# ---- vid_stream_meter ----
<file path="src/rtl/vid_stream_meter.sv">
// Pixel stream meter: measures frame width/height, flags sync, overflow, line-length and test-pattern errors.
// Frame results appear 1 clk after the next vs_i&hs_i; pattern errors 1 clk after the pixel; never stalls the stream.
module vid_stream_meter #(
  parameter int PIXEL_WIDTH   = 8,
  parameter int CNT_WIDTH     = 16,
  parameter int PATTERN_CHECK = 1,
  parameter int ERR_CNT_WIDTH = 16
) (
  input  logic                     clk,
  input  logic                     rst_n,
  input  logic [PIXEL_WIDTH-1:0]   di_i,
  input  logic                     de_i,
  input  logic                     hs_i,
  input  logic                     vs_i,
  input  logic                     clr_i,
  output logic [CNT_WIDTH-1:0]     frame_w_o,
  output logic [CNT_WIDTH-1:0]     frame_h_o,
  output logic                     frame_done_o,
  output logic                     line_len_err_o,
  output logic                     sync_err_o,
  output logic                     ovf_o,
  output logic                     pattern_err_o,
  output logic [ERR_CNT_WIDTH-1:0] err_cnt_o,
  output logic [CNT_WIDTH-1:0]     err_x_o,
  output logic [CNT_WIDTH-1:0]     err_y_o
);

  localparam int H = PIXEL_WIDTH / 2;
  localparam logic [CNT_WIDTH-1:0] CNT_MAX = '1;

  typedef enum logic {IDLE, ACTIVE} state_t;

  state_t               state;
  logic [CNT_WIDTH-1:0] x, y, ref_w;
  logic                 first;
  logic                 sof, y_sat;
  logic [CNT_WIDTH-1:0] y_inc;

  always_comb begin
    sof   = vs_i & hs_i;
    y_sat = (y == CNT_MAX);
    y_inc = y_sat ? y : y + CNT_WIDTH'(1);
  end

  // A pixel arriving with hs_i is x=0 of the new line, so x restarts at 1.
  always_ff @(posedge clk) begin
    if (!rst_n) begin
      state          <= IDLE;
      x              <= '0;
      y              <= '0;
      ref_w          <= '0;
      first          <= 1'b0;
      frame_w_o      <= '0;
      frame_h_o      <= '0;
      frame_done_o   <= 1'b0;
      line_len_err_o <= 1'b0;
      sync_err_o     <= 1'b0;
      ovf_o          <= 1'b0;
    end else begin
      frame_done_o <= 1'b0;
      if (sof) begin
        if (state == ACTIVE) begin
          if (!first && (x != ref_w)) line_len_err_o <= 1'b1;
          if (y_sat) ovf_o <= 1'b1;
          frame_w_o    <= first ? x : ref_w;
          frame_h_o    <= y_inc;
          frame_done_o <= 1'b1;
        end
        state <= ACTIVE;
        first <= 1'b1;
        y     <= '0;
        x     <= de_i ? CNT_WIDTH'(1) : '0;
      end else if (state == ACTIVE) begin
        if (hs_i) begin
          if (first) begin
            ref_w <= x;
            first <= 1'b0;
          end else if (x != ref_w) begin
            line_len_err_o <= 1'b1;
          end
          if (y_sat) ovf_o <= 1'b1;
          y <= y_inc;
          x <= de_i ? CNT_WIDTH'(1) : '0;
        end else if (de_i) begin
          if (x == CNT_MAX) ovf_o <= 1'b1;
          else              x <= x + CNT_WIDTH'(1);
        end
      end
      if (vs_i && !hs_i) sync_err_o <= 1'b1;
      if (clr_i) begin
        line_len_err_o <= 1'b0;
        sync_err_o     <= 1'b0;
        ovf_o          <= 1'b0;
      end
    end
  end

  if (PATTERN_CHECK != 0) begin : g_pat
    localparam logic [ERR_CNT_WIDTH-1:0] ERR_MAX = '1;
    logic [CNT_WIDTH-1:0]   pix_x, pix_y;
    logic [PIXEL_WIDTH-1:0] exp_pix;
    logic                   pix_vld, mismatch;

    always_comb begin
      pix_x    = hs_i ? '0 : x;
      pix_y    = sof ? '0 : (hs_i ? y_inc : y);
      pix_vld  = de_i & ((state == ACTIVE) | sof);
      exp_pix  = {H'(pix_y), H'(pix_x + CNT_WIDTH'(1))};
      mismatch = pix_vld & (di_i != exp_pix);
    end

    always_ff @(posedge clk) begin
      if (!rst_n || clr_i) begin
        pattern_err_o <= 1'b0;
        err_cnt_o     <= '0;
        err_x_o       <= '0;
        err_y_o       <= '0;
      end else if (mismatch) begin
        pattern_err_o <= 1'b1;
        if (err_cnt_o != ERR_MAX) err_cnt_o <= err_cnt_o + ERR_CNT_WIDTH'(1);
        if (err_cnt_o == '0) begin
          err_x_o <= pix_x;
          err_y_o <= pix_y;
        end
      end
    end
  end else begin : g_no_pat
    assign pattern_err_o = 1'b0;
    assign err_cnt_o     = '0;
    assign err_x_o       = '0;
    assign err_y_o       = '0;
  end

endmodule
</file>
<file path="config.mk">
export PLATFORM = sky130hd
export DESIGN_NAME = vid_stream_meter
export DESIGN_NICKNAME = d
export VERILOG_FILES = /design/src/rtl/vid_stream_meter.sv
export SDC_FILE = /design/constraint.sdc
export NUM_CORES = 1
export LEC_CHECK = 0
export CAP_MARGIN = 20
export CORE_ASPECT_RATIO = 1.75
export CORE_MARGIN = 2
export CORE_UTILIZATION = 49
export DETAILED_ROUTE_END_ITERATION = 10
export PLACE_DENSITY_LB_ADDON = 0.25
export SLEW_MARGIN = 20
export SYNTH_ARGS = -nofsm -noshare
export SYNTH_HDL_FRONTEND = slang
export SYNTH_SLANG_ARGS = --single-unit
</file>
<file path="constraint.sdc">
create_clock -name clk -period 3.93 [get_ports clk]
set_input_delay 1.179 -clock clk [delete_from_list [all_inputs] [get_ports clk]]
set_output_delay 1.179 -clock clk [all_outputs]
set_load 0.02 [all_outputs]
</file>
Figure 1. Local utilization (vid_stream_meter).
9 x 16 tiles, from black (low) to pale yellow (high), 0 to 100% covered.
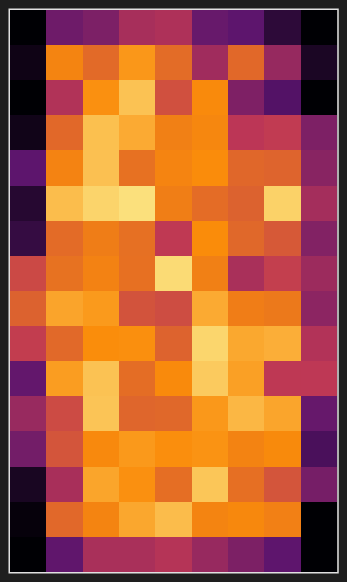
25% of the tiles are over 75% full. 5.6% of the tiles are nearly empty. The fullest tile reaches 93%.
final core occ: 63.36%
fp util: 50.21%

Figure 2. Wires at chosen ports, followed through buffers (vid_stream_meter).
Scale bar: 20 um.
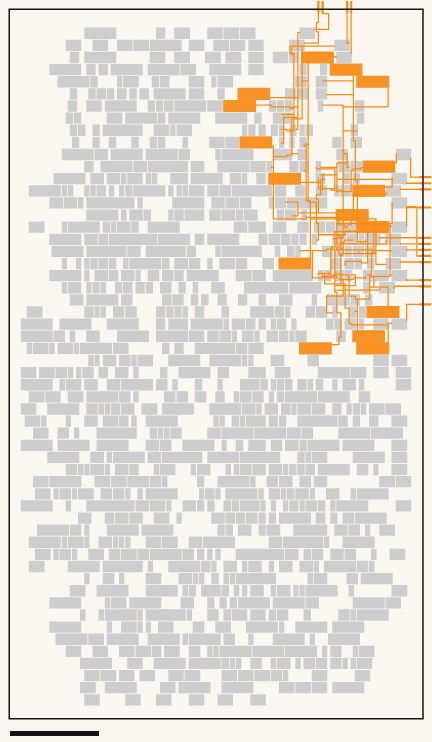
err_cnt_o: marked orange, bits 16, direction output, edge 12 east, 4 north, end cells 16, buffers 16, wire 944 um.
IO Count: 99
port bufs: 98

==> impl_metrics.py <==
# Metrics from the implementation run
metrics = {
    "run_status": {
        "status": "complete, no violations",
    },
    "sta": {
        "max_freq_ghz": 0.2779,
    },
    "placement": {
        "gp_congestion": 0.9223,
        "place_area_um2": 7845,
        "place_ws_ps": -61.07,
    },
    "cts": {
        "cts_htree_levels": 4,
        "cts_hold_buf": 0,
    },
    "power": {
        "p_per_area_nw_per_um2": 395.0,
        "seqPwrFrac_pct": 42.1,
    },
    "die": {
        "chipArea_um2": 14700,
        "rows": 56,
    },
    "logic_synthesis": {
        "ys.flops": 135,
        "ys_area_um2": 6719,
        "synthSimpleGateAreaFrac_pct": 23.65,
        "synthFlopType": "dfxtp_1",
    },
    "job": {
        "tool_warnings": 27,
    },
}
==> area by class of cell <==
class                   instances  area [um2]
fillers                      1141        4903
multi-input cells             585        3675
flip-flops and latches        135        2703
repair buffers                126        1216
clock buffers                  19       442.9
well taps                     174       217.7
clock inverters                13       191.4
inverters                       9       33.78
==> state kept, by name, indices dropped and copies added (netlist names), 16 cells and up <==
name / cells
frame_h_o: 16
err_cnt_o: 16
frame_w_o: 16
x: 16
err_x_o: 16
err_y_o: 16
ref_w: 16
y: 16
==> metal layers <==
| layer | vias up | track usage [%] | part of all wire [%] |
|---|---|---|---|
| li1 | 2948 | - | - |
| met1 | 2879 | 26.85 | 38 |
| met2 | 232 | 46.02 | 55 |
| met3 | 46 | 5.028 | 4.8 |
| met4 | 0 | 11.19 | 3.1 |
| met5 | - | 0 | 0 |
==> worst max-delay path: cells and delay by family <==
kind                      cells  cell delay, ps
and+or+nand+nor               1             120
xor gates and xnor gates      1             110
AOI/OAI and AO/OA             5            1130
buffers and inverters         4            1340

# ---- mem_arbiter ----
### src/rtl/mem_arbiter.sv
// Round-robin arbiter granting one writer and one reader access to a single
// memory port; all outputs registered, read data returned after RD_LATENCY.
module mem_arbiter #(
  parameter int unsigned DATA_WIDTH = 32,
  parameter int unsigned ADDR_WIDTH = 29,
  parameter int unsigned RD_LATENCY = 2
) (
  input  logic                  clk,
  input  logic                  reset,
  input  logic                  wr_req_l,
  input  logic [ADDR_WIDTH-1:0] wr_req_addr,
  input  logic [DATA_WIDTH-1:0] wr_req_data,
  output logic                  wr_ack_l,
  input  logic                  rd_req_l,
  input  logic [ADDR_WIDTH-1:0] rd_req_addr,
  output logic                  rd_ack_l,
  output logic [DATA_WIDTH-1:0] rd_resp_data,
  output logic                  mem_wr_en_l,
  output logic                  mem_rd_en_l,
  output logic [ADDR_WIDTH-1:0] mem_wr_addr,
  output logic [ADDR_WIDTH-1:0] mem_rd_addr,
  output logic [DATA_WIDTH-1:0] mem_wr_data,
  input  logic [DATA_WIDTH-1:0] mem_rd_data,
  output logic                  busy
);

  typedef enum logic [1:0] {IDLE, WRITE, READ, READ_WAIT} state_t;
  typedef enum logic {GRANT_WR, GRANT_RD} grant_t;

  state_t                state, state_d;
  grant_t                last_grant, last_grant_d;
  logic [3:0]            cnt, cnt_d;
  logic                  grant_wr, grant_rd;

  logic                  wr_ack_d, rd_ack_d, wr_en_d, rd_en_d;
  logic [ADDR_WIDTH-1:0] wr_addr_d, rd_addr_d;
  logic [DATA_WIDTH-1:0] wr_data_d, rd_resp_d;

  // Output registers are loaded from the next-state decode so that each
  // strobe/ack is aligned with the state it belongs to.
  always_comb begin
    state_d      = state;
    last_grant_d = last_grant;
    cnt_d        = cnt;
    wr_ack_d     = 1'b1;
    rd_ack_d     = 1'b1;
    wr_en_d      = 1'b1;
    rd_en_d      = 1'b1;
    wr_addr_d    = mem_wr_addr;
    rd_addr_d    = mem_rd_addr;
    wr_data_d    = mem_wr_data;
    rd_resp_d    = rd_resp_data;
    grant_wr     = 1'b0;
    grant_rd     = 1'b0;

    case (state)
      IDLE: begin
        grant_wr = !wr_req_l && (rd_req_l || last_grant == GRANT_RD);
        grant_rd = !rd_req_l && !grant_wr;
        if (grant_wr) begin
          state_d      = WRITE;
          last_grant_d = GRANT_WR;
          wr_en_d      = 1'b0;
          wr_ack_d     = 1'b0;
          wr_addr_d    = wr_req_addr;
          wr_data_d    = wr_req_data;
        end else if (grant_rd) begin
          state_d      = READ;
          last_grant_d = GRANT_RD;
          rd_en_d      = 1'b0;
          rd_addr_d    = rd_req_addr;
        end
      end
      WRITE: state_d = IDLE;
      READ: begin
        state_d = READ_WAIT;
        cnt_d   = 4'(RD_LATENCY);
      end
      READ_WAIT: begin
        // The cycle in which the count has just reached zero carries the ack;
        // its closing edge returns to IDLE, so a held request is not re-granted.
        if (cnt == '0) begin
          state_d = IDLE;
        end else begin
          cnt_d = cnt - 4'd1;
          if (cnt == 4'd1) begin
            rd_ack_d  = 1'b0;
            rd_resp_d = mem_rd_data;
          end
        end
      end
      default: state_d = IDLE;
    endcase
  end

  always_ff @(posedge clk) begin
    if (!reset) begin
      state        <= IDLE;
      last_grant   <= GRANT_RD;
      cnt          <= '0;
      wr_ack_l     <= 1'b1;
      rd_ack_l     <= 1'b1;
      mem_wr_en_l  <= 1'b1;
      mem_rd_en_l  <= 1'b1;
      mem_wr_addr  <= '0;
      mem_rd_addr  <= '0;
      mem_wr_data  <= '0;
      rd_resp_data <= '0;
      busy         <= 1'b0;
    end else begin
      state        <= state_d;
      last_grant   <= last_grant_d;
      cnt          <= cnt_d;
      wr_ack_l     <= wr_ack_d;
      rd_ack_l     <= rd_ack_d;
      mem_wr_en_l  <= wr_en_d;
      mem_rd_en_l  <= rd_en_d;
      mem_wr_addr  <= wr_addr_d;
      mem_rd_addr  <= rd_addr_d;
      mem_wr_data  <= wr_data_d;
      rd_resp_data <= rd_resp_d;
      busy         <= (state_d != IDLE);
    end
  end

endmodule

### config.mk
export PLATFORM = sky130hd
export DESIGN_NAME = mem_arbiter
export DESIGN_NICKNAME = d
export VERILOG_FILES = /design/src/rtl/mem_arbiter.sv
export SDC_FILE = /design/constraint.sdc
export NUM_CORES = 1
export LEC_CHECK = 0
export CORE_ASPECT_RATIO = 0.9
export CORE_MARGIN = 1
export CORE_UTILIZATION = 38
export DETAILED_ROUTE_END_ITERATION = 12
export GPL_ROUTABILITY_DRIVEN = 0
export GPL_TIMING_DRIVEN = 0
export PLACE_DENSITY_LB_ADDON = 0.3
export RECOVER_POWER = 25
export SYNTH_ARGS = -nofsm -noshare
export SYNTH_HDL_FRONTEND = slang
export SYNTH_SLANG_ARGS = --single-unit
### constraint.sdc
create_clock -name clk -period 1.5 [get_ports clk]
set_clock_uncertainty 0.15 [all_clocks]
set_input_delay 0.15 -clock clk [delete_from_list [all_inputs] [get_ports clk]]
set_output_delay 0.15 -clock clk [all_outputs]
set_load 0.05 [all_outputs]
Figure 3. Local utilization (mem_arbiter).
13 x 12 tiles, from black (low) to pale yellow (high), 0 to 100% covered.
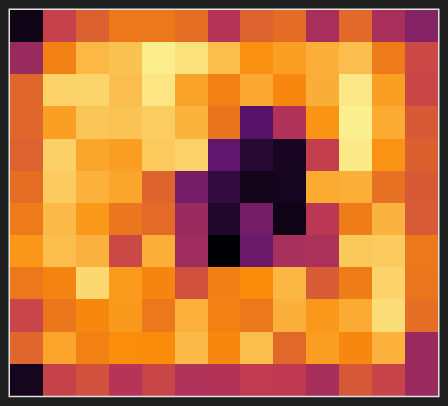
The mean over all tiles is 66%. The emptiest ninth of the die: center. 0.60% of the tiles are nearly empty. 41% of the tiles are over 75% full.
fp util: 39.22%
CORE AREA: 14,110 um2
final core occ: 71.69%

Figure 4. Cells by drive strength (mem_arbiter).
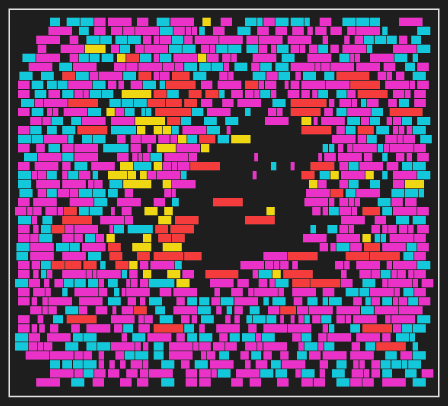
drive 1 or less: marked magenta, cells 523. drive 2: marked cyan, cells 295. drive 6 and up: marked red, cells 63. drive 3 to 4: marked yellow, cells 40.
Buffers excl. clock: 347
post-route setup slack: -98.34 ps
fin area: 10,110 um2
Area Overhead vs Synth: 82.79%

-- Yosys cell counts, drive strengths merged --
master	count	area (um2)
nand4b	1	8.760
o21ai	123	615.6
o31a	1	8.760
mux2i	1	10.01
or2	2	12.52
nor2	5	21.27
o211ai	1	7.510
inv	4	15.01
and4bb	1	12.51
dfxtp	133	2663
nand2	3	11.26
nor3	3	25.02
o211a	2	20.02
nand3	124	620.6
ha	3	37.54
clkbuf	32	123.9
o21a	2	15.01
and2b	1	7.510
or3	3	23.77
buf	38	286.5
nand2b	2	12.51
a21boi	124	930.9
nand3b	1	7.510
o2111ai	2	17.52
and4b	1	10.01
nor4b	1	8.760
-- routing by layer --
layer / global-route usage (%) / vias to the layer above / part of all wire [%]
met2: 41.72 / 201 / 48
met5: 0 / - / 0
met1: 29.47 / 2751 / 42
met3: 7.284 / 29 / 7.4
li1: - / 2826 / -
met4: 10.82 / 0 / 1.9
-- kinds of logic after synthesis --
kind of cell               synth area share, %
muxes                                   0.1809
buffers and inverters                    7.689
adders and majority gates               0.6785
and+or+nand+nor                          14.13
AOI/OAI and AO/OA                        29.19
DFF                                      48.12
==> impl_metrics.py <==
# Metrics from the implementation run
metrics = {
    "finish": {
        "seq-cell-share_pct": 26.41,
        "fin_cells": 1114,
        "ff_count": 133,
        "layout_top_cells": "dfxtp_1 (128), clkdlybuf4s50_1 (124), a21boi_1 (112)",
        "nets": 1039,
        "comb_cells": 407,
        "dominant_cells": "buffers",
        "nClkBuffers": 22,
        "antenna_cells": 0,
    },
    "worst_setup_path": {
        "path_class": "flip-flop to flip-flop",
        "worst_ep_required_time_ps": 1700,
        "path_depth": 7,
        "worst-path-buf-inv": 3,
    },
    "logic_synthesis": {
        "ys_cells": 614,
        "synth_cell_type_count": 36,
    },
    "job": {
        "tool_warnings": 30,
    },
    "sta": {
        "finalSetupViolations": 72,
        "timing.final.ws_setup_ps": -98.34,
    },
    "run_status": {
        "failed_checks": "setup timing",
        "status": "finished, violations left",
    },
    "drt": {
        "drt_iter0_markers": 235,
        "wl_per_cell_um": 17.26,
        "drtPass1Iterations": 5,
    },
    "power": {
        "clkPwrFrac_pct": 37.2,
    },
    "placement": {
        "port_buffers": 251,
    },
    "cts": {
        "cts_buffers": 17,
        "cts_htree_levels": 4,
    },
}

# ---- mem_port_arbiter ----
Figure 5. Local utilization (mem_port_arbiter).
14 x 14 tiles, from black (low) to pale yellow (high), 0 to 100% covered.
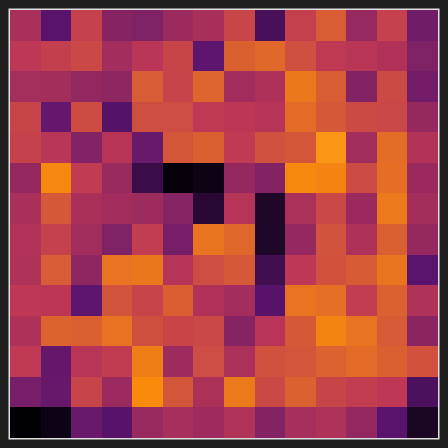
File: src/rtl/mem_arb_pkg.sv
// rtl/mem_arb_pkg.sv - shared types for the memory port arbiter
package mem_arb_pkg;

  typedef enum logic [1:0] {
    IDLE   = 2'd0,
    ACCESS = 2'd1,
    DONE   = 2'd2
  } arb_state_e;

  typedef enum logic [1:0] {
    NONE  = 2'b00,
    FETCH = 2'b01,
    DATA  = 2'b10
  } owner_e;

  typedef struct packed {
    logic [31:0] addr;
    logic        we;
    logic        is32;
    logic [31:0] wdata;
  } mem_req_t;

  localparam int STREAK_W = 8;

endpackage

File: src/rtl/arb_priority_pick.sv
// rtl/arb_priority_pick.sv - data-first pick with a bounded streak so fetch cannot starve
module arb_priority_pick
  import mem_arb_pkg::*;
#(
  parameter int MAX_STREAK = 4
) (
  input  logic                if_req,
  input  logic                d_req,
  input  logic [STREAK_W-1:0] streak_cnt,
  output owner_e              winner
);

  logic fetch_turn;

  assign fetch_turn = if_req && (MAX_STREAK != 0) &&
                      (streak_cnt == STREAK_W'(MAX_STREAK));

  always_comb begin
    winner = NONE;
    if (d_req && !fetch_turn) begin
      winner = DATA;
    end else if (if_req) begin
      winner = FETCH;
    end
  end

endmodule

File: src/rtl/mem_port_arbiter.sv
// rtl/mem_port_arbiter.sv - shares one Ram port between instruction fetch and load/store
module mem_port_arbiter
  import mem_arb_pkg::*;
#(
  parameter int MEM_LATENCY = 1,
  parameter int MAX_STREAK  = 4,
  parameter int ALIGN_CHECK = 1
) (
  input  logic        clk,
  input  logic        rst_n,
  input  logic        if_req,
  input  logic [31:0] if_addr,
  output logic        if_done,
  output logic [31:0] if_rdata,
  input  logic        d_req,
  input  logic        d_we,
  input  logic        d_is32,
  input  logic [31:0] d_addr,
  input  logic [31:0] d_wdata,
  output logic        d_done,
  output logic        d_err,
  output logic [31:0] d_rdata,
  output logic [31:0] mem_addr,
  output logic        mem_we,
  output logic        mem_is32,
  output logic [31:0] mem_wdata,
  input  logic [31:0] mem_rdata,
  output logic        busy,
  output logic [1:0]  owner
);

  localparam logic [3:0]          LAT_INIT   = 4'(MEM_LATENCY - 1);
  localparam logic [STREAK_W-1:0] STREAK_MAX = STREAK_W'(MAX_STREAK);

  arb_state_e          state, next_state;
  owner_e              winner, owner_q;
  mem_req_t            req_q;
  logic [3:0]          lat_cnt;
  logic [STREAK_W-1:0] streak_cnt;
  logic                err_q;
  logic                busy_q;
  logic                misaligned;
  logic [31:0]         if_rdata_q, d_rdata_q;

  assign misaligned = (ALIGN_CHECK != 0) && d_is32 && (d_addr[1:0] != 2'b00);

  arb_priority_pick #(
    .MAX_STREAK (MAX_STREAK)
  ) u_pick (
    .if_req     (if_req),
    .d_req      (d_req),
    .streak_cnt (streak_cnt),
    .winner     (winner)
  );

  always_ff @(posedge clk or negedge rst_n) begin
    if (!rst_n) begin
      state <= IDLE;
    end else begin
      state <= next_state;
    end
  end

  always_comb begin
    next_state = state;
    case (state)
      IDLE: begin
        if (winner == DATA && misaligned) begin
          next_state = DONE;
        end else if (winner != NONE) begin
          next_state = ACCESS;
        end
      end
      ACCESS: if (lat_cnt == 4'd0) next_state = DONE;
      DONE:   next_state = IDLE;
      default: next_state = IDLE;
    endcase
  end

  // Strobes decode from the state register so a reset kills mem_we at once.
  always_comb begin
    mem_we  = (state == ACCESS) && req_q.we;
    if_done = (state == DONE) && (owner_q == FETCH);
    d_done  = (state == DONE) && (owner_q == DATA);
    d_err   = d_done && err_q;
  end

  always_ff @(posedge clk or negedge rst_n) begin
    if (!rst_n) begin
      owner_q    <= NONE;
      busy_q     <= 1'b0;
      req_q      <= '0;
      lat_cnt    <= 4'd0;
      streak_cnt <= '0;
      err_q      <= 1'b0;
      if_rdata_q <= 32'd0;
      d_rdata_q  <= 32'd0;
    end else begin
      busy_q <= (next_state != IDLE);
      case (state)
        IDLE: begin
          if (winner != NONE) begin
            owner_q <= winner;
            lat_cnt <= LAT_INIT;
            if (winner == FETCH) begin
              req_q.addr  <= if_addr;
              req_q.we    <= 1'b0;
              req_q.is32  <= 1'b1;
              req_q.wdata <= 32'd0;
              err_q       <= 1'b0;
              streak_cnt  <= '0;
            end else begin
              req_q.addr  <= d_addr;
              req_q.we    <= d_we && !misaligned;
              req_q.is32  <= d_is32;
              req_q.wdata <= d_wdata;
              err_q       <= misaligned;
              if (!if_req) begin
                streak_cnt <= '0;
              end else if (streak_cnt != STREAK_MAX) begin
                streak_cnt <= streak_cnt + 1'b1;
              end
            end
          end
        end
        ACCESS: begin
          if (lat_cnt == 4'd0) begin
            if (!req_q.we) begin
              if (owner_q == FETCH) begin
                if_rdata_q <= mem_rdata;
              end else begin
                d_rdata_q <= req_q.is32 ? mem_rdata : {24'd0, mem_rdata[7:0]};
              end
            end
          end else begin
            lat_cnt <= lat_cnt - 4'd1;
          end
        end
        DONE: owner_q <= NONE;
        default: ;
      endcase
    end
  end

  assign mem_addr  = req_q.addr;
  assign mem_is32  = req_q.is32;
  assign mem_wdata = req_q.wdata;
  assign if_rdata  = if_rdata_q;
  assign d_rdata   = d_rdata_q;
  assign busy      = busy_q;
  assign owner     = owner_q;

endmodule

File: config.mk
export PLATFORM = sky130hd
export DESIGN_NAME = mem_port_arbiter
export DESIGN_NICKNAME = d
export VERILOG_FILES = /design/src/rtl/mem_arb_pkg.sv /design/src/rtl/arb_priority_pick.sv /design/src/rtl/mem_port_arbiter.sv
export SDC_FILE = /design/constraint.sdc
export NUM_CORES = 1
export LEC_CHECK = 0
export CAP_MARGIN = 30
export CELL_PAD_IN_SITES_DETAIL_PLACEMENT = 1
export CELL_PAD_IN_SITES_GLOBAL_PLACEMENT = 1
export CORE_UTILIZATION = 35
export CTS_CLUSTER_DIAMETER = 50
export DETAILED_ROUTE_END_ITERATION = 8
export HOLD_SLACK_MARGIN = 0.05
export PLACE_DENSITY_LB_ADDON = 0.1
export SLEW_MARGIN = 40
export SYNTH_ARGS = -nofsm -noshare
export SYNTH_HDL_FRONTEND = slang
export SYNTH_SLANG_ARGS = --single-unit
File: constraint.sdc
create_clock -name clk -period 5.1 [get_ports clk]
set_input_delay 1.02 -clock clk [delete_from_list [all_inputs] [get_ports clk]]
set_output_delay 1.02 -clock clk [all_outputs]
set_load 0.01 [all_outputs]
==> impl_metrics.py <==
# Metrics from the implementation run
metrics = {
    "worst_hold_path": {
        "holdPathEnd": "d_rdata[15]",
        "hold_start": "d_rdata[15]",
    },
    "logic_synthesis": {
        "mux_share_pct": 5.774,
        "aoi_share_pct": 12.24,
        "yosysWarnings": 0,
        "ys.flops": 148,
        "synthSimpleGateAreaFrac_pct": 14.47,
        "ys_cells": 628,
        "async_flop_share_pct": 100.0,
    },
    "run_status": {
        "status": "complete, no violations",
    },
    "finish": {
        "n_all_inverters": 5,
        "dominant_cells": "flip-flops and latches",
        "comb_share_pct": 23.48,
        "flop_area_um2": 3704,
        "layout-drive-gt1-share_pct": 11.30,
        "design_area_um2": 9651,
        "nClkBuffers": 20,
        "nets": 967,
        "ff_count": 148,
        "seq-cell-share_pct": 38.38,
    },
    "worst_setup_path": {
        "ff2ff_path_depth": 7,
        "path_class": "flip-flop to output port",
        "worst_ep_required_time_ps": 4080,
    },
    "sta": {
        "rsz0062_at_grt": "no",
        "finalClockSkew_ps": 12.19,
        "worst_slew_pin_slew_ps": 676.0,
        "period_used_pct": 59.99,
    },
    "drt": {
        "top_layer": "met4",
        "vias": 5341,
    },
    "global_routing": {
        "grtUsageMet2_pct": 35.71,
    },
}
## Picture notes: Figure 5
0.50% of the tiles are over 75% full. 1.0% of the tiles are nearly empty. The emptiest ninth of the die: center. The fullest tile reaches 77%. The mean over all tiles is 48%.
CORE AREA: 18,710 um2
fp util: 35.68%
final core occ: 51.59%

sequential cells by signal, summed over array words and instances, names as in the netlist:
name and cells:
d_rdata 32, if_rdata 32, mem_addr 32, mem_wdata 32
streak_cnt 8, lat_cnt 4, owner 2, state 2
busy 1, err_q 1, mem_is32 1, req_q 1
cells in the mapped netlist, drive strengths merged, types with 2 or more instances:
master / number
nand3: 30
o21ai: 11
nand2: 113
and2b: 3
nor3: 4
dfrtp: 148
mux2: 33
nor2: 42
and2: 2
xor2: 2
clkbuf: 14
a21oi: 65
nand2b: 3
and3: 4
a22o: 39
inv: 5
nor2b: 2
nor3b: 2
buf: 84
nand4b: 2
ha: 4
report_power, final:
part	total [mW]	leakage, nW	internal [mW]	switching (mW)
Sequential	1.99	1.85	1.68	0.308
Clock	1.24	0.271	0.746	0.492
Combinational	2.50	2.10	1.34	1.16
stage by stage:
| step | instances | total power, mW | hold WS, ps |
|---|---|---|---|
| after floorplan | 628 | 3.428 | 441.8 |
| after global placement | 1043 | 4.424 | 449.5 |
| after detailed placement | 1044 | 4.542 | 454.5 |
| after CTS | 1075 | 5.817 | 468.2 |
| after global routing | 1075 | 6.081 | 495.6 |
| final | 1075 | 5.732 | 463.3 |

# ---- hamming_memory_scrubber ----
Figure 6. Sequential cells colored by netlist name (hamming_memory_scrubber).
Other sequential cells in the stronger gray, the rest of the logic in the fainter gray.
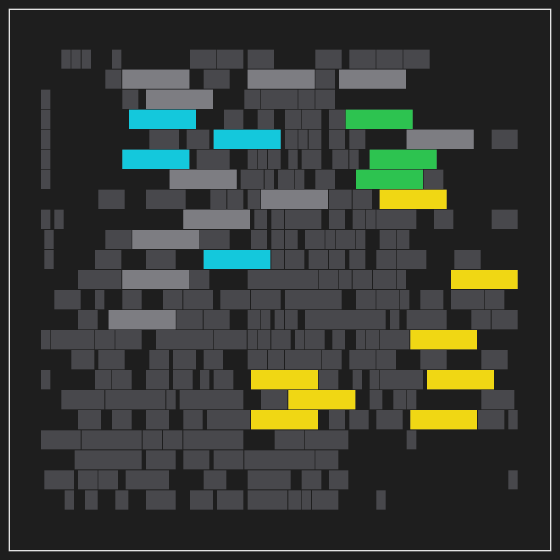
Figure 7. Track usage over the die (hamming_memory_scrubber).
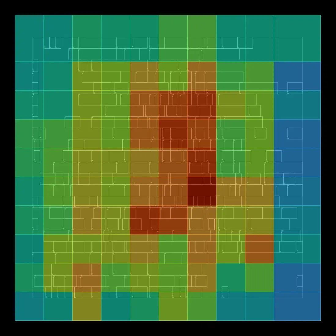
Figure 8. Local utilization (hamming_memory_scrubber).
7 x 7 tiles, from black (low) to pale yellow (high), 0 to 100% covered.
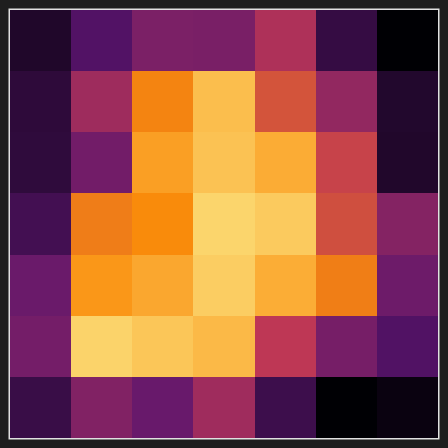
--- src/rtl/hamming_memory_scrubber.sv ---
// Background Hamming scrubber: sweeps every memory word, counts faulty blocks and the last faulty address.
// Corrected write-back is enabled by defining HAMMING_MEMORY_SCRUBBER_WRITEBACK_EN; otherwise report-only.
module hamming_memory_scrubber #(
  parameter int unsigned BLOCK_WIDTH = 15,
  parameter int unsigned DEPTH = 16,
  parameter int unsigned COUNT_WIDTH = 8,
  localparam int unsigned ADDRESS_WIDTH = $clog2(DEPTH)
) (
  input  logic                     clock,
  input  logic                     reset,
  input  logic                     start,
  output logic                     busy,
  output logic                     done,
  input  logic                     memory_grant,
  output logic                     memory_read_enable,
  output logic [ADDRESS_WIDTH-1:0] memory_read_address,
  input  logic [BLOCK_WIDTH-1:0]   memory_read_data,
  output logic                     memory_write_enable,
  output logic [ADDRESS_WIDTH-1:0] memory_write_address,
  output logic [BLOCK_WIDTH-1:0]   memory_write_data,
  output logic [COUNT_WIDTH-1:0]   error_count,
  output logic [ADDRESS_WIDTH-1:0] last_error_address
);
  localparam int unsigned PARITY_WIDTH = $clog2(BLOCK_WIDTH + 1);

  typedef enum logic [2:0] {IDLE, READ, CHECK, WRITE, DONE} state_t;

  state_t                   state, state_next;
  logic [ADDRESS_WIDTH-1:0] address, address_next, last_error_next;
  logic [COUNT_WIDTH-1:0]   count_next;
  logic [PARITY_WIDTH-1:0]  syndrome;
  logic                     at_last_address;

  // Syndrome is the XOR of the 1-based positions of all set bits.
  function automatic logic [PARITY_WIDTH-1:0] syndrome_of(input logic [BLOCK_WIDTH-1:0] block);
    logic [PARITY_WIDTH-1:0] s;
    s = '0;
    for (int unsigned i = 0; i < BLOCK_WIDTH; i++) begin
      if (block[i]) s = s ^ PARITY_WIDTH'(i + 1);
    end
    return s;
  endfunction

  // Syndromes beyond the block width match no position and leave the block untouched.
  function automatic logic [BLOCK_WIDTH-1:0] correct_block(input logic [BLOCK_WIDTH-1:0] block,
                                                          input logic [PARITY_WIDTH-1:0] syn);
    logic [BLOCK_WIDTH-1:0] r;
    r = block;
    for (int unsigned i = 0; i < BLOCK_WIDTH; i++) begin
      if (PARITY_WIDTH'(i + 1) == syn) r[i] = ~r[i];
    end
    return r;
  endfunction

  // Parity bits live at power-of-two positions; recompute them from the data positions.
  function automatic logic [BLOCK_WIDTH-1:0] encode_block(input logic [BLOCK_WIDTH-1:0] block);
    logic [BLOCK_WIDTH-1:0]  r;
    logic [PARITY_WIDTH-1:0] s;
    r = block;
    for (int unsigned i = 0; i < BLOCK_WIDTH; i++) begin
      if (((i + 1) & i) == 0) r[i] = 1'b0;
    end
    s = syndrome_of(r);
    for (int unsigned i = 0; i < BLOCK_WIDTH; i++) begin
      if (((i + 1) & i) == 0) r[i] = ^(PARITY_WIDTH'(i + 1) & s);
    end
    return r;
  endfunction

  assign syndrome        = syndrome_of(memory_read_data);
  assign at_last_address = (address == ADDRESS_WIDTH'(DEPTH - 1));

`ifdef HAMMING_MEMORY_SCRUBBER_WRITEBACK_EN
  logic [BLOCK_WIDTH-1:0] write_data_next;
  logic [BLOCK_WIDTH-1:0] reencoded;
  assign reencoded = encode_block(correct_block(memory_read_data, syndrome));
`endif

  always_comb begin
    state_next      = state;
    address_next    = address;
    count_next      = error_count;
    last_error_next = last_error_address;
`ifdef HAMMING_MEMORY_SCRUBBER_WRITEBACK_EN
    write_data_next = memory_write_data;
`endif
    case (state)
      IDLE: begin
        if (start) begin
          address_next = '0;
          count_next   = '0;
          state_next   = READ;
        end
      end
      READ: begin
        if (memory_grant) state_next = CHECK;
      end
      CHECK: begin
        if (syndrome != '0) begin
          count_next      = (error_count == '1) ? error_count : error_count + COUNT_WIDTH'(1);
          last_error_next = address;
        end
`ifdef HAMMING_MEMORY_SCRUBBER_WRITEBACK_EN
        if (syndrome != '0) begin
          write_data_next = reencoded;
          state_next      = WRITE;
        end else if (at_last_address) begin
          state_next = DONE;
        end else begin
          address_next = address + ADDRESS_WIDTH'(1);
          state_next   = READ;
        end
`else
        if (at_last_address) begin
          state_next = DONE;
        end else begin
          address_next = address + ADDRESS_WIDTH'(1);
          state_next   = READ;
        end
`endif
      end
      WRITE: begin
        if (memory_grant) begin
          if (at_last_address) begin
            state_next = DONE;
          end else begin
            address_next = address + ADDRESS_WIDTH'(1);
            state_next   = READ;
          end
        end
      end
      DONE:    state_next = IDLE;
      default: state_next = IDLE;
    endcase
  end

  // Request outputs are registered decodes of the next state, so grant never reaches them combinationally.
  always_ff @(posedge clock or posedge reset) begin
    if (reset) begin
      state               <= IDLE;
      address             <= '0;
      error_count         <= '0;
      last_error_address  <= '0;
      busy                <= 1'b0;
      done                <= 1'b0;
      memory_read_enable  <= 1'b0;
      memory_read_address <= '0;
    end else begin
      state               <= state_next;
      address             <= address_next;
      error_count         <= count_next;
      last_error_address  <= last_error_next;
      busy                <= (state_next != IDLE);
      done                <= (state_next == DONE);
      memory_read_enable  <= (state_next == READ);
      memory_read_address <= (state_next == READ) ? address_next : '0;
    end
  end

`ifdef HAMMING_MEMORY_SCRUBBER_WRITEBACK_EN
  always_ff @(posedge clock or posedge reset) begin
    if (reset) begin
      memory_write_enable  <= 1'b0;
      memory_write_address <= '0;
      memory_write_data    <= '0;
    end else begin
      memory_write_enable  <= (state_next == WRITE);
      memory_write_address <= (state_next == WRITE) ? address_next : '0;
      memory_write_data    <= write_data_next;
    end
  end
`else
  assign memory_write_enable  = 1'b0;
  assign memory_write_address = '0;
  assign memory_write_data    = '0;
`endif

endmodule

--- config.mk ---
export PLATFORM = sky130hd
export DESIGN_NAME = hamming_memory_scrubber
export DESIGN_NICKNAME = d
export VERILOG_FILES = /design/src/rtl/hamming_memory_scrubber.sv
export SDC_FILE = /design/constraint.sdc
export NUM_CORES = 1
export LEC_CHECK = 0
export CORE_MARGIN = 4
export CORE_UTILIZATION = 41
export CTS_CLUSTER_DIAMETER = 80
export DETAILED_ROUTE_END_ITERATION = 10
export PLACE_DENSITY = 0.74
export SYNTH_ARGS = -nofsm -noshare
export SYNTH_HDL_FRONTEND = slang
export SYNTH_SLANG_ARGS = --single-unit
--- constraint.sdc ---
create_clock -name clock -period 1.9 [get_ports clock]
set_input_delay 0.57 -clock clock [delete_from_list [all_inputs] [get_ports clock]]
set_output_delay 0.57 -clock clock [all_outputs]
set_load 0.005 [all_outputs]
==> impl_metrics.py <==
# Metrics from the implementation run
metrics = {
    "die": {
        "die_w_um": 73.32,
    },
    "run_status": {
        "status": "finished, violations left",
        "failed_checks": "setup timing",
    },
    "drt": {
        "drc": 0,
        "wl_um": 4254,
    },
    "logic_synthesis": {
        "ys.flops": 26,
    },
    "sta": {
        "fin_crit_ps": 2294,
        "timing.final.ws_setup_ps": -393.8,
        "finalClockSkew_ps": 6.540,
        "drv_slew": 0,
        "finalSetupViolations": 12,
    },
    "worst_hold_path": {
        "hold_path_class": "flip-flop to flip-flop",
        "hold_start": "last_error_address[3]",
    },
    "worst_setup_path": {
        "startpoint": "memory_read_data[2]",
    },
    "finish": {
        "layout-drive-gt1-share_pct": 32.38,
        "layout.cells.most_common": "buf_4",
    },
}
## Picture notes: Figure 6
error_count: marked yellow, placed flops 8. state: marked green, placed flops 3. address: marked cyan, placed flops 4.
Another 11 sequential cells are not colored.
register area: 650.6 um2
sequential cell power: 0.766 mW
final core occ: 62.87%

## Picture notes: Figure 7
routed len/inst: 14.47 um
gr usage total: 16.11%
met1 usage in global routing: 21.58%

## Picture notes: Figure 8
The densest ninth of the die: center. The fullest tile reaches 91%. The mean over all tiles is 46%.
fp util: 43.11%
CORE AREA: 4058 um2

[final cells by class]
cell class              count  area (um2)  share of cell area [%]
multi-input cells         138        1117                   43.80
clock buffers               3       41.29                   1.618
well taps                  50       62.56                   2.452
flip-flops and latches     26       650.6                   25.50
repair buffers             71       630.6                   24.72
inverters                   5       18.77                  0.7357
clock inverters             1       30.03                   1.177
[power by group]
part | internal [mW] | leakage (nW) | total, mW | switching [mW]
logic | 0.652 | 0.885 | 1.20 | 0.553
clock network | 0.282 | 0.0357 | 0.468 | 0.186
registers | 0.679 | 0.347 | 0.766 | 0.0871
[cells by family (layout without fill, tap and decap cells)]
| logic type | Yosys count | after routing | share of synthesized area [%] |
|---|---|---|---|
| fa+ha+maj | 2 | 2 | 1.430 |
| flops | 26 | 26 | 37.20 |
| mux | 7 | 7 | 4.435 |
| simple gates | 63 | 63 | 19.31 |
| xor+xnor | 18 | 18 | 14.59 |
| compound gates | 27 | 28 | 11.87 |
| other cells | 1 | 20 | 0.2144 |
| buf+inv | 29 | 80 | 10.94 |
[timing repair]
item                       4_1_cts  5_1_grt
buffers inserted                 3        1
gates cloned                     1        0
setup endpoints to repair       12       14
gates resized                   57       21
pin swaps                       20       13

# ---- alu ----
Figure 9. Local utilization (alu).
11 x 6 tiles, from black (low) to pale yellow (high), 0 to 100% covered.
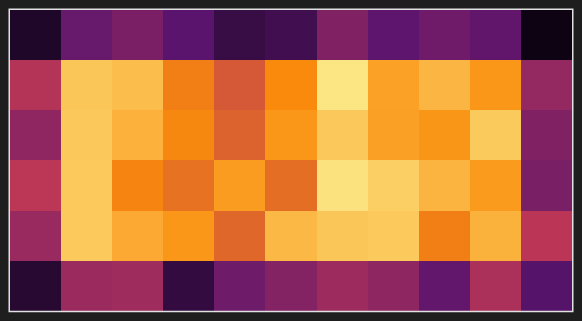
Figure 10. Cells by drive strength (alu).
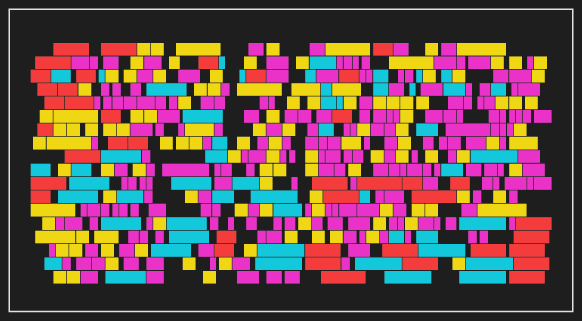
Figure 11. Cell classes on the final placement (alu).
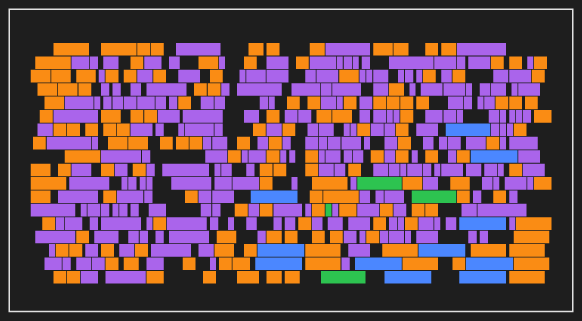
<file path="src/rtl/alu.sv">
// Registered 8-bit (parameterisable) integer ALU.
//
// Every rising clk edge computes one of eight operations on in_a/in_b, selected by
// opcode, and registers the result and status flags. Latency is one cycle and a new
// operation is accepted every cycle.
//
// Ports:
//   clk     - clock, rising edge
//   rst_n   - asynchronous active-low reset; clears out and flags
//   in_a    - operand A
//   in_b    - operand B; low $clog2(WIDTH) bits are the shift amount for shifts
//   opcode  - 000 ADD, 001 SUB, 010 AND, 011 OR, 100 XOR, 101 SHL, 110 SHR, 111 ASR
//   out     - registered result
//   flags   - registered status {V, C, Z}
module alu #(
    parameter int unsigned WIDTH = 8
) (
    input  logic             clk,
    input  logic             rst_n,
    input  logic [WIDTH-1:0] in_a,
    input  logic [WIDTH-1:0] in_b,
    input  logic [2:0]       opcode,
    output logic [WIDTH-1:0] out,
    output logic [2:0]       flags
);

    localparam int unsigned ShW = $clog2(WIDTH);

    typedef enum logic [2:0] {
        OpAdd = 3'b000,
        OpSub = 3'b001,
        OpAnd = 3'b010,
        OpOr  = 3'b011,
        OpXor = 3'b100,
        OpShl = 3'b101,
        OpShr = 3'b110,
        OpAsr = 3'b111
    } op_e;

    op_e                   op;
    logic [ShW-1:0]        sh;
    logic [WIDTH:0]        sum;
    logic [WIDTH:0]        diff;
    logic [WIDTH:0]        shl_ext;
    logic [WIDTH:0]        shr_ext;
    logic signed [WIDTH:0] asr_ext;

    logic [WIDTH-1:0]      out_d, out_q;
    logic [2:0]            flags_d, flags_q;
    logic                  v_flag, c_flag;

    assign op = op_e'(opcode);
    assign sh = in_b[ShW-1:0];

    // Arithmetic at WIDTH+1 bits so bit WIDTH is the carry / borrow.
    assign sum  = {1'b0, in_a} + {1'b0, in_b};
    assign diff = {1'b0, in_a} - {1'b0, in_b};

    // Shifts carry one extra bit that catches the last bit shifted out; with sh == 0
    // that bit is the zero padding, so C is naturally 0.
    assign shl_ext = {1'b0, in_a} << sh;
    assign shr_ext = {in_a, 1'b0} >> sh;
    assign asr_ext = $signed({in_a, 1'b0}) >>> sh;

    always_comb begin
        out_d  = '0;
        c_flag = 1'b0;
        v_flag = 1'b0;
        unique case (op)
            OpAdd: begin
                out_d  = sum[WIDTH-1:0];
                c_flag = sum[WIDTH];
                v_flag = (in_a[WIDTH-1] == in_b[WIDTH-1]) &&
                         (sum[WIDTH-1] != in_a[WIDTH-1]);
            end
            OpSub: begin
                out_d  = diff[WIDTH-1:0];
                c_flag = diff[WIDTH];
                v_flag = (in_a[WIDTH-1] != in_b[WIDTH-1]) &&
                         (diff[WIDTH-1] != in_a[WIDTH-1]);
            end
            OpAnd: out_d = in_a & in_b;
            OpOr:  out_d = in_a | in_b;
            OpXor: out_d = in_a ^ in_b;
            OpShl: begin
                out_d  = shl_ext[WIDTH-1:0];
                c_flag = shl_ext[WIDTH];
            end
            OpShr: begin
                out_d  = shr_ext[WIDTH:1];
                c_flag = shr_ext[0];
            end
            OpAsr: begin
                out_d  = asr_ext[WIDTH:1];
                c_flag = asr_ext[0];
            end
        endcase
        // Z reflects this cycle's result, not the previously registered one.
        flags_d = {v_flag, c_flag, (out_d == '0)};
    end

    always_ff @(posedge clk or negedge rst_n) begin
        if (!rst_n) begin
            out_q   <= '0;
            flags_q <= 3'b000;
        end else begin
            out_q   <= out_d;
            flags_q <= flags_d;
        end
    end

    assign out   = out_q;
    assign flags = flags_q;

endmodule

</file>
<file path="config.mk">
export PLATFORM = sky130hd
export DESIGN_NAME = alu
export DESIGN_NICKNAME = d
export VERILOG_FILES = /design/src/rtl/alu.sv
export SDC_FILE = /design/constraint.sdc
export NUM_CORES = 1
export LEC_CHECK = 0
export ABC_AREA = 0
export CORE_ASPECT_RATIO = 0.5
export CORE_MARGIN = 4
export CORE_UTILIZATION = 40
export CTS_CLUSTER_DIAMETER = 200
export DETAILED_ROUTE_END_ITERATION = 16
export GPL_TIMING_DRIVEN = 1
export PLACE_DENSITY = 0.74
export SETUP_SLACK_MARGIN = 0.4
export SLEW_MARGIN = 20
export SYNTH_ARGS = -nofsm -noshare
export SYNTH_HDL_FRONTEND = slang
export SYNTH_SLANG_ARGS = --single-unit
</file>
<file path="constraint.sdc">
create_clock -name clk -period 0.8 [get_ports clk]
set_clock_uncertainty 0.1 [all_clocks]
set_input_delay 0.12 -clock clk [delete_from_list [all_inputs] [get_ports clk]]
set_output_delay 0.12 -clock clk [all_outputs]
set_load 0.05 [all_outputs]
</file>
==> impl_metrics.py <==
# Metrics from the implementation run
metrics = {
    "worst_setup_path": {
        "cp_data_arrival_time_ps": 2510,
        "startpoint": "in_a[0]",
    },
    "die": {
        "die_y_um": 61.02,
    },
    "logic_synthesis": {
        "syn-num-nets": 332,
        "ys_cells": 284,
        "ys_sh_xor_pct": 2.337,
        "edf_count": 0,
    },
    "run_status": {
        "failed_checks": "hold timing, setup timing",
        "status": "finished, violations left",
    },
    "sta": {
        "timing.final.ws_setup_ps": -1669,
        "holdWs_ps": -128.5,
        "finalSetupViolations": 22,
        "hold_viol": 11,
    },
    "power": {
        "p_leak_nw": 1.833,
    },
    "finish": {
        "comb_area_um2": 2051,
    },
}
Notes on Figure 9 above:
The fullest tile reaches 95%. 39% of the tiles are over 75% full. The densest ninth of the die: center. The mean over all tiles is 58%.
fp util: 43.41%
final core occ: 79.15%
CORE AREA: 5180 um2

Notes on Figure 10 above:
drive 3 to 4: marked yellow, cells 120. drive 2: marked cyan, cells 52. drive 6 and up: marked red, cells 40. drive 1 or less: marked magenta, cells 213.
Area Overhead vs Synth: 82.36%
post-route setup slack: -1669 ps
fin area: 4100 um2

Notes on Figure 11 above:
other buffers and delay cells: marked orange, cells 155, share of their area 37%. clock drivers and dummy loads: marked green, cells 4, share of their area 2.0%. all other logic: marked purple, cells 255, share of their area 54%. flops: marked blue, cells 11, share of their area 7.2%.
sequential cell area share: 7.019%
row cnt: 18

==> cell usage after synthesis (all sizes together) (2+ instances only) <==
cell type / count
a211oi: 2
a21boi: 2
a21o: 2
a21oi: 27
a22oi: 4
a311oi: 2
and2: 2
and3: 3
buf: 11
clkbuf: 7
dfrtp: 11
fa: 2
ha: 25
inv: 24
mux2i: 6
mux4: 10
nand2: 27
nand2b: 7
nand3: 5
nor2: 17
nor2b: 4
nor3: 10
nor4: 3
nor4b: 2
o211ai: 6
o21ai: 16
o21bai: 3
o22ai: 8
o31a: 2
o32a: 3
or3: 2
xnor2: 3
xor2: 3
==> flip-flops by register name (all words and copies together), names as in the netlist <==
name	count
flags	3
out	8
==> power by group <==
| group | switching [mW] | leakage [nW] | internal (mW) |
|---|---|---|---|
| sequential | 0.0628 | 0.126 | 0.647 |
| clock | 0.249 | 0.0382 | 0.669 |
| combinational | 1.43 | 1.67 | 1.50 |
==> per-stage QoR <==
step / worst slack, ps / hold slack [ps]
CTS: -1665 / -132.9
detailed placement: -2125 / 380.4
global route: -1770 / -121.3
finish: -1669 / -128.5
global placement: -2034 / 353.8
floorplan: -1223 / -275.6

# ---- adder8_seq_ctrl ----
Figure 12. Cell classes on the final placement (adder8_seq_ctrl).
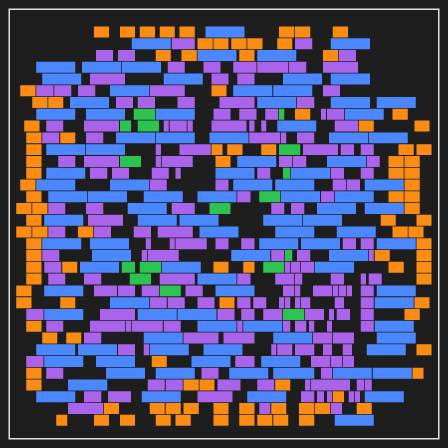
Figure 13. Cells by drive strength (adder8_seq_ctrl).
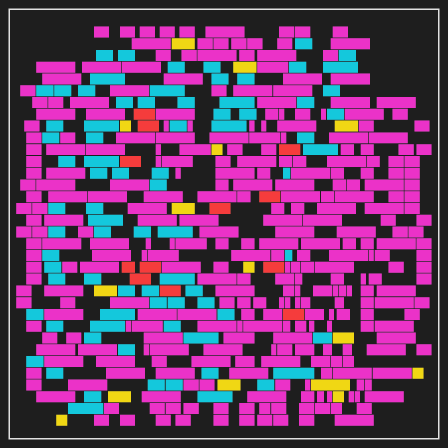
[src/rtl/adder8_seq_pkg.sv]
// Shared definitions for the byte-serial adder sequencer.
//   BYTE_W    : width of the shared adder datapath slice
//   state_t   : sequencer states IDLE / RUN / DONE
//   idx_width : byte-index register width, max(1, clog2(bytes))
package adder8_seq_pkg;

  localparam int unsigned BYTE_W = 8;

  typedef enum logic [1:0] {
    IDLE,
    RUN,
    DONE
  } state_t;

  function automatic int unsigned idx_width(input int unsigned bytes);
    return (bytes > 1) ? $clog2(bytes) : 1;
  endfunction

endpackage

[src/rtl/adder8_seq_ctrl_adder8.sv]
// adder8: 8-bit ripple-carry adder, the shared datapath slice.
// Ports:
//   a, b  in  [7:0]  addends
//   cin   in         carry in
//   sum   out [7:0]  a + b + cin (mod 256)
//   cout  out        carry out of bit 7
module adder8
  import adder8_seq_pkg::*;
(
  input  logic [BYTE_W-1:0] a,
  input  logic [BYTE_W-1:0] b,
  input  logic              cin,
  output logic [BYTE_W-1:0] sum,
  output logic              cout
);

  logic carry;

  always_comb begin
    sum   = '0;
    carry = cin;
    for (int unsigned i = 0; i < BYTE_W; i++) begin
      sum[i] = a[i] ^ b[i] ^ carry;
      carry  = (a[i] & b[i]) | (carry & (a[i] ^ b[i]));
    end
    cout = carry;
  end

endmodule

[src/rtl/adder8_seq_ctrl.sv]
// adder8_seq_ctrl: adds two 8*BYTES-bit operands one byte per clock (LSB
// first) through a single shared adder8, carry held in a register.
// Optional macro ADDER8_SEQ_SUB_EN adds op_sub (A-B mode).
// Ports:
//   clk, rst_n             clock, async active-low reset
//   in_valid / in_ready    operand handshake
//   op_a, op_b, cin        operands and initial carry
//   op_sub                 (ADDER8_SEQ_SUB_EN only) subtract request
//   out_valid / out_ready  result handshake
//   sum, cout, ovf         result, carry out of MSB, signed overflow
module adder8_seq_ctrl
  import adder8_seq_pkg::*;
#(
  parameter int unsigned BYTES = 4
) (
  input  logic                    clk,
  input  logic                    rst_n,
  input  logic                    in_valid,
  output logic                    in_ready,
  input  logic [BYTE_W*BYTES-1:0] op_a,
  input  logic [BYTE_W*BYTES-1:0] op_b,
  input  logic                    cin,
`ifdef ADDER8_SEQ_SUB_EN
  input  logic                    op_sub,
`endif
  output logic                    out_valid,
  input  logic                    out_ready,
  output logic [BYTE_W*BYTES-1:0] sum,
  output logic                    cout,
  output logic                    ovf
);

  localparam int unsigned W    = BYTE_W * BYTES;
  localparam int unsigned IDXW = idx_width(BYTES);
  localparam logic [IDXW-1:0] LAST = IDXW'(BYTES - 1);

  state_t            state;
  logic [W-1:0]      a_reg;
  logic [W-1:0]      b_reg;
  logic              carry_reg;
  logic [IDXW-1:0]   idx;
  logic [BYTE_W-1:0] a_byte;
  logic [BYTE_W-1:0] b_byte;
  logic [BYTE_W-1:0] s_byte;
  logic              c_byte;

  assign a_byte = a_reg[BYTE_W*idx +: BYTE_W];

`ifdef ADDER8_SEQ_SUB_EN
  logic sub_reg;
  // Subtraction is A + ~B + 1; the +1 comes from the forced initial carry.
  assign b_byte = sub_reg ? ~b_reg[BYTE_W*idx +: BYTE_W] : b_reg[BYTE_W*idx +: BYTE_W];
`else
  assign b_byte = b_reg[BYTE_W*idx +: BYTE_W];
`endif

  adder8 u_adder8 (
    .a    (a_byte),
    .b    (b_byte),
    .cin  (carry_reg),
    .sum  (s_byte),
    .cout (c_byte)
  );

  always_ff @(posedge clk or negedge rst_n) begin
    if (!rst_n) begin
      state     <= IDLE;
      in_ready  <= 1'b1;
      out_valid <= 1'b0;
      sum       <= '0;
      cout      <= 1'b0;
      ovf       <= 1'b0;
      a_reg     <= '0;
      b_reg     <= '0;
      carry_reg <= 1'b0;
      idx       <= '0;
`ifdef ADDER8_SEQ_SUB_EN
      sub_reg   <= 1'b0;
`endif
    end else begin
      case (state)
        IDLE: begin
          if (in_valid && in_ready) begin
            a_reg    <= op_a;
            b_reg    <= op_b;
            idx      <= '0;
            in_ready <= 1'b0;
            state    <= RUN;
`ifdef ADDER8_SEQ_SUB_EN
            sub_reg   <= op_sub;
            carry_reg <= op_sub ? 1'b1 : cin;
`else
            carry_reg <= cin;
`endif
          end
        end
        RUN: begin
          sum[BYTE_W*idx +: BYTE_W] <= s_byte;
          carry_reg                 <= c_byte;
          if (idx == LAST) begin
            // idx parks at 0 so the byte select never leaves a_reg/b_reg.
            idx       <= '0;
            cout      <= c_byte;
            ovf       <= (a_byte[BYTE_W-1] == b_byte[BYTE_W-1]) &&
                         (s_byte[BYTE_W-1] != a_byte[BYTE_W-1]);
            out_valid <= 1'b1;
            state     <= DONE;
          end else begin
            idx <= idx + 1'b1;
          end
        end
        DONE: begin
          if (out_ready) begin
            out_valid <= 1'b0;
            in_ready  <= 1'b1;
            state     <= IDLE;
          end
        end
        default: begin
          state     <= IDLE;
          in_ready  <= 1'b1;
          out_valid <= 1'b0;
        end
      endcase
    end
  end

endmodule

[config.mk]
export PLATFORM = sky130hd
export DESIGN_NAME = adder8_seq_ctrl
export DESIGN_NICKNAME = d
export VERILOG_FILES = /design/src/rtl/adder8_seq_pkg.sv /design/src/rtl/adder8_seq_ctrl_adder8.sv /design/src/rtl/adder8_seq_ctrl.sv
export SDC_FILE = /design/constraint.sdc
export NUM_CORES = 1
export LEC_CHECK = 0
export CORE_MARGIN = 1
export CORE_UTILIZATION = 50
export DETAILED_ROUTE_END_ITERATION = 6
export PLACE_DENSITY = 0.79
export REMOVE_ABC_BUFFERS = 1
export SLEW_MARGIN = 20
export SYNTH_ARGS = -nofsm -noshare
export SYNTH_HDL_FRONTEND = slang
export SYNTH_SLANG_ARGS = --single-unit
[constraint.sdc]
create_clock -name clk -period 14.69 [get_ports clk]
set_clock_uncertainty 0.15 [all_clocks]
set_input_delay 2.938 -clock clk [delete_from_list [all_inputs] [get_ports clk]]
set_output_delay 2.938 -clock clk [all_outputs]
set_load 0.02 [all_outputs]
==> impl_metrics.py <==
# Metrics from the implementation run
metrics = {
    "run_status": {
        "status": "complete, no violations",
    },
    "worst_setup_path": {
        "crit_path_top_delay_cell": "fa_1",
        "r2r-start": "idx[0]",
        "critical-path-top-delay-family": "adder cells",
    },
    "placement": {
        "place_inst": 506,
    },
    "logic_synthesis": {
        "ys.flops": 105,
        "synth.cells.most_frequent": "dfrtp_1 (104), mux2_2 (58), o2bb2ai_1 (26)",
    },
    "drt": {
        "drc": 0,
        "wl_per_cell_um": 17.58,
    },
    "cts": {
        "postCtsSetupBuffers": 0,
        "cts_tree": "built",
        "clock_sinks": 105,
        "worst_skew_pair.late_latency_ps": 350,
        "clockBufferDepth": 2,
    },
    "global_routing": {
        "grt_max_degree": 70,
        "grt_pass1_wl_um": 15370,
    },
    "sta": {
        "setup_tns_ps": 0,
        "rsz0062_at_grt": "no",
        "holdWs_ps": 349.2,
    },
    "power": {
        "p_total_mw": 1.317,
        "ir_drop_mv": 0.1176,
    },
    "worst_hold_path": {
        "hold_start": "sum[23]",
    },
    "die": {
        "fp_util_pct": 52.81,
    },
}
## Picture notes: Figure 12
all other logic: marked purple, cells 185, share of their area 34%. flops: marked blue, cells 105, share of their area 45%. other buffers and delay cells: marked orange, cells 108, share of their area 18%. clock drivers and dummy loads: marked green, cells 16, share of their area 3.1%.
row cnt: 34
fin area: 5982 um2
CORE AREA: 8891 um2

## Picture notes: Figure 13
drive 6 and up: marked red, cells 12. drive 2: marked cyan, cells 78. drive 3 to 4: marked yellow, cells 15. drive 1 or less: marked magenta, cells 309.
Buffers excl. clock: 108
post-route setup slack: 9671 ps
Area Overhead vs Synth: 27.39%

[worst max-delay path by stage]
stage | from | endpoint | slack (ps) | depth (start not counted)
after floorplan | in_valid | a_reg[0] | 3910 | 2
after global placement | in_valid | a_reg[2] | 9670 | 4
after detailed placement | in_valid | a_reg[1] | 9610 | 4
after CTS | idx[0] | ovf | 9640 | 16
after global routing | idx[0] | ovf | 9470 | 16
final | idx[0] | ovf | 9670 | 16
[layer usage]
metal  track usage (%)  up-vias  wire [um]
met5                 0        -          0
met4             3.904        0         60
met3             4.113        7        385
li1                  -     1316          -
met1             29.89     1470       4212
met2             32.65       96       4520
[through the flow]
step	instance area, um2	setup slack (ps)
after floorplan	4582	3908
after global placement	5801	9665
after detailed placement	5801	9611
after CTS	5982	9637
after global routing	5982	9470
final	5982	9671
[power by group]
part	internal, mW	switching, mW	leakage, nW	total [mW]
Sequential	0.413	0.0724	1.34	0.485
Combinational	0.339	0.327	1.12	0.667
Clock	0.0712	0.0934	0.0928	0.165
[cell type report]
class,count,share of cell area [%]
Multi-Input combinational cell,164,31.58
Sequential cell,105,43.94
Tap cell,108,2.259
Clock buffer,12,2.594
Inverter,21,1.318
Timing Repair Buffer,108,17.86
Clock inverter,4,0.4392

# ---- ram_fifo_ctrl ----
Figure 14. Track usage over the die (ram_fifo_ctrl).
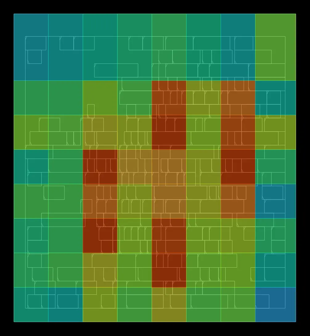
Figure 15. Local utilization (ram_fifo_ctrl).
6 x 6 tiles, from black (low) to pale yellow (high), 0 to 100% covered.
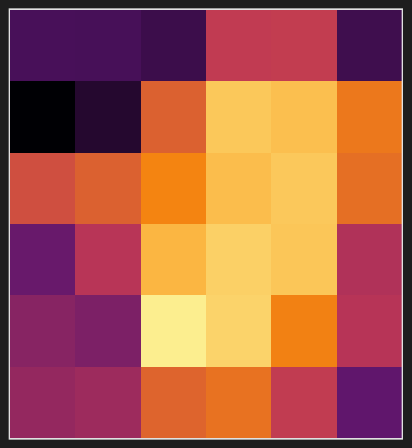
### src/rtl/ram_fifo_ctrl.sv
// rtl/ram_fifo_ctrl.sv - FIFO controller driving an external dual-port RAM with registered read data
module ram_fifo_ctrl #(
  parameter int DATA_W   = 8,
  parameter int ADDR_W   = 4,
  parameter int AF_LEVEL = 14
) (
  input  logic              clk,
  input  logic              rst,
  input  logic              push,
  input  logic [DATA_W-1:0] push_data,
  input  logic              pop,
  output logic [DATA_W-1:0] pop_data,
  output logic              pop_valid,
  output logic              full,
  output logic              almost_full,
  output logic              empty,
  output logic [ADDR_W:0]   count,
  output logic              overflow,
  output logic              underflow,
  output logic              ram_wr_en,
  output logic [ADDR_W-1:0] ram_wr_addr,
  output logic [DATA_W-1:0] ram_din,
  output logic              ram_rd_en,
  output logic [ADDR_W-1:0] ram_rd_addr,
  input  logic [DATA_W-1:0] ram_dout
);

  localparam logic [ADDR_W:0]   DEPTH_C = (ADDR_W+1)'(2**ADDR_W);
  localparam logic [ADDR_W:0]   AF_C    = (ADDR_W+1)'(AF_LEVEL);
  localparam logic [ADDR_W:0]   CNT_ONE = (ADDR_W+1)'(1);
  localparam logic [ADDR_W-1:0] PTR_ONE = ADDR_W'(1);

  logic [ADDR_W-1:0] wr_ptr;
  logic [ADDR_W-1:0] rd_ptr;
  logic [ADDR_W:0]   count_q;
  logic [ADDR_W:0]   count_next;
  logic              full_q;
  logic              empty_q;
  logic              af_q;
  logic              valid_q;
  logic              ovf_q;
  logic              unf_q;
  logic              push_ok;
  logic              pop_ok;

  // Gating with rst keeps the RAM untouched during reset whatever push/pop do.
  assign push_ok = push & ~full_q & ~rst;
  assign pop_ok  = pop & ~empty_q & ~rst;

  always_comb begin
    count_next = count_q;
    if (push_ok && !pop_ok) begin
      count_next = count_q + CNT_ONE;
    end else if (pop_ok && !push_ok) begin
      count_next = count_q - CNT_ONE;
    end
  end

  // Status flags are flopped from the next count so they never glitch.
  always_ff @(posedge clk) begin
    if (rst) begin
      wr_ptr  <= '0;
      rd_ptr  <= '0;
      count_q <= '0;
      full_q  <= 1'b0;
      empty_q <= 1'b1;
      af_q    <= 1'b0;
      valid_q <= 1'b0;
      ovf_q   <= 1'b0;
      unf_q   <= 1'b0;
    end else begin
      if (push_ok) begin
        wr_ptr <= wr_ptr + PTR_ONE;
      end
      if (pop_ok) begin
        rd_ptr <= rd_ptr + PTR_ONE;
      end
      count_q <= count_next;
      full_q  <= (count_next == DEPTH_C);
      empty_q <= (count_next == '0);
      af_q    <= (count_next >= AF_C);
      valid_q <= pop_ok;
      if (push && full_q) begin
        ovf_q <= 1'b1;
      end
      if (pop && empty_q) begin
        unf_q <= 1'b1;
      end
    end
  end

  assign ram_wr_en   = push_ok;
  assign ram_wr_addr = wr_ptr;
  assign ram_din     = push_data;
  assign ram_rd_en   = pop_ok;
  assign ram_rd_addr = rd_ptr;

  assign pop_data    = ram_dout;
  assign pop_valid   = valid_q;
  assign full        = full_q;
  assign empty       = empty_q;
  assign almost_full = af_q;
  assign count       = count_q;
  assign overflow    = ovf_q;
  assign underflow   = unf_q;

endmodule

### config.mk
export PLATFORM = sky130hd
export DESIGN_NAME = ram_fifo_ctrl
export DESIGN_NICKNAME = d
export VERILOG_FILES = /design/src/rtl/ram_fifo_ctrl.sv
export SDC_FILE = /design/constraint.sdc
export NUM_CORES = 1
export LEC_CHECK = 0
export ABC_AREA = 1
export CAP_MARGIN = 10
export CORE_ASPECT_RATIO = 1.1
export CORE_MARGIN = 2
export CORE_UTILIZATION = 35
export DETAILED_ROUTE_END_ITERATION = 7
export GPL_TIMING_DRIVEN = 0
export MAX_ROUTING_LAYER = met4
export PLACE_DENSITY = 0.83
export SYNTH_ARGS = -nofsm -noshare
export SYNTH_HDL_FRONTEND = slang
export SYNTH_SLANG_ARGS = --single-unit
### constraint.sdc
create_clock -name clk -period 1.2 [get_ports clk]
set_input_delay 0.24 -clock clk [delete_from_list [all_inputs] [get_ports clk]]
set_output_delay 0.24 -clock clk [all_outputs]
set_load 0.1 [all_outputs]
==> impl_metrics.py <==
# Metrics from the implementation run
metrics = {
    "sta": {
        "timing.final.ws_setup_ps": -247.0,
        "finalSetupViolations": 16,
        "period_used_pct": 120.6,
        "worst_slew_pin_slew_ps": 551.0,
        "rsz0062_at_grt": "yes",
    },
    "power": {
        "top_power_group": "combinational cells",
        "pg_seq_mw": 0.730,
        "p_total_mw": 2.206,
        "switching_power_mw": 1.063,
    },
    "logic_synthesis": {
        "most_common_cell": "nand2_1",
        "syn_inst": 139,
    },
    "die": {
        "chipArea_um2": 3477,
        "die_w_um": 56.41,
        "die_y_um": 61.65,
        "io_pins": 57,
        "rows": 20,
    },
    "cts": {
        "cts_buffers": 3,
        "clock_sinks": 19,
    },
    "run_status": {
        "status": "finished, violations left",
        "failed_checks": "setup timing",
    },
    "drt": {
        "drt_iter0_markers": 21,
        "ant_nets": 0,
    },
    "finish": {
        "comb_share_pct": 30.49,
        "nClkBuffers": 3,
    },
    "placement": {
        "hpwlAfterDp_um": 1886,
        "port_buffers": 40,
    },
}
Notes on Figure 14 above:
routed len/inst: 12.94 um
M2 GR Usage: 28.91%
busiest grt layer: met2

Notes on Figure 15 above:
2.8% of the tiles are nearly empty. The mean over all tiles is 55%. 25% of the tiles are over 75% full. The fullest tile reaches 96%. The emptiest ninth of the die: north-west.
final core occ: 68.94%
CORE AREA: 2828 um2

## cell families (layout without fill, tap and decap cells)
kind of cell	after synthesis	after routing	share of synthesized area, %
xor gates and xnor gates	2	2	1.657
buffers and inverters	32	91	17.28
adders and majority gates	4	4	4.734
and+or+nand+nor	71	71	35.15
DFF	19	19	35.98
AOI/OAI and AO/OA	11	11	5.207
## placed cells by master (no fill, tap or decap), types with 2 or more instances in the layout
cell type and count:
a21oi_1 8, buf_12 11, buf_4 26, buf_6 10, buf_8 4, clkbuf_4 3
clkdlybuf4s15_2 17, dfxtp_1 5, dfxtp_2 6, dfxtp_4 8, ha_1 4, inv_1 12
inv_4 2, nand2_1 20, nand2_2 6, nand2_4 6, nand3_1 8, nand3_2 5
nand3_4 3, nand4_1 6, nor2_1 7, nor2_2 3, nor2_4 2, nor3_1 2
o21ai_1 2, xor2_1 2
## layer usage
metal | routed length, um | part of all wire (%)
met5 | 0 | 0
met4 | 43 | 1.4
met3 | 167 | 5.6
met2 | 1514 | 51
met1 | 1262 | 42
## sequential cells by signal (all words and copies together) (netlist names)
signal / flops
count: 5
ram_rd_addr: 4
ram_wr_addr: 4
almost_full: 1
empty: 1
full: 1
overflow: 1
pop_valid: 1
underflow: 1

# ---- mac_job_scheduler ----
Figure 16. Sequential cells colored by netlist name (mac_job_scheduler).
Other sequential cells in the stronger gray, the rest of the logic in the fainter gray.
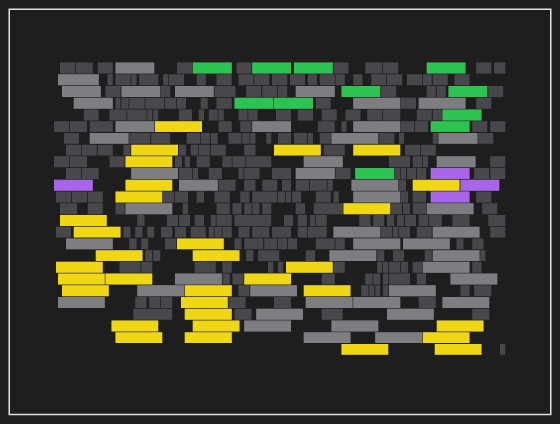
Figure 17. Cells by drive strength (mac_job_scheduler).
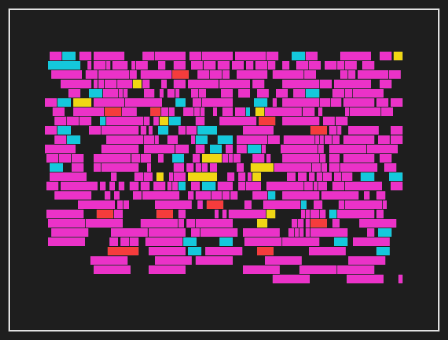
Figure 18. Cell classes on the final placement (mac_job_scheduler).
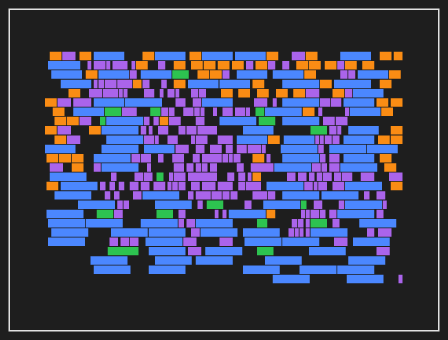
$ cat config.mk
export PLATFORM = sky130hd
export DESIGN_NAME = mac_job_scheduler
export DESIGN_NICKNAME = d
export VERILOG_FILES = /design/src/rtl/mac_sched_pkg.sv /design/src/rtl/mac_rr_arbiter.sv /design/src/rtl/mac_job_scheduler.sv
export SDC_FILE = /design/constraint.sdc
export NUM_CORES = 1
export LEC_CHECK = 0
export CAP_MARGIN = 10
export CORE_ASPECT_RATIO = 0.7
export CORE_MARGIN = 10
export CORE_UTILIZATION = 55
export DETAILED_ROUTE_END_ITERATION = 6
export PLACE_DENSITY = 0.79
export SLEW_MARGIN = 20
export SYNTH_ARGS = -nofsm -noshare
export SYNTH_HDL_FRONTEND = slang
export SYNTH_SLANG_ARGS = --single-unit
export TNS_END_PERCENT = 100
$ cat constraint.sdc
create_clock -name clk -period 4.11 [get_ports clk]
set_input_delay 0.822 -clock clk [delete_from_list [all_inputs] [get_ports clk]]
set_output_delay 0.822 -clock clk [all_outputs]
set_load 0.005 [all_outputs]
$ cat src/rtl/mac_sched_pkg.sv
// mac_sched_pkg: shared types and constants for the mac job scheduler.
//   sched_state_e  scheduler FSM encoding (idle / load / issue / drain)
//   OPERAND_W      mac operand width
//   RESULT_W       mac result width
//   MAX_VEC_LEN    largest job length whose worst-case sum still fits RESULT_W
//   CNT_W          pair counter width, sized for MAX_VEC_LEN
//   rr_dist        round-robin distance of a requester from the one after last_grant
package mac_sched_pkg;

  localparam int unsigned OPERAND_W   = 4;
  localparam int unsigned RESULT_W    = 11;
  localparam int unsigned MAX_VEC_LEN = 9;
  localparam int unsigned CNT_W       = $clog2(MAX_VEC_LEN + 1);

  typedef enum logic [1:0] {
    StIdle  = 2'd0,
    StLoad  = 2'd1,
    StIssue = 2'd2,
    StDrain = 2'd3
  } sched_state_e;

  // 0 for the requester right after last_grant, n-1 for last_grant itself.
  function automatic int unsigned rr_dist(input int unsigned idx, input int unsigned last,
                                          input int unsigned n);
    return (idx + n - 1 - last) % n;
  endfunction

endpackage

$ cat src/rtl/mac_rr_arbiter.sv
// mac_rr_arbiter: combinational round-robin arbiter.
// Ports:
//   req         in   NUM_REQ  request bits
//   last_grant  in   IdW      requester served most recently
//   grant       out  NUM_REQ  one-hot grant (all zero when no request)
//   grant_id    out  IdW      encoded index of the granted requester
module mac_rr_arbiter
  import mac_sched_pkg::*;
#(
  parameter int unsigned NUM_REQ = 2,
  parameter int unsigned IdW     = $clog2(NUM_REQ)
) (
  input  logic [NUM_REQ-1:0] req,
  input  logic [IdW-1:0]     last_grant,
  output logic [NUM_REQ-1:0] grant,
  output logic [IdW-1:0]     grant_id
);

  int unsigned best_dist;
  logic        found;

  // Pick the set request closest (in wrapping order) to last_grant+1.
  always_comb begin
    best_dist = NUM_REQ;
    found     = 1'b0;
    grant_id  = '0;
    for (int unsigned i = 0; i < NUM_REQ; i++) begin
      if (req[i] && (rr_dist(i, 32'(last_grant), NUM_REQ) < best_dist)) begin
        best_dist = rr_dist(i, 32'(last_grant), NUM_REQ);
        found     = 1'b1;
        grant_id  = IdW'(i);
      end
    end
  end

  always_comb begin
    grant = '0;
    for (int unsigned i = 0; i < NUM_REQ; i++) begin
      grant[i] = found && (grant_id == IdW'(i));
    end
  end

endmodule

$ cat src/rtl/mac_job_scheduler.sv
// mac_job_scheduler: shares one 4x4->11-bit mac between NUM_REQ requesters, one
// VEC_LEN-pair dot-product job at a time. Round-robin grant, operands buffered
// locally, then burst contiguously into the mac; result returned with owner id.
// Optional feature macro: MAC_SCHED_TIMEOUT_EN (drain watchdog, TIMEOUT_CYC cycles).
// Ports:
//   clk, reset                   clock, async active-low reset
//   req/op_valid/op_a/op_b       requester side (op_a/op_b: 4 bits per requester)
//   op_ready                     pair accepted on op_valid[i] & op_ready[i]
//   rsp_valid/rsp_id/rsp_data    one-cycle result strobe, owner, dot product
//   rsp_err                      watchdog expiry, valid with rsp_valid
//   busy                         scheduler not idle
//   mac_in_a/b, mac_in_valid_a/b registered mac inputs
//   mac_out, mac_out_valid       mac result
module mac_job_scheduler
  import mac_sched_pkg::*;
#(
  parameter int unsigned NUM_REQ     = 2,
  parameter int unsigned VEC_LEN     = 8,
  parameter int unsigned TIMEOUT_CYC = 32
) (
  input  logic                           clk,
  input  logic                           reset,
  input  logic [NUM_REQ-1:0]             req,
  input  logic [NUM_REQ-1:0]             op_valid,
  input  logic [OPERAND_W*NUM_REQ-1:0]   op_a,
  input  logic [OPERAND_W*NUM_REQ-1:0]   op_b,
  output logic [NUM_REQ-1:0]             op_ready,
  output logic                           rsp_valid,
  output logic [$clog2(NUM_REQ)-1:0]     rsp_id,
  output logic [RESULT_W-1:0]            rsp_data,
  output logic                           rsp_err,
  output logic                           busy,
  output logic [OPERAND_W-1:0]           mac_in_a,
  output logic [OPERAND_W-1:0]           mac_in_b,
  output logic                           mac_in_valid_a,
  output logic                           mac_in_valid_b,
  input  logic [RESULT_W-1:0]            mac_out,
  input  logic                           mac_out_valid
);

  localparam int unsigned IdW = $clog2(NUM_REQ);

  sched_state_e         state_q, state_d;
  logic [IdW-1:0]       owner_q, owner_d;
  logic [IdW-1:0]       last_grant_q, last_grant_d;
  logic [CNT_W-1:0]     cnt_q, cnt_d;
  logic [OPERAND_W-1:0] mac_a_q, mac_a_d, mac_b_q, mac_b_d;
  logic                 mac_v_q, mac_v_d;
  logic                 rsp_valid_q, rsp_valid_d;
  logic [IdW-1:0]       rsp_id_q, rsp_id_d;
  logic [RESULT_W-1:0]  rsp_data_q, rsp_data_d;

  logic [OPERAND_W-1:0] op_buf_a [VEC_LEN];
  logic [OPERAND_W-1:0] op_buf_b [VEC_LEN];

  logic [NUM_REQ-1:0]   grant;
  logic [IdW-1:0]       grant_id;
  logic                 own_valid;
  logic [OPERAND_W-1:0] own_a, own_b;
  logic                 load_hs, load_last, issue_last, drain_done, drain_tmo;
  logic [CNT_W-1:0]     rd_idx;
  logic [OPERAND_W-1:0] rd_a, rd_b;

  mac_rr_arbiter #(
    .NUM_REQ (NUM_REQ),
    .IdW     (IdW)
  ) u_arb (
    .req        (req),
    .last_grant (last_grant_q),
    .grant      (grant),
    .grant_id   (grant_id)
  );

  // Owner's operand lane.
  always_comb begin
    own_valid = 1'b0;
    own_a     = '0;
    own_b     = '0;
    for (int unsigned i = 0; i < NUM_REQ; i++) begin
      if (owner_q == IdW'(i)) begin
        own_valid = op_valid[i];
        own_a     = op_a[OPERAND_W*i +: OPERAND_W];
        own_b     = op_b[OPERAND_W*i +: OPERAND_W];
      end
    end
  end

  assign load_hs    = (state_q == StLoad) && own_valid;
  assign load_last  = load_hs && (cnt_q == CNT_W'(VEC_LEN - 1));
  assign issue_last = (state_q == StIssue) && (cnt_q == CNT_W'(VEC_LEN - 1));
  assign drain_done = (state_q == StDrain) && mac_out_valid;

  // The first pair is issued on the final load handshake so the mac sees valid
  // the cycle after the last acceptance; each issue cycle then fetches the next.
  assign rd_idx = (state_q == StLoad) ? '0 : cnt_q + CNT_W'(1);

  always_comb begin
    rd_a = '0;
    rd_b = '0;
    for (int unsigned i = 0; i < VEC_LEN; i++) begin
      if (rd_idx == CNT_W'(i)) begin
        rd_a = op_buf_a[i];
        rd_b = op_buf_b[i];
      end
    end
    // VEC_LEN==1: entry 0 is being written this very cycle.
    if (load_hs && (cnt_q == rd_idx)) begin
      rd_a = own_a;
      rd_b = own_b;
    end
  end

  // Operand buffer, no reset needed.
  always_ff @(posedge clk) begin
    for (int unsigned i = 0; i < VEC_LEN; i++) begin
      if (load_hs && (cnt_q == CNT_W'(i))) begin
        op_buf_a[i] <= own_a;
        op_buf_b[i] <= own_b;
      end
    end
  end

`ifdef MAC_SCHED_TIMEOUT_EN
  localparam int unsigned TmoW = $clog2(TIMEOUT_CYC + 1);

  logic [TmoW-1:0] tmo_q, tmo_d;
  logic            rsp_err_q, rsp_err_d;

  assign tmo_d     = (state_q == StDrain) ? tmo_q + TmoW'(1) : '0;
  assign drain_tmo = (state_q == StDrain) && !mac_out_valid && (tmo_q == TmoW'(TIMEOUT_CYC - 1));
  assign rsp_err_d = drain_tmo;
  assign rsp_err   = rsp_err_q;

  always_ff @(posedge clk or negedge reset) begin
    if (!reset) begin
      tmo_q     <= '0;
      rsp_err_q <= 1'b0;
    end else begin
      tmo_q     <= tmo_d;
      rsp_err_q <= rsp_err_d;
    end
  end
`else
  logic unused_timeout;

  assign unused_timeout = ^TIMEOUT_CYC;
  assign drain_tmo      = 1'b0;
  assign rsp_err        = 1'b0;
`endif

  // FSM state register.
  always_ff @(posedge clk or negedge reset) begin
    if (!reset) begin
      state_q <= StIdle;
    end else begin
      state_q <= state_d;
    end
  end

  // FSM next state.
  always_comb begin
    state_d = state_q;
    case (state_q)
      StIdle:  if (|grant) state_d = StLoad;
      StLoad:  if (load_last) state_d = StIssue;
      StIssue: if (issue_last) state_d = StDrain;
      StDrain: if (drain_done || drain_tmo) state_d = StIdle;
      default: state_d = StIdle;
    endcase
  end

  // FSM outputs.
  always_comb begin
    busy     = (state_q != StIdle);
    op_ready = '0;
    for (int unsigned i = 0; i < NUM_REQ; i++) begin
      op_ready[i] = (state_q == StLoad) && (owner_q == IdW'(i));
    end
  end

  // Datapath next state.
  always_comb begin
    owner_d      = owner_q;
    last_grant_d = last_grant_q;
    cnt_d        = cnt_q;
    mac_a_d      = '0;
    mac_b_d      = '0;
    mac_v_d      = 1'b0;
    rsp_valid_d  = 1'b0;
    rsp_id_d     = '0;
    rsp_data_d   = '0;
    case (state_q)
      StIdle: begin
        cnt_d = '0;
        if (|grant) owner_d = grant_id;
      end
      StLoad: begin
        if (load_hs) cnt_d = cnt_q + CNT_W'(1);
        if (load_last) begin
          cnt_d   = '0;
          mac_v_d = 1'b1;
          mac_a_d = rd_a;
          mac_b_d = rd_b;
        end
      end
      StIssue: begin
        if (issue_last) begin
          cnt_d = '0;
        end else begin
          cnt_d   = cnt_q + CNT_W'(1);
          mac_v_d = 1'b1;
          mac_a_d = rd_a;
          mac_b_d = rd_b;
        end
      end
      StDrain: begin
        if (drain_done || drain_tmo) begin
          rsp_valid_d  = 1'b1;
          rsp_id_d     = owner_q;
          rsp_data_d   = drain_done ? mac_out : '0;
          last_grant_d = owner_q;
        end
      end
      default: ;
    endcase
  end

  always_ff @(posedge clk or negedge reset) begin
    if (!reset) begin
      owner_q      <= '0;
      last_grant_q <= IdW'(NUM_REQ - 1);
      cnt_q        <= '0;
      mac_a_q      <= '0;
      mac_b_q      <= '0;
      mac_v_q      <= 1'b0;
      rsp_valid_q  <= 1'b0;
      rsp_id_q     <= '0;
      rsp_data_q   <= '0;
    end else begin
      owner_q      <= owner_d;
      last_grant_q <= last_grant_d;
      cnt_q        <= cnt_d;
      mac_a_q      <= mac_a_d;
      mac_b_q      <= mac_b_d;
      mac_v_q      <= mac_v_d;
      rsp_valid_q  <= rsp_valid_d;
      rsp_id_q     <= rsp_id_d;
      rsp_data_q   <= rsp_data_d;
    end
  end

  assign mac_in_a       = mac_a_q;
  assign mac_in_b       = mac_b_q;
  assign mac_in_valid_a = mac_v_q;
  assign mac_in_valid_b = mac_v_q;
  assign rsp_valid      = rsp_valid_q;
  assign rsp_id         = rsp_id_q;
  assign rsp_data       = rsp_data_q;

endmodule

==> impl_metrics.py <==
# Metrics from the implementation run
metrics = {
    "global_routing": {
        "grt_pass1_vias": 2935,
        "grt_max_degree": 31,
    },
    "die": {
        "die_w_um": 125.3,
        "die_y_um": 93.71,
        "chipArea_um2": 11740,
    },
    "worst_setup_path": {
        "worst-path-max-fanout": 20,
        "path_class": "flip-flop to output port",
        "end_kind": "output port",
    },
    "power": {
        "switching_power_mw": 1.148,
        "ir_drop_mv": 0.4941,
        "p_total_mw": 3.128,
    },
    "sta": {
        "max_freq_ghz": 0.3392,
        "finalClockSkew_ps": 8.642,
    },
    "logic_synthesis": {
        "synth.cell_area_um2": 4269,
        "synth.cells.most_frequent": "edfxtp_1 (64), dfrtp_1 (29), and3_1 (20)",
        "top_cell_area_share_pct": 45.02,
        "yosysWarnings": 0,
        "async_flop_share_pct": 31.91,
    },
    "finish": {
        "ff_count": 94,
        "nClkBuffers": 10,
        "nets": 412,
        "comb_area_um2": 1419,
        "dominant_cells": "flip-flops and latches",
        "fin_cells": 473,
    },
    "run_status": {
        "status": "complete, no violations",
    },
    "placement": {
        "hpwlAfterDp_um": 7354,
    },
}
About Figure 16:
mac_in_b: marked purple, placed flops 4. op_buf_a: marked yellow, placed flops 32. rsp_data: marked green, placed flops 11.
sequential cell area share: 52.73%
sequential cell power: 1.29 mW
register area: 2674 um2
final core occ: 68.37%

About Figure 17:
drive 6 and up: marked red, cells 11. drive 3 to 4: marked yellow, cells 12. drive 1 or less: marked magenta, cells 318. drive 2: marked cyan, cells 34.
fin area: 5071 um2
post-route setup slack: 1162 ps
Buffers excl. clock: 64
Area Overhead vs Synth: 18.79%

About Figure 18:
clock drivers and dummy loads: marked green, cells 16, share of their area 3.8%. flops: marked blue, cells 94, share of their area 54%. other buffers and delay cells: marked orange, cells 64, share of their area 13%. all other logic: marked purple, cells 201, share of their area 29%.
row cnt: 26
CORE AREA: 7417 um2

==> logic make-up after synthesis <==
| group | synth area share, % |
|---|---|
| flops | 62.63 |
| xor+xnor | 0.2052 |
| fa+ha+maj | 2.345 |
| simple gates | 11.64 |
| buf+inv | 4.132 |
| compound gates | 13.63 |
| other cells | 0.08784 |
| mux | 5.334 |
==> metal layers <==
metal  vias up  wire length [um]  global-route usage, %
met5         -                 0                      0
met4         0               197                  6.597
met1      1422              4462                  22.96
met2       139              4823                  27.66
li1       1310                 -                      -
met3        19              1007                  6.035
==> sequential cells by signal, summed over array words and instances (netlist names), 2 cells and up <==
| name | flops |
|---|---|
| cnt_q | 4 |
| mac_in_a | 4 |
| mac_in_b | 4 |
| op_buf_a | 32 |
| op_buf_b | 32 |
| rsp_data | 11 |
| state_q | 2 |
==> final timing paths <==
check | from | to | slack (ps) | depth (start not counted)
worst max-delay path | state_q[1] | op_ready[0] | 1160 | 6
worst min-delay path | state_q[0] | state_q[0] | 590 | 1
worst max register to register | cnt_q[0] | mac_in_a[1] | 1260 | 8
worst min register to register | state_q[0] | state_q[0] | 590 | 1
max in group asynchronous | reset | last_grant_q | 2940 | 2
min in group asynchronous | reset | rsp_data[8] | 830 | 2

# ---- alu_instr_sequencer ----
Figure 19. Track usage over the die (alu_instr_sequencer).
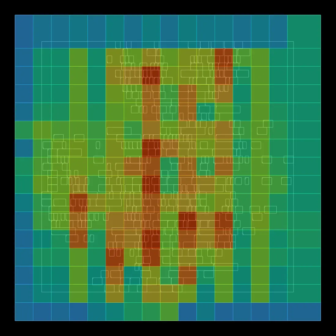
Figure 20. Cells by drive strength (alu_instr_sequencer).
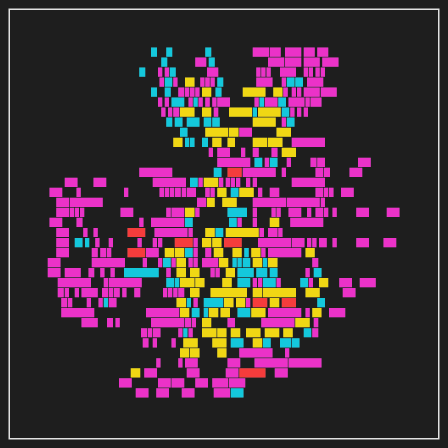
$ cat src/rtl/alu_seq_pkg.sv
// ---------------------------------------------------------------------------
// alu_seq_pkg
// Shared definitions for the Phase-1 hardwired control sequencer:
//   - state_t        : one state per control step (IDLE, T0..T6, ERR)
//   - instr_class_t  : instruction classes the sequencer knows how to run
//   - OP_*           : opcodes of every supported instruction
//   - IR_*           : bit positions of the IR fields
//   - classify()     : maps an opcode onto its instruction class
// ---------------------------------------------------------------------------
package alu_seq_pkg;

  typedef enum logic [3:0] {
    S_IDLE,
    S_T0,
    S_T1,
    S_T2,
    S_T3,
    S_T4,
    S_T5,
    S_T6,
    S_ERR
  } state_t;

  typedef enum logic [1:0] {
    CLS_ILLEGAL,
    CLS_ALU,
    CLS_MULDIV,
    CLS_UNARY
  } instr_class_t;

  localparam logic [4:0] OP_ADD  = 5'b00011;
  localparam logic [4:0] OP_SUB  = 5'b00100;
  localparam logic [4:0] OP_SHR  = 5'b00101;
  localparam logic [4:0] OP_SHRA = 5'b00110;
  localparam logic [4:0] OP_SHL  = 5'b00111;
  localparam logic [4:0] OP_ROR  = 5'b01000;
  localparam logic [4:0] OP_ROL  = 5'b01001;
  localparam logic [4:0] OP_AND  = 5'b01010;
  localparam logic [4:0] OP_OR   = 5'b01011;
  localparam logic [4:0] OP_MUL  = 5'b01111;
  localparam logic [4:0] OP_DIV  = 5'b10000;
  localparam logic [4:0] OP_NEG  = 5'b10001;
  localparam logic [4:0] OP_NOT  = 5'b10010;

  localparam int IR_OP_MSB = 31;
  localparam int IR_OP_LSB = 27;
  localparam int IR_RA_MSB = 26;
  localparam int IR_RA_LSB = 23;
  localparam int IR_RB_MSB = 22;
  localparam int IR_RB_LSB = 19;
  localparam int IR_RC_MSB = 18;
  localparam int IR_RC_LSB = 15;

  // Anything not listed falls into CLS_ILLEGAL, which sends T3 to ERR.
  function automatic instr_class_t classify(input logic [4:0] op);
    instr_class_t cls;
    case (op)
      OP_ADD, OP_SUB, OP_SHR, OP_SHRA, OP_SHL,
      OP_ROR, OP_ROL, OP_AND, OP_OR:  cls = CLS_ALU;
      OP_MUL, OP_DIV:                 cls = CLS_MULDIV;
      OP_NEG, OP_NOT:                 cls = CLS_UNARY;
      default:                        cls = CLS_ILLEGAL;
    endcase
    return cls;
  endfunction

endpackage

$ cat src/rtl/reg_sel_decoder.sv
// ---------------------------------------------------------------------------
// reg_sel_decoder
// Turns a 4-bit register index into a one-hot R0..R15 select.
// Ports:
//   i_idx    : register number 0..15
//   i_en     : when low the output is all zero
//   o_onehot : one-hot select, bit n drives register Rn
// ---------------------------------------------------------------------------
module reg_sel_decoder (
  input  logic [3:0]  i_idx,
  input  logic        i_en,
  output logic [15:0] o_onehot
);

  always_comb begin
    o_onehot = '0;
    if (i_en) begin
      o_onehot[i_idx] = 1'b1;
    end
  end

endmodule

$ cat src/rtl/alu_instr_sequencer.sv
// ---------------------------------------------------------------------------
// alu_instr_sequencer
// Hardwired control FSM for the Phase-1 datapath. A start pulse in IDLE
// fetches one instruction (PC -> MAR -> MDR -> IR), decodes it, and sequences
// the register/ALU/Z/HI/LO strobes to execute it, one state per clock.
// Ports:
//   i_clock, i_clear        : clock (rising edge), async active-low reset
//   i_start                 : begin one instruction (only looked at in IDLE)
//   i_ir[31:0]              : datapath IR; op [31:27], Ra [26:23], Rb [22:19],
//                             Rc [18:15]
//   i_mem_ready             : memory read data valid
//   o_busy, o_done          : in-flight flag, one-cycle completion pulse
//   o_illegal_op            : with done, unsupported opcode
//   o_mem_timeout           : with done, memory never answered
//   o_pc_out .. o_lo_in     : single-bit datapath strobes
//   o_reg_out_en/o_reg_in_en: one-hot register enables (or zero)
//   o_alu_opcode            : ALU select, IDLE_OPCODE when not operating
// ---------------------------------------------------------------------------
module alu_instr_sequencer
  import alu_seq_pkg::*;
#(
  parameter int         MEM_TIMEOUT = 15,
  parameter logic [4:0] IDLE_OPCODE = 5'b00000
) (
  input  logic        i_clock,
  input  logic        i_clear,
  input  logic        i_start,
  input  logic [31:0] i_ir,
  input  logic        i_mem_ready,
  output logic        o_busy,
  output logic        o_done,
  output logic        o_illegal_op,
  output logic        o_mem_timeout,
  output logic        o_pc_out,
  output logic        o_mar_in,
  output logic        o_inc_pc,
  output logic        o_z_in,
  output logic        o_zlow_out,
  output logic        o_zhigh_out,
  output logic        o_pc_in,
  output logic        o_read,
  output logic        o_mdr_in,
  output logic        o_mdr_out,
  output logic        o_ir_in,
  output logic        o_y_in,
  output logic        o_hi_in,
  output logic        o_lo_in,
  output logic [15:0] o_reg_out_en,
  output logic [15:0] o_reg_in_en,
  output logic [4:0]  o_alu_opcode
);

  localparam int         CW       = $clog2(MEM_TIMEOUT + 1);
  localparam logic [CW-1:0] CNT_ONE  = CW'(1);
  localparam logic [CW-1:0] CNT_LAST = CW'(MEM_TIMEOUT - 1);

  state_t        r_state;
  state_t        w_nextState;
  logic [CW-1:0] r_waitCnt;
  logic          r_errTimeout;
  logic [4:0]    r_opcode;
  logic [3:0]    r_ra;
  logic [3:0]    r_rb;
  logic [3:0]    r_rc;

  logic [4:0]    w_op;
  logic [3:0]    w_ra;
  logic [3:0]    w_rb;
  logic [3:0]    w_rc;
  instr_class_t  w_class;
  logic          w_outEn;
  logic [3:0]    w_outIdx;
  logic          w_inEn;
  logic [3:0]    w_inIdx;
  logic          w_unusedIrLow;

  assign w_unusedIrLow = ^i_ir[IR_RC_LSB-1:0];

  // IR is loaded at the end of T2, so during T3 the fields are read straight
  // from the IR; from T4 on the copies latched at the end of T3 are used.
  always_comb begin
    if (r_state == S_T3) begin
      w_op = i_ir[IR_OP_MSB:IR_OP_LSB];
      w_ra = i_ir[IR_RA_MSB:IR_RA_LSB];
      w_rb = i_ir[IR_RB_MSB:IR_RB_LSB];
      w_rc = i_ir[IR_RC_MSB:IR_RC_LSB];
    end else begin
      w_op = r_opcode;
      w_ra = r_ra;
      w_rb = r_rb;
      w_rc = r_rc;
    end
  end

  assign w_class = classify(w_op);

  // State register plus the T1 wait counter, error kind and IR field latch.
  always_ff @(posedge i_clock or negedge i_clear) begin
    if (!i_clear) begin
      r_state      <= S_IDLE;
      r_waitCnt    <= '0;
      r_errTimeout <= 1'b0;
      r_opcode     <= '0;
      r_ra         <= '0;
      r_rb         <= '0;
      r_rc         <= '0;
    end else begin
      r_state <= w_nextState;
      case (r_state)
        S_T1: begin
          if (!i_mem_ready) begin
            r_waitCnt <= r_waitCnt + CNT_ONE;
          end
          r_errTimeout <= 1'b1;
        end
        S_T2: begin
          r_waitCnt <= '0;
        end
        S_T3: begin
          r_opcode     <= w_op;
          r_ra         <= w_ra;
          r_rb         <= w_rb;
          r_rc         <= w_rc;
          r_errTimeout <= 1'b0;
        end
        S_ERR: begin
          r_waitCnt <= '0;
        end
        default: begin
        end
      endcase
    end
  end

  // Next-state and Moore output decode. Only T1 looks at i_mem_ready and only
  // IDLE at i_start, and both only for the next state, never for outputs.
  always_comb begin
    w_nextState   = r_state;
    o_done        = 1'b0;
    o_illegal_op  = 1'b0;
    o_mem_timeout = 1'b0;
    o_pc_out      = 1'b0;
    o_mar_in      = 1'b0;
    o_inc_pc      = 1'b0;
    o_z_in        = 1'b0;
    o_zlow_out    = 1'b0;
    o_zhigh_out   = 1'b0;
    o_pc_in       = 1'b0;
    o_read        = 1'b0;
    o_mdr_in      = 1'b0;
    o_mdr_out     = 1'b0;
    o_ir_in       = 1'b0;
    o_y_in        = 1'b0;
    o_hi_in       = 1'b0;
    o_lo_in       = 1'b0;
    o_alu_opcode  = IDLE_OPCODE;
    w_outEn       = 1'b0;
    w_outIdx      = '0;
    w_inEn        = 1'b0;
    w_inIdx       = '0;

    case (r_state)
      S_IDLE: begin
        if (i_start) begin
          w_nextState = S_T0;
        end
      end

      S_T0: begin
        o_pc_out    = 1'b1;
        o_mar_in    = 1'b1;
        o_inc_pc    = 1'b1;
        o_z_in      = 1'b1;
        w_nextState = S_T1;
      end

      // The counter is zero on entry, so pc_in only fires on the first cycle
      // even while the read is being held for a slow memory.
      S_T1: begin
        o_zlow_out = 1'b1;
        o_read     = 1'b1;
        o_mdr_in   = 1'b1;
        o_pc_in    = (r_waitCnt == '0);
        if (i_mem_ready) begin
          w_nextState = S_T2;
        end else if (r_waitCnt == CNT_LAST) begin
          w_nextState = S_ERR;
        end
      end

      S_T2: begin
        o_mdr_out   = 1'b1;
        o_ir_in     = 1'b1;
        w_nextState = S_T3;
      end

      S_T3: begin
        case (w_class)
          CLS_ALU: begin
            w_outEn     = 1'b1;
            w_outIdx    = w_rb;
            o_y_in      = 1'b1;
            w_nextState = S_T4;
          end
          CLS_MULDIV: begin
            w_outEn     = 1'b1;
            w_outIdx    = w_ra;
            o_y_in      = 1'b1;
            w_nextState = S_T4;
          end
          CLS_UNARY: begin
            w_outEn      = 1'b1;
            w_outIdx     = w_rb;
            o_z_in       = 1'b1;
            o_alu_opcode = w_op;
            w_nextState  = S_T5;
          end
          default: begin
            w_nextState = S_ERR;
          end
        endcase
      end

      S_T4: begin
        w_outEn      = 1'b1;
        w_outIdx     = (w_class == CLS_MULDIV) ? w_rb : w_rc;
        o_z_in       = 1'b1;
        o_alu_opcode = w_op;
        w_nextState  = S_T5;
      end

      S_T5: begin
        o_zlow_out = 1'b1;
        if (w_class == CLS_MULDIV) begin
          o_lo_in     = 1'b1;
          w_nextState = S_T6;
        end else begin
          w_inEn      = 1'b1;
          w_inIdx     = w_ra;
          o_done      = 1'b1;
          w_nextState = S_IDLE;
        end
      end

      S_T6: begin
        o_zhigh_out = 1'b1;
        o_hi_in     = 1'b1;
        o_done      = 1'b1;
        w_nextState = S_IDLE;
      end

      S_ERR: begin
        o_done        = 1'b1;
        o_mem_timeout = r_errTimeout;
        o_illegal_op  = !r_errTimeout;
        w_nextState   = S_IDLE;
      end

      default: begin
        w_nextState = S_IDLE;
      end
    endcase
  end

  assign o_busy = (r_state != S_IDLE);

  reg_sel_decoder u_outDecoder (
    .i_idx    (w_outIdx),
    .i_en     (w_outEn),
    .o_onehot (o_reg_out_en)
  );

  reg_sel_decoder u_inDecoder (
    .i_idx    (w_inIdx),
    .i_en     (w_inEn),
    .o_onehot (o_reg_in_en)
  );

endmodule

$ cat config.mk
export PLATFORM = sky130hd
export DESIGN_NAME = alu_instr_sequencer
export DESIGN_NICKNAME = d
export VERILOG_FILES = /design/src/rtl/alu_seq_pkg.sv /design/src/rtl/reg_sel_decoder.sv /design/src/rtl/alu_instr_sequencer.sv
export SDC_FILE = /design/constraint.sdc
export NUM_CORES = 1
export LEC_CHECK = 0
export ABC_AREA = 1
export CELL_PAD_IN_SITES_DETAIL_PLACEMENT = 0
export CELL_PAD_IN_SITES_GLOBAL_PLACEMENT = 2
export CORE_MARGIN = 10
export CORE_UTILIZATION = 21
export CTS_CLUSTER_SIZE = 30
export DETAILED_ROUTE_END_ITERATION = 7
export HOLD_SLACK_MARGIN = 0.06
export PLACE_DENSITY = 0.93
export SLEW_MARGIN = 10
export SYNTH_ARGS = -nofsm -noshare
export SYNTH_HDL_FRONTEND = slang
export SYNTH_HIERARCHICAL = 1
export SYNTH_SLANG_ARGS = --single-unit
$ cat constraint.sdc
create_clock -name i_clock -period 3.3 [get_ports i_clock]
set_input_delay 0.33 -clock i_clock [delete_from_list [all_inputs] [get_ports i_clock]]
set_output_delay 0.33 -clock i_clock [all_outputs]
set_load 0.005 [all_outputs]
==> impl_metrics.py <==
# Metrics from the implementation run
metrics = {
    "run_status": {
        "status": "complete, no violations",
    },
    "global_routing": {
        "antenna_found_initial": 0,
        "grt_pass1_vias": 2349,
        "grt_util_all_layers_pct": 10.08,
    },
    "power": {
        "ir_drop_mv": 0.3342,
        "p_leak_nw": 1.895,
    },
    "logic_synthesis": {
        "yosysWarnings": 6,
        "async_flop_share_pct": 100.0,
        "mux_share_pct": 1.547,
        "syn_inst": 295,
        "synth.cell_area_um2": 1941,
    },
    "drt": {
        "wl_um": 6931,
        "met2WireLength_um": 3737,
        "via_per_inst": 4.230,
        "ant_nets": 0,
    },
    "worst_setup_path": {
        "end_kind": "output port",
    },
    "cts": {
        "cts_buffers": 3,
        "cts-root-buf": "clkbuf_8",
    },
}
Notes on Figure 19 above:
routed len/inst: 13.15 um
met1 usage in global routing: 11.64%
M2 GR Usage: 18.58%

Notes on Figure 20 above:
drive 2: marked cyan, cells 72. drive 6 and up: marked red, cells 8. drive 3 to 4: marked yellow, cells 75. drive 1 or less: marked magenta, cells 261.
post-route setup slack: 95.47 ps
fin area: 3502 um2
Buffers excl. clock: 126
Area Overhead vs Synth: 80.46%

[worst min-delay path by stage]
stage,from,endpoint,slack [ps]
CTS,i_clear,r_state[1],440
global route,i_clear,r_opcode[4],450
finish,i_clear,r_state[1],430
global placement,r_rc[3],r_rc[3],460
detailed placement,r_rc[3],r_rc[3],460
floorplan,i_clear,r_errTimeout,30
[cell type report]
class                      count  area [um2]
timing repair buffer         126        1115
tap                          111       138.9
inverter                      49       188.9
fill                         947        5607
multi-input combinational    211        1353
sequential                    26       651.9
clock buffer                   4       55.05
[metrics by stage]
stage	std cells	hold WS [ps]	utilization [%]	total power, mW
3_3_place_gp	507	460.8	33.27	1.862
4_1_cts	520	440.6	35.99	2.273
2_1_floorplan	295	34.41	-	1.282
6_report	527	429.6	38.45	2.442
3_5_place_dp	507	462.3	33.27	1.889
5_1_grt	527	446.4	38.45	2.688
[report_power, final]
part / total [mW] / internal (mW) / switching (mW)
Sequential: 0.537 / 0.462 / 0.0749
Combinational: 1.70 / 0.801 / 0.896
Clock: 0.208 / 0.107 / 0.101
Total: 2.44 / 1.37 / 1.07

# ---- fetch_queue ----
Figure 21. Sequential cells colored by netlist name (fetch_queue).
Other sequential cells in the stronger gray, the rest of the logic in the fainter gray.
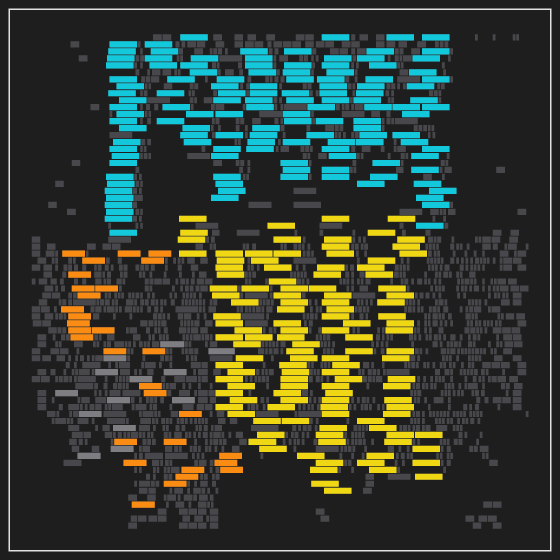
Figure 22. Cell classes on the final placement (fetch_queue).
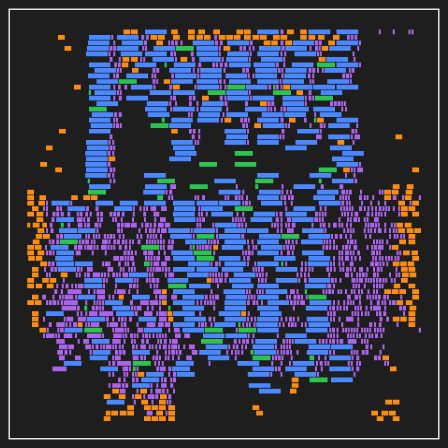
### config.mk
export PLATFORM = sky130hd
export DESIGN_NAME = fetch_queue
export DESIGN_NICKNAME = d
export VERILOG_FILES = /design/src/rtl/fetch_queue.sv
export SDC_FILE = /design/constraint.sdc
export NUM_CORES = 1
export LEC_CHECK = 0
export ABC_AREA = 1
export CORE_MARGIN = 8
export CORE_UTILIZATION = 40
export DETAILED_ROUTE_END_ITERATION = 12
export GPL_ROUTABILITY_DRIVEN = 0
export PLACE_DENSITY = 0.73
export SLEW_MARGIN = 20
export SYNTH_ARGS = -nofsm -noshare
export SYNTH_HDL_FRONTEND = slang
export SYNTH_SLANG_ARGS = --single-unit
### constraint.sdc
create_clock -name clk -period 12.96 [get_ports clk]
set_clock_uncertainty 0.05 [all_clocks]
set_input_delay 3.888 -clock clk [delete_from_list [all_inputs] [get_ports clk]]
set_output_delay 3.888 -clock clk [all_outputs]
set_load 0.005 [all_outputs]
### src/rtl/fetch_queue.sv
// ---------------------------------------------------------------------------
// fetch_queue
// Instruction prefetch buffer between instruction memory and decode. It owns
// the fetch PC, issues in-order word requests to memory, buffers the returned
// instructions with their PC in a DEPTH-entry FIFO, and presents the head to
// decode. A redirect flushes the FIFO, drops responses that are still in
// flight and restarts fetch at the new target.
//
// Ports:
//   clk              in   sole clock, rising edge
//   reset            in   asynchronous reset, active low
//   i_redirect       in   taken branch/jump from execute
//   i_redirect_pc    in   redirect target (low two bits ignored)
//   o_imem_req_valid out  request pending
//   i_imem_req_ready in   memory accepts request
//   o_imem_req_addr  out  word address of request
//   i_imem_rsp_valid in   in-order response, never back-pressured
//   i_imem_rsp_data  in   returned instruction
//   o_fetch_valid    out  FIFO head valid
//   i_decode_ready   in   decode consumes head
//   o_fetch_inst     out  head instruction (NOP when empty)
//   o_fetch_pc       out  head PC (0 when empty)
//   o_fetch_pc_inc   out  head PC + 4 (4 when empty)
// ---------------------------------------------------------------------------
module fetch_queue #(
    parameter int          DEPTH    = 4,
    parameter logic [31:0] RESET_PC = 32'h0000_0000
) (
    input  logic        clk,
    input  logic        reset,
    input  logic        i_redirect,
    input  logic [31:0] i_redirect_pc,
    output logic        o_imem_req_valid,
    input  logic        i_imem_req_ready,
    output logic [31:0] o_imem_req_addr,
    input  logic        i_imem_rsp_valid,
    input  logic [31:0] i_imem_rsp_data,
    output logic        o_fetch_valid,
    input  logic        i_decode_ready,
    output logic [31:0] o_fetch_inst,
    output logic [31:0] o_fetch_pc,
    output logic [31:0] o_fetch_pc_inc
);
    localparam int AW = $clog2(DEPTH);
    localparam int CW = AW + 1;
    localparam int SW = CW + 2;
    localparam logic [SW-1:0] DEPTH_S = SW'(DEPTH);
    localparam logic [31:0]   NOP     = 32'h0000_0013;

    logic [31:0]   fetch_pc_r;
    logic [31:0]   inst_mem_r [DEPTH];
    logic [31:0]   pc_mem_r   [DEPTH];
    logic [AW-1:0] wr_ptr_r;
    logic [AW-1:0] rd_ptr_r;
    logic [CW-1:0] count_r;
    logic [CW-1:0] outstanding_r;
    logic [CW-1:0] discard_r;

    logic [SW-1:0] used_s;
    logic          req_valid_s;
    logic          accept_s;
    logic          keep_s;
    logic          drop_s;
    logic          pop_s;
    logic [31:0]   rsp_pc_s;

    // Credit check and per-cycle event decode from registered state only.
    always_comb begin
        used_s      = SW'(count_r) + SW'(outstanding_r) + SW'(discard_r);
        // Gated by reset so the request line drops the moment reset asserts.
        req_valid_s = reset && !i_redirect && (used_s < DEPTH_S);
        accept_s    = req_valid_s && i_imem_req_ready;
        keep_s      = i_imem_rsp_valid && (discard_r == CW'(0));
        drop_s      = i_imem_rsp_valid && (discard_r != CW'(0));
        pop_s       = (count_r != CW'(0)) && i_decode_ready && !i_redirect;
        // Oldest kept request was issued 'outstanding' words before fetch_pc.
        rsp_pc_s    = fetch_pc_r - 32'({outstanding_r, 2'b00});
    end

    // Fetch PC, FIFO pointers and request bookkeeping.
    always_ff @(posedge clk or negedge reset) begin
        if (!reset) begin
            fetch_pc_r    <= RESET_PC;
            wr_ptr_r      <= AW'(0);
            rd_ptr_r      <= AW'(0);
            count_r       <= CW'(0);
            outstanding_r <= CW'(0);
            discard_r     <= CW'(0);
        end else if (i_redirect) begin
            // Masking keeps the target word aligned.
            fetch_pc_r    <= i_redirect_pc & 32'hFFFF_FFFC;
            wr_ptr_r      <= AW'(0);
            rd_ptr_r      <= AW'(0);
            count_r       <= CW'(0);
            outstanding_r <= CW'(0);
            // Everything still expected becomes garbage; a response landing
            // now is one of those and is consumed immediately.
            discard_r     <= discard_r + outstanding_r - CW'(i_imem_rsp_valid);
        end else begin
            if (accept_s) begin
                fetch_pc_r <= fetch_pc_r + 32'd4;
            end
            if (keep_s) begin
                wr_ptr_r <= wr_ptr_r + AW'(1);
            end
            if (pop_s) begin
                rd_ptr_r <= rd_ptr_r + AW'(1);
            end
            count_r       <= count_r + CW'(keep_s) - CW'(pop_s);
            outstanding_r <= outstanding_r + CW'(accept_s) - CW'(keep_s);
            discard_r     <= discard_r - CW'(drop_s);
        end
    end

    // FIFO storage; contents are don't-care while count is zero.
    always_ff @(posedge clk) begin
        if (keep_s && !i_redirect) begin
            inst_mem_r[wr_ptr_r] <= i_imem_rsp_data;
            pc_mem_r[wr_ptr_r]   <= rsp_pc_s;
        end
    end

    // Head presentation with the defined empty values.
    always_comb begin
        o_fetch_valid  = 1'b0;
        o_fetch_inst   = NOP;
        o_fetch_pc     = 32'h0000_0000;
        o_fetch_pc_inc = 32'h0000_0004;
        if (count_r != CW'(0)) begin
            o_fetch_valid  = 1'b1;
            o_fetch_inst   = inst_mem_r[rd_ptr_r];
            o_fetch_pc     = pc_mem_r[rd_ptr_r];
            o_fetch_pc_inc = pc_mem_r[rd_ptr_r] + 32'd4;
        end else begin
            o_fetch_valid  = 1'b0;
        end
    end

    assign o_imem_req_valid = req_valid_s;
    assign o_imem_req_addr  = fetch_pc_r;

    fetch_queue_checker #(
        .DEPTH (DEPTH),
        .CW    (CW)
    ) u_checker (
        .clk         (clk),
        .reset       (reset),
        .rsp_valid   (i_imem_rsp_valid),
        .fifo_write  (keep_s && !i_redirect),
        .count       (count_r),
        .outstanding (outstanding_r),
        .discard     (discard_r)
    );
endmodule

// ---------------------------------------------------------------------------
// fetch_queue_checker
// Simulation-only protocol checks for fetch_queue: no unexpected response,
// no FIFO write while full.
// Ports: clk, reset, rsp_valid, fifo_write, count, outstanding, discard.
// ---------------------------------------------------------------------------
module fetch_queue_checker #(
    parameter int DEPTH = 4,
    parameter int CW    = 3
) (
    input logic          clk,
    input logic          reset,
    input logic          rsp_valid,
    input logic          fifo_write,
    input logic [CW-1:0] count,
    input logic [CW-1:0] outstanding,
    input logic [CW-1:0] discard
);
    a_rsp_expected : assert property (@(posedge clk) disable iff (!reset)
        rsp_valid |-> ((outstanding != CW'(0)) || (discard != CW'(0))));

    a_no_overflow : assert property (@(posedge clk) disable iff (!reset)
        fifo_write |-> (count != CW'(DEPTH)));
endmodule

==> impl_metrics.py <==
# Metrics from the implementation run
metrics = {
    "placement": {
        "place_ws_ps": 2873,
        "port_buffers": 191,
    },
    "logic_synthesis": {
        "ys_area_um2": 15150,
        "edf_count": 248,
    },
    "power": {
        "p_total_mw": 3.629,
    },
    "worst_setup_path": {
        "start_kind": "input pin",
        "reg2reg_setup_slack_ps": 9170,
        "max_stage_delay_ps": 640,
        "worst-path-max-fanout": 48,
        "path_class": "input pin to output port",
    },
    "global_routing": {
        "grt_max_degree": 131,
        "grt_pass1_vias": 11929,
    },
    "sta": {
        "period_used_pct": 77.95,
    },
    "worst_hold_path": {
        "hold_start": "wr_ptr_r[0]",
    },
    "finish": {
        "layout-drive-gt1-share_pct": 5.193,
    },
    "run_status": {
        "status": "complete, no violations",
    },
    "drt": {
        "drc": 0,
    },
}
Notes on Figure 21 above:
pc_mem_r: marked yellow, placed flops 120. o_imem_req_addr: marked orange, placed flops 30. inst_mem_r: marked cyan, placed flops 128.
Another 13 sequential cells are not colored.
final core occ: 48.80%
sequential cell area share: 46.62%
sequential cell power: 1.23 mW
register area: 8528 um2

Notes on Figure 22 above:
clock drivers and dummy loads: marked green, cells 53, share of their area 5.3%. flops: marked blue, cells 291, share of their area 48%. other buffers and delay cells: marked orange, cells 202, share of their area 11%. all other logic: marked purple, cells 1,341, share of their area 35%.
row cnt: 71
CORE AREA: 37,490 um2
fin area: 18,290 um2

## layer usage
metal	track usage, %	up-vias	routed length [um]
met2	29.12	459	18700
met5	0	-	0
met3	3.220	57	3210
met4	5.068	0	903
met1	23.73	5657	17320
li1	-	5908	-
## state kept, by name (all words and copies together) (netlist names)
register and count:
count_r 3, discard_r 3, inst_mem_r 128, o_imem_req_addr 30, outstanding_r 3, pc_mem_r 120
rd_ptr_r 2, wr_ptr_r 2
## final cells by class
type / count / area [um2]
Antenna cell: 1 / 2.502
Clock inverter: 15 / 131.4
Sequential cell: 291 / 8528
Fill cell: 3465 / 19200
Timing Repair Buffer: 202 / 1989
Multi-Input combinational cell: 1223 / 5752
Clock buffer: 38 / 802.0
Inverter: 118 / 447.9
Tap cell: 511 / 639.4
## report_power, final
| group | internal (mW) | switching [mW] | total [mW] |
|---|---|---|---|
| sequential | 1.13 | 0.103 | 1.23 |
| combinational | 0.652 | 0.928 | 1.58 |
| clock | 0.475 | 0.340 | 0.815 |
## critical path: cells and delay by family
| kind | cells | cell delay, ps |
|---|---|---|
| buffers and inverters | 4 | 1860 |
| AOI/OAI and AO/OA | 1 | 240 |
| and+or+nand+nor | 1 | 160 |

# ---- uart_rx_ctrl ----
File: src/rtl/uart_rx_ctrl.sv
// 8N1 UART receiver: start-bit validation at mid-bit, centre sampling of data and stop
// bits, and a valid/ready output with one-cycle framing-error and overrun pulses.
module uart_rx_ctrl #(
    parameter int CLKS_PER_BIT = 434,
    parameter int DATA_BITS    = 8
) (
    input  logic                 clk,
    input  logic                 rst,
    input  logic                 rx_sync,
    output logic [DATA_BITS-1:0] data_out,
    output logic                 data_valid,
    input  logic                 data_ready,
    output logic                 frame_err,
    output logic                 overrun,
    output logic                 busy
);

    localparam int CNT_W = $clog2(CLKS_PER_BIT);
    localparam int IDX_W = (DATA_BITS > 1) ? $clog2(DATA_BITS) : 1;

    localparam logic [CNT_W-1:0] CNT_HALF = CNT_W'(CLKS_PER_BIT / 2 - 1);
    localparam logic [CNT_W-1:0] CNT_LAST = CNT_W'(CLKS_PER_BIT - 1);
    localparam logic [IDX_W-1:0] IDX_LAST = IDX_W'(DATA_BITS - 1);

    typedef enum logic [1:0] {
        IDLE,
        START,
        DATA,
        STOP
    } state_t;

    state_t               state_reg, state_next;
    logic [CNT_W-1:0]     cnt_reg, cnt_next;
    logic [IDX_W-1:0]     idx_reg, idx_next;
    logic [DATA_BITS-1:0] shift_reg, shift_next;
    logic [DATA_BITS-1:0] data_out_reg, data_out_next;
    logic                 data_valid_reg, data_valid_next;
    logic                 frame_err_reg, frame_err_next;
    logic                 overrun_reg, overrun_next;
    logic                 busy_reg, busy_next;

    always_ff @(posedge clk) begin
        if (rst) begin
            state_reg      <= IDLE;
            cnt_reg        <= '0;
            idx_reg        <= '0;
            shift_reg      <= '0;
            data_out_reg   <= '0;
            data_valid_reg <= 1'b0;
            frame_err_reg  <= 1'b0;
            overrun_reg    <= 1'b0;
            busy_reg       <= 1'b0;
        end else begin
            state_reg      <= state_next;
            cnt_reg        <= cnt_next;
            idx_reg        <= idx_next;
            shift_reg      <= shift_next;
            data_out_reg   <= data_out_next;
            data_valid_reg <= data_valid_next;
            frame_err_reg  <= frame_err_next;
            overrun_reg    <= overrun_next;
            busy_reg       <= busy_next;
        end
    end

    always_comb begin
        state_next      = state_reg;
        cnt_next        = cnt_reg;
        idx_next        = idx_reg;
        shift_next      = shift_reg;
        data_out_next   = data_out_reg;
        data_valid_next = data_valid_reg;
        frame_err_next  = 1'b0;
        overrun_next    = 1'b0;

        // Consumer handshake; a load at the stop sample below may re-set valid.
        if (data_valid_reg && data_ready) begin
            data_valid_next = 1'b0;
        end

        case (state_reg)
            IDLE: begin
                if (!rx_sync) begin
                    state_next = START;
                    cnt_next   = '0;
                end
            end
            START: begin
                if (cnt_reg == CNT_HALF) begin
                    if (!rx_sync) begin
                        state_next = DATA;
                        cnt_next   = '0;
                        idx_next   = '0;
                    end else begin
                        state_next = IDLE;
                    end
                end else begin
                    cnt_next = cnt_reg + 1'b1;
                end
            end
            DATA: begin
                if (cnt_reg == CNT_LAST) begin
                    shift_next                = shift_reg >> 1;
                    shift_next[DATA_BITS-1]   = rx_sync;
                    cnt_next                  = '0;
                    idx_next                  = idx_reg + 1'b1;
                    if (idx_reg == IDX_LAST) begin
                        state_next = STOP;
                    end
                end else begin
                    cnt_next = cnt_reg + 1'b1;
                end
            end
            STOP: begin
                if (cnt_reg == CNT_LAST) begin
                    // Leave at mid-stop-bit so a back-to-back start edge is not missed.
                    state_next = IDLE;
                    cnt_next   = '0;
                    if (rx_sync) begin
                        if (!data_valid_reg || data_ready) begin
                            data_out_next   = shift_reg;
                            data_valid_next = 1'b1;
                        end else begin
                            overrun_next = 1'b1;
                        end
                    end else begin
                        frame_err_next = 1'b1;
                    end
                end else begin
                    cnt_next = cnt_reg + 1'b1;
                end
            end
            default: begin
                state_next = IDLE;
            end
        endcase

        busy_next = (state_next != IDLE);
    end

    assign data_out   = data_out_reg;
    assign data_valid = data_valid_reg;
    assign frame_err  = frame_err_reg;
    assign overrun    = overrun_reg;
    assign busy       = busy_reg;

endmodule

File: config.mk
export PLATFORM = sky130hd
export DESIGN_NAME = uart_rx_ctrl
export DESIGN_NICKNAME = d
export VERILOG_FILES = /design/src/rtl/uart_rx_ctrl.sv
export SDC_FILE = /design/constraint.sdc
export NUM_CORES = 1
export LEC_CHECK = 0
export CAP_MARGIN = 20
export CORE_ASPECT_RATIO = 0.9
export CORE_MARGIN = 10
export CORE_UTILIZATION = 55
export CTS_CLUSTER_SIZE = 25
export DETAILED_ROUTE_END_ITERATION = 12
export MAX_ROUTING_LAYER = met4
export PLACE_DENSITY_LB_ADDON = 0.3
export SLEW_MARGIN = 20
export SYNTH_ARGS = -nofsm -noshare
export SYNTH_HDL_FRONTEND = slang
export SYNTH_SLANG_ARGS = --single-unit
File: constraint.sdc
create_clock -name clk -period 2.1 [get_ports clk]
set_input_delay 0.525 -clock clk [delete_from_list [all_inputs] [get_ports clk]]
set_output_delay 0.525 -clock clk [all_outputs]
set_load 0.01 [all_outputs]
Figure 23. Cell classes on the final placement (uart_rx_ctrl).
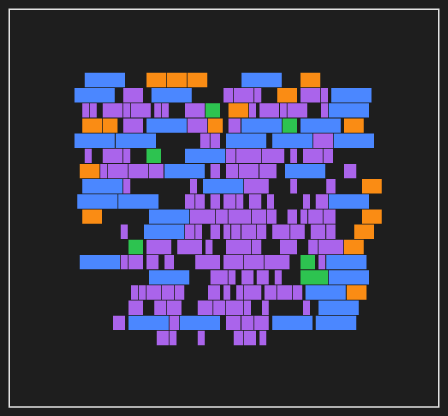
flops: marked blue, cells 34, share of their area 39%. all other logic: marked purple, cells 132, share of their area 49%. other buffers and delay cells: marked orange, cells 17, share of their area 9.4%. clock drivers and dummy loads: marked green, cells 6, share of their area 2.9%.
final core occ: 65.40%
fin area: 1812 um2

==> impl_metrics.py <==
# Metrics from the implementation run
metrics = {
    "logic_synthesis": {
        "ys.flops": 34,
        "yosys.area.top_type": "dfxtp_1",
        "syn-num-nets": 183,
        "avgSynthCellArea_um2": 9.147,
        "top_cell_area_share_pct": 42.77,
        "aoi_share_pct": 16.35,
    },
    "worst_hold_path": {
        "hold_path_class": "flip-flop to flip-flop",
    },
    "run_status": {
        "status": "complete, no violations",
    },
    "cts": {
        "cts_buffers": 5,
        "clock_sinks": 34,
        "cts.reportedPaths.clkPinSlew_ps": 90,
        "cts_tree": "built",
    },
    "placement": {
        "port_buffers": 15,
        "gp_congestion": 0.9154,
        "place_ws_ps": -0.6661,
    },
    "drt": {
        "drc": 0,
        "via_per_inst": 5.843,
    },
    "global_routing": {
        "grt_pass1_wl_um": 6265,
    },
    "sta": {
        "rsz0062_at_grt": "no",
        "worst_slew_pin_slew_ps": 564.0,
        "fin_crit_ps": 1772,
    },
    "power": {
        "p_per_area_nw_per_um2": 582.9,
        "p_comb_share_pct": 5.2,
    },
    "die": {
        "core_um2": 2770,
        "rows": 18,
    },
    "finish": {
        "nonClockBufferCount": 17,
        "fillCellCount": 228,
    },
    "worst_setup_path": {
        "worst_ep_required_time_ps": 1570,
    },
}
Figure 24. Sequential cells colored by netlist name (uart_rx_ctrl).
Other sequential cells in the stronger gray, the rest of the logic in the fainter gray.
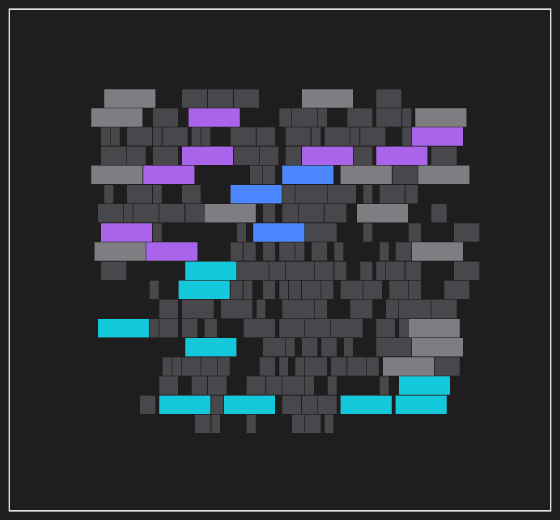
idx_reg: marked blue, placed flops 3. data_out: marked purple, placed flops 8. cnt_reg: marked cyan, placed flops 9.
Another 14 sequential cells are not colored.
sequential cell power: 0.656 mW
sequential cell area share: 37.57%
register area: 680.7 um2

==> cells in the final DEF, fill, tap and decap left out, drive strengths merged, types with 4 or more instances in the layout <==
cell,instances
a21oi,8
nor3,4
inv,10
nand3,6
mux2i,16
nand2,7
o22ai,7
clkdlybuf4s50,15
nor2,22
o21ai,6
nand2b,4
clkbuf,6
ha,5
dfxtp,34
o31ai,7
==> stage by stage <==
stage | util [%] | instances | hold slack [ps] | cell area, um2
after floorplan | - | 174 | 453.3 | 1592
after global placement | 63.55 | 223 | 465.2 | 1760
after detailed placement | 63.55 | 223 | 473.9 | 1760
after CTS | 65.40 | 229 | 486.7 | 1812
after global routing | 65.40 | 229 | 520.3 | 1812
final | 65.40 | 229 | 483.7 | 1812
==> worst paths after layout <==
kind	from	endpoint	slack (ps)	depth (start not counted)
worst max-delay path	data_out[1]	data_out[1]	330	1
worst min-delay path	idx_reg[1]	idx_reg[1]	480	2
worst max register to register	cnt_reg[0]	cnt_reg[4]	330	6
worst min register to register	idx_reg[1]	idx_reg[1]	480	2
==> per-layer routing <==
metal  GRT usage (%)  wire, um
met1           17.87      1677
met2           20.49      1624
met3           4.419       191
met4           5.567        42
met5               -         0


==> layout pictures side by side <==
Cell classes on the final placement.
picture 1
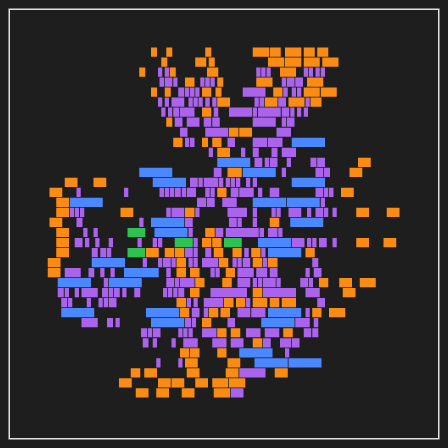
picture 2
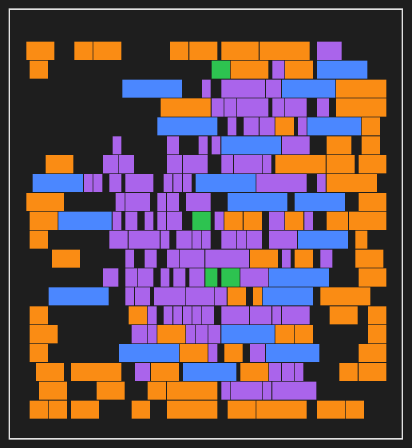
picture 3
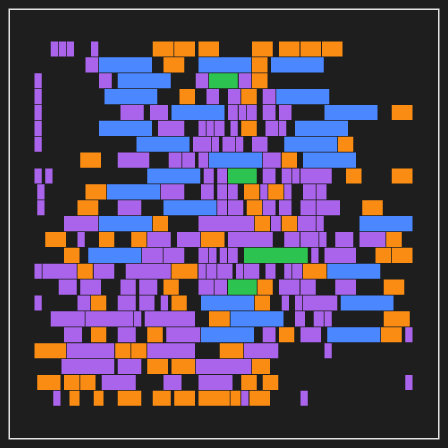
picture 4
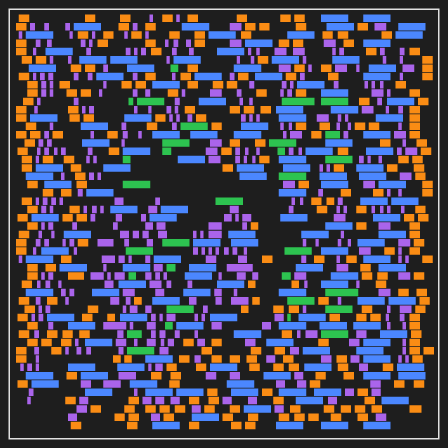
picture 5
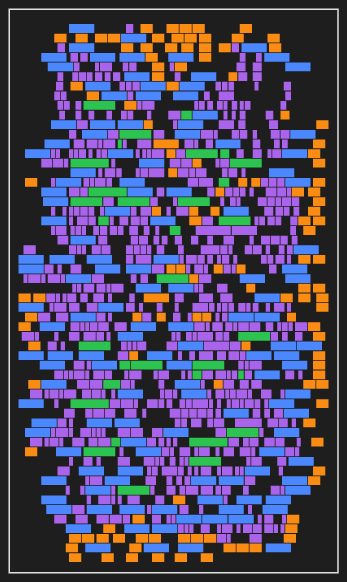
picture 6
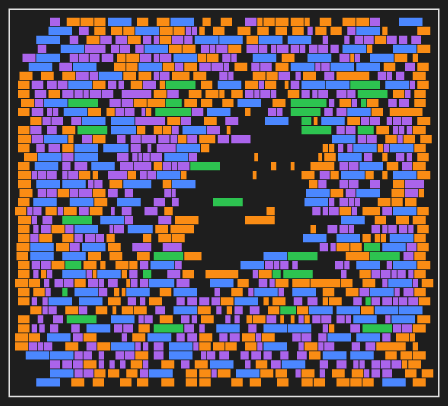
Picture 1 comes from alu_instr_sequencer.
Picture 4 comes from mem_port_arbiter.
Picture 2 comes from ram_fifo_ctrl.
Picture 6 comes from mem_arbiter.
Picture 3 comes from hamming_memory_scrubber.
Picture 5 comes from vid_stream_meter.


==> notes/layouts.md <==
Pictures saved along the way, in no particular order.

Cells by drive strength.
panel A
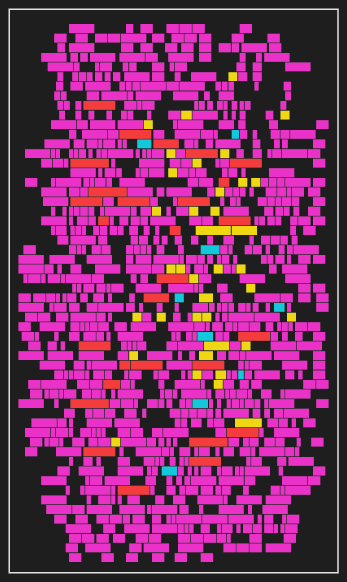
panel B
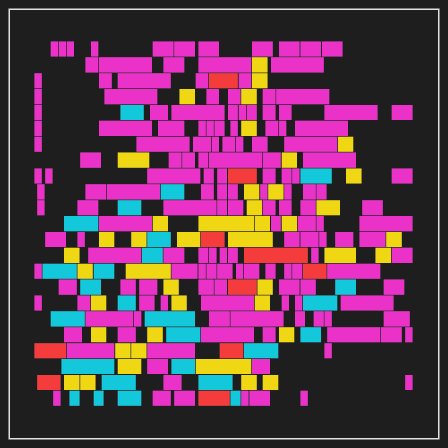
panel C
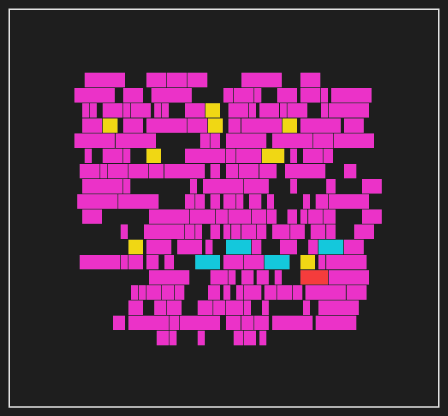
panel D
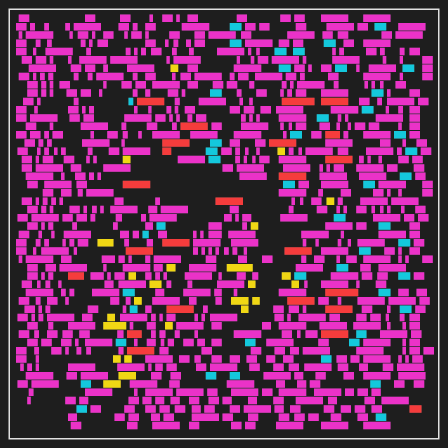
panel E
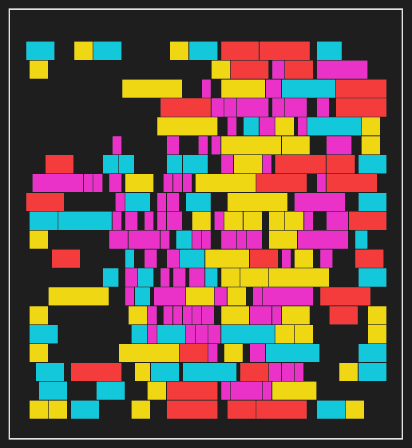
panel F
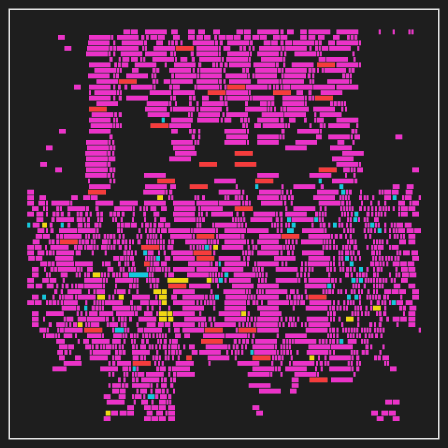
vid_stream_meter: panel A
mem_port_arbiter: panel D
ram_fifo_ctrl: panel E
uart_rx_ctrl: panel C
hamming_memory_scrubber: panel B
fetch_queue: panel F
- most cells: panel F

Power is estimated from default activity; no workload was simulated.
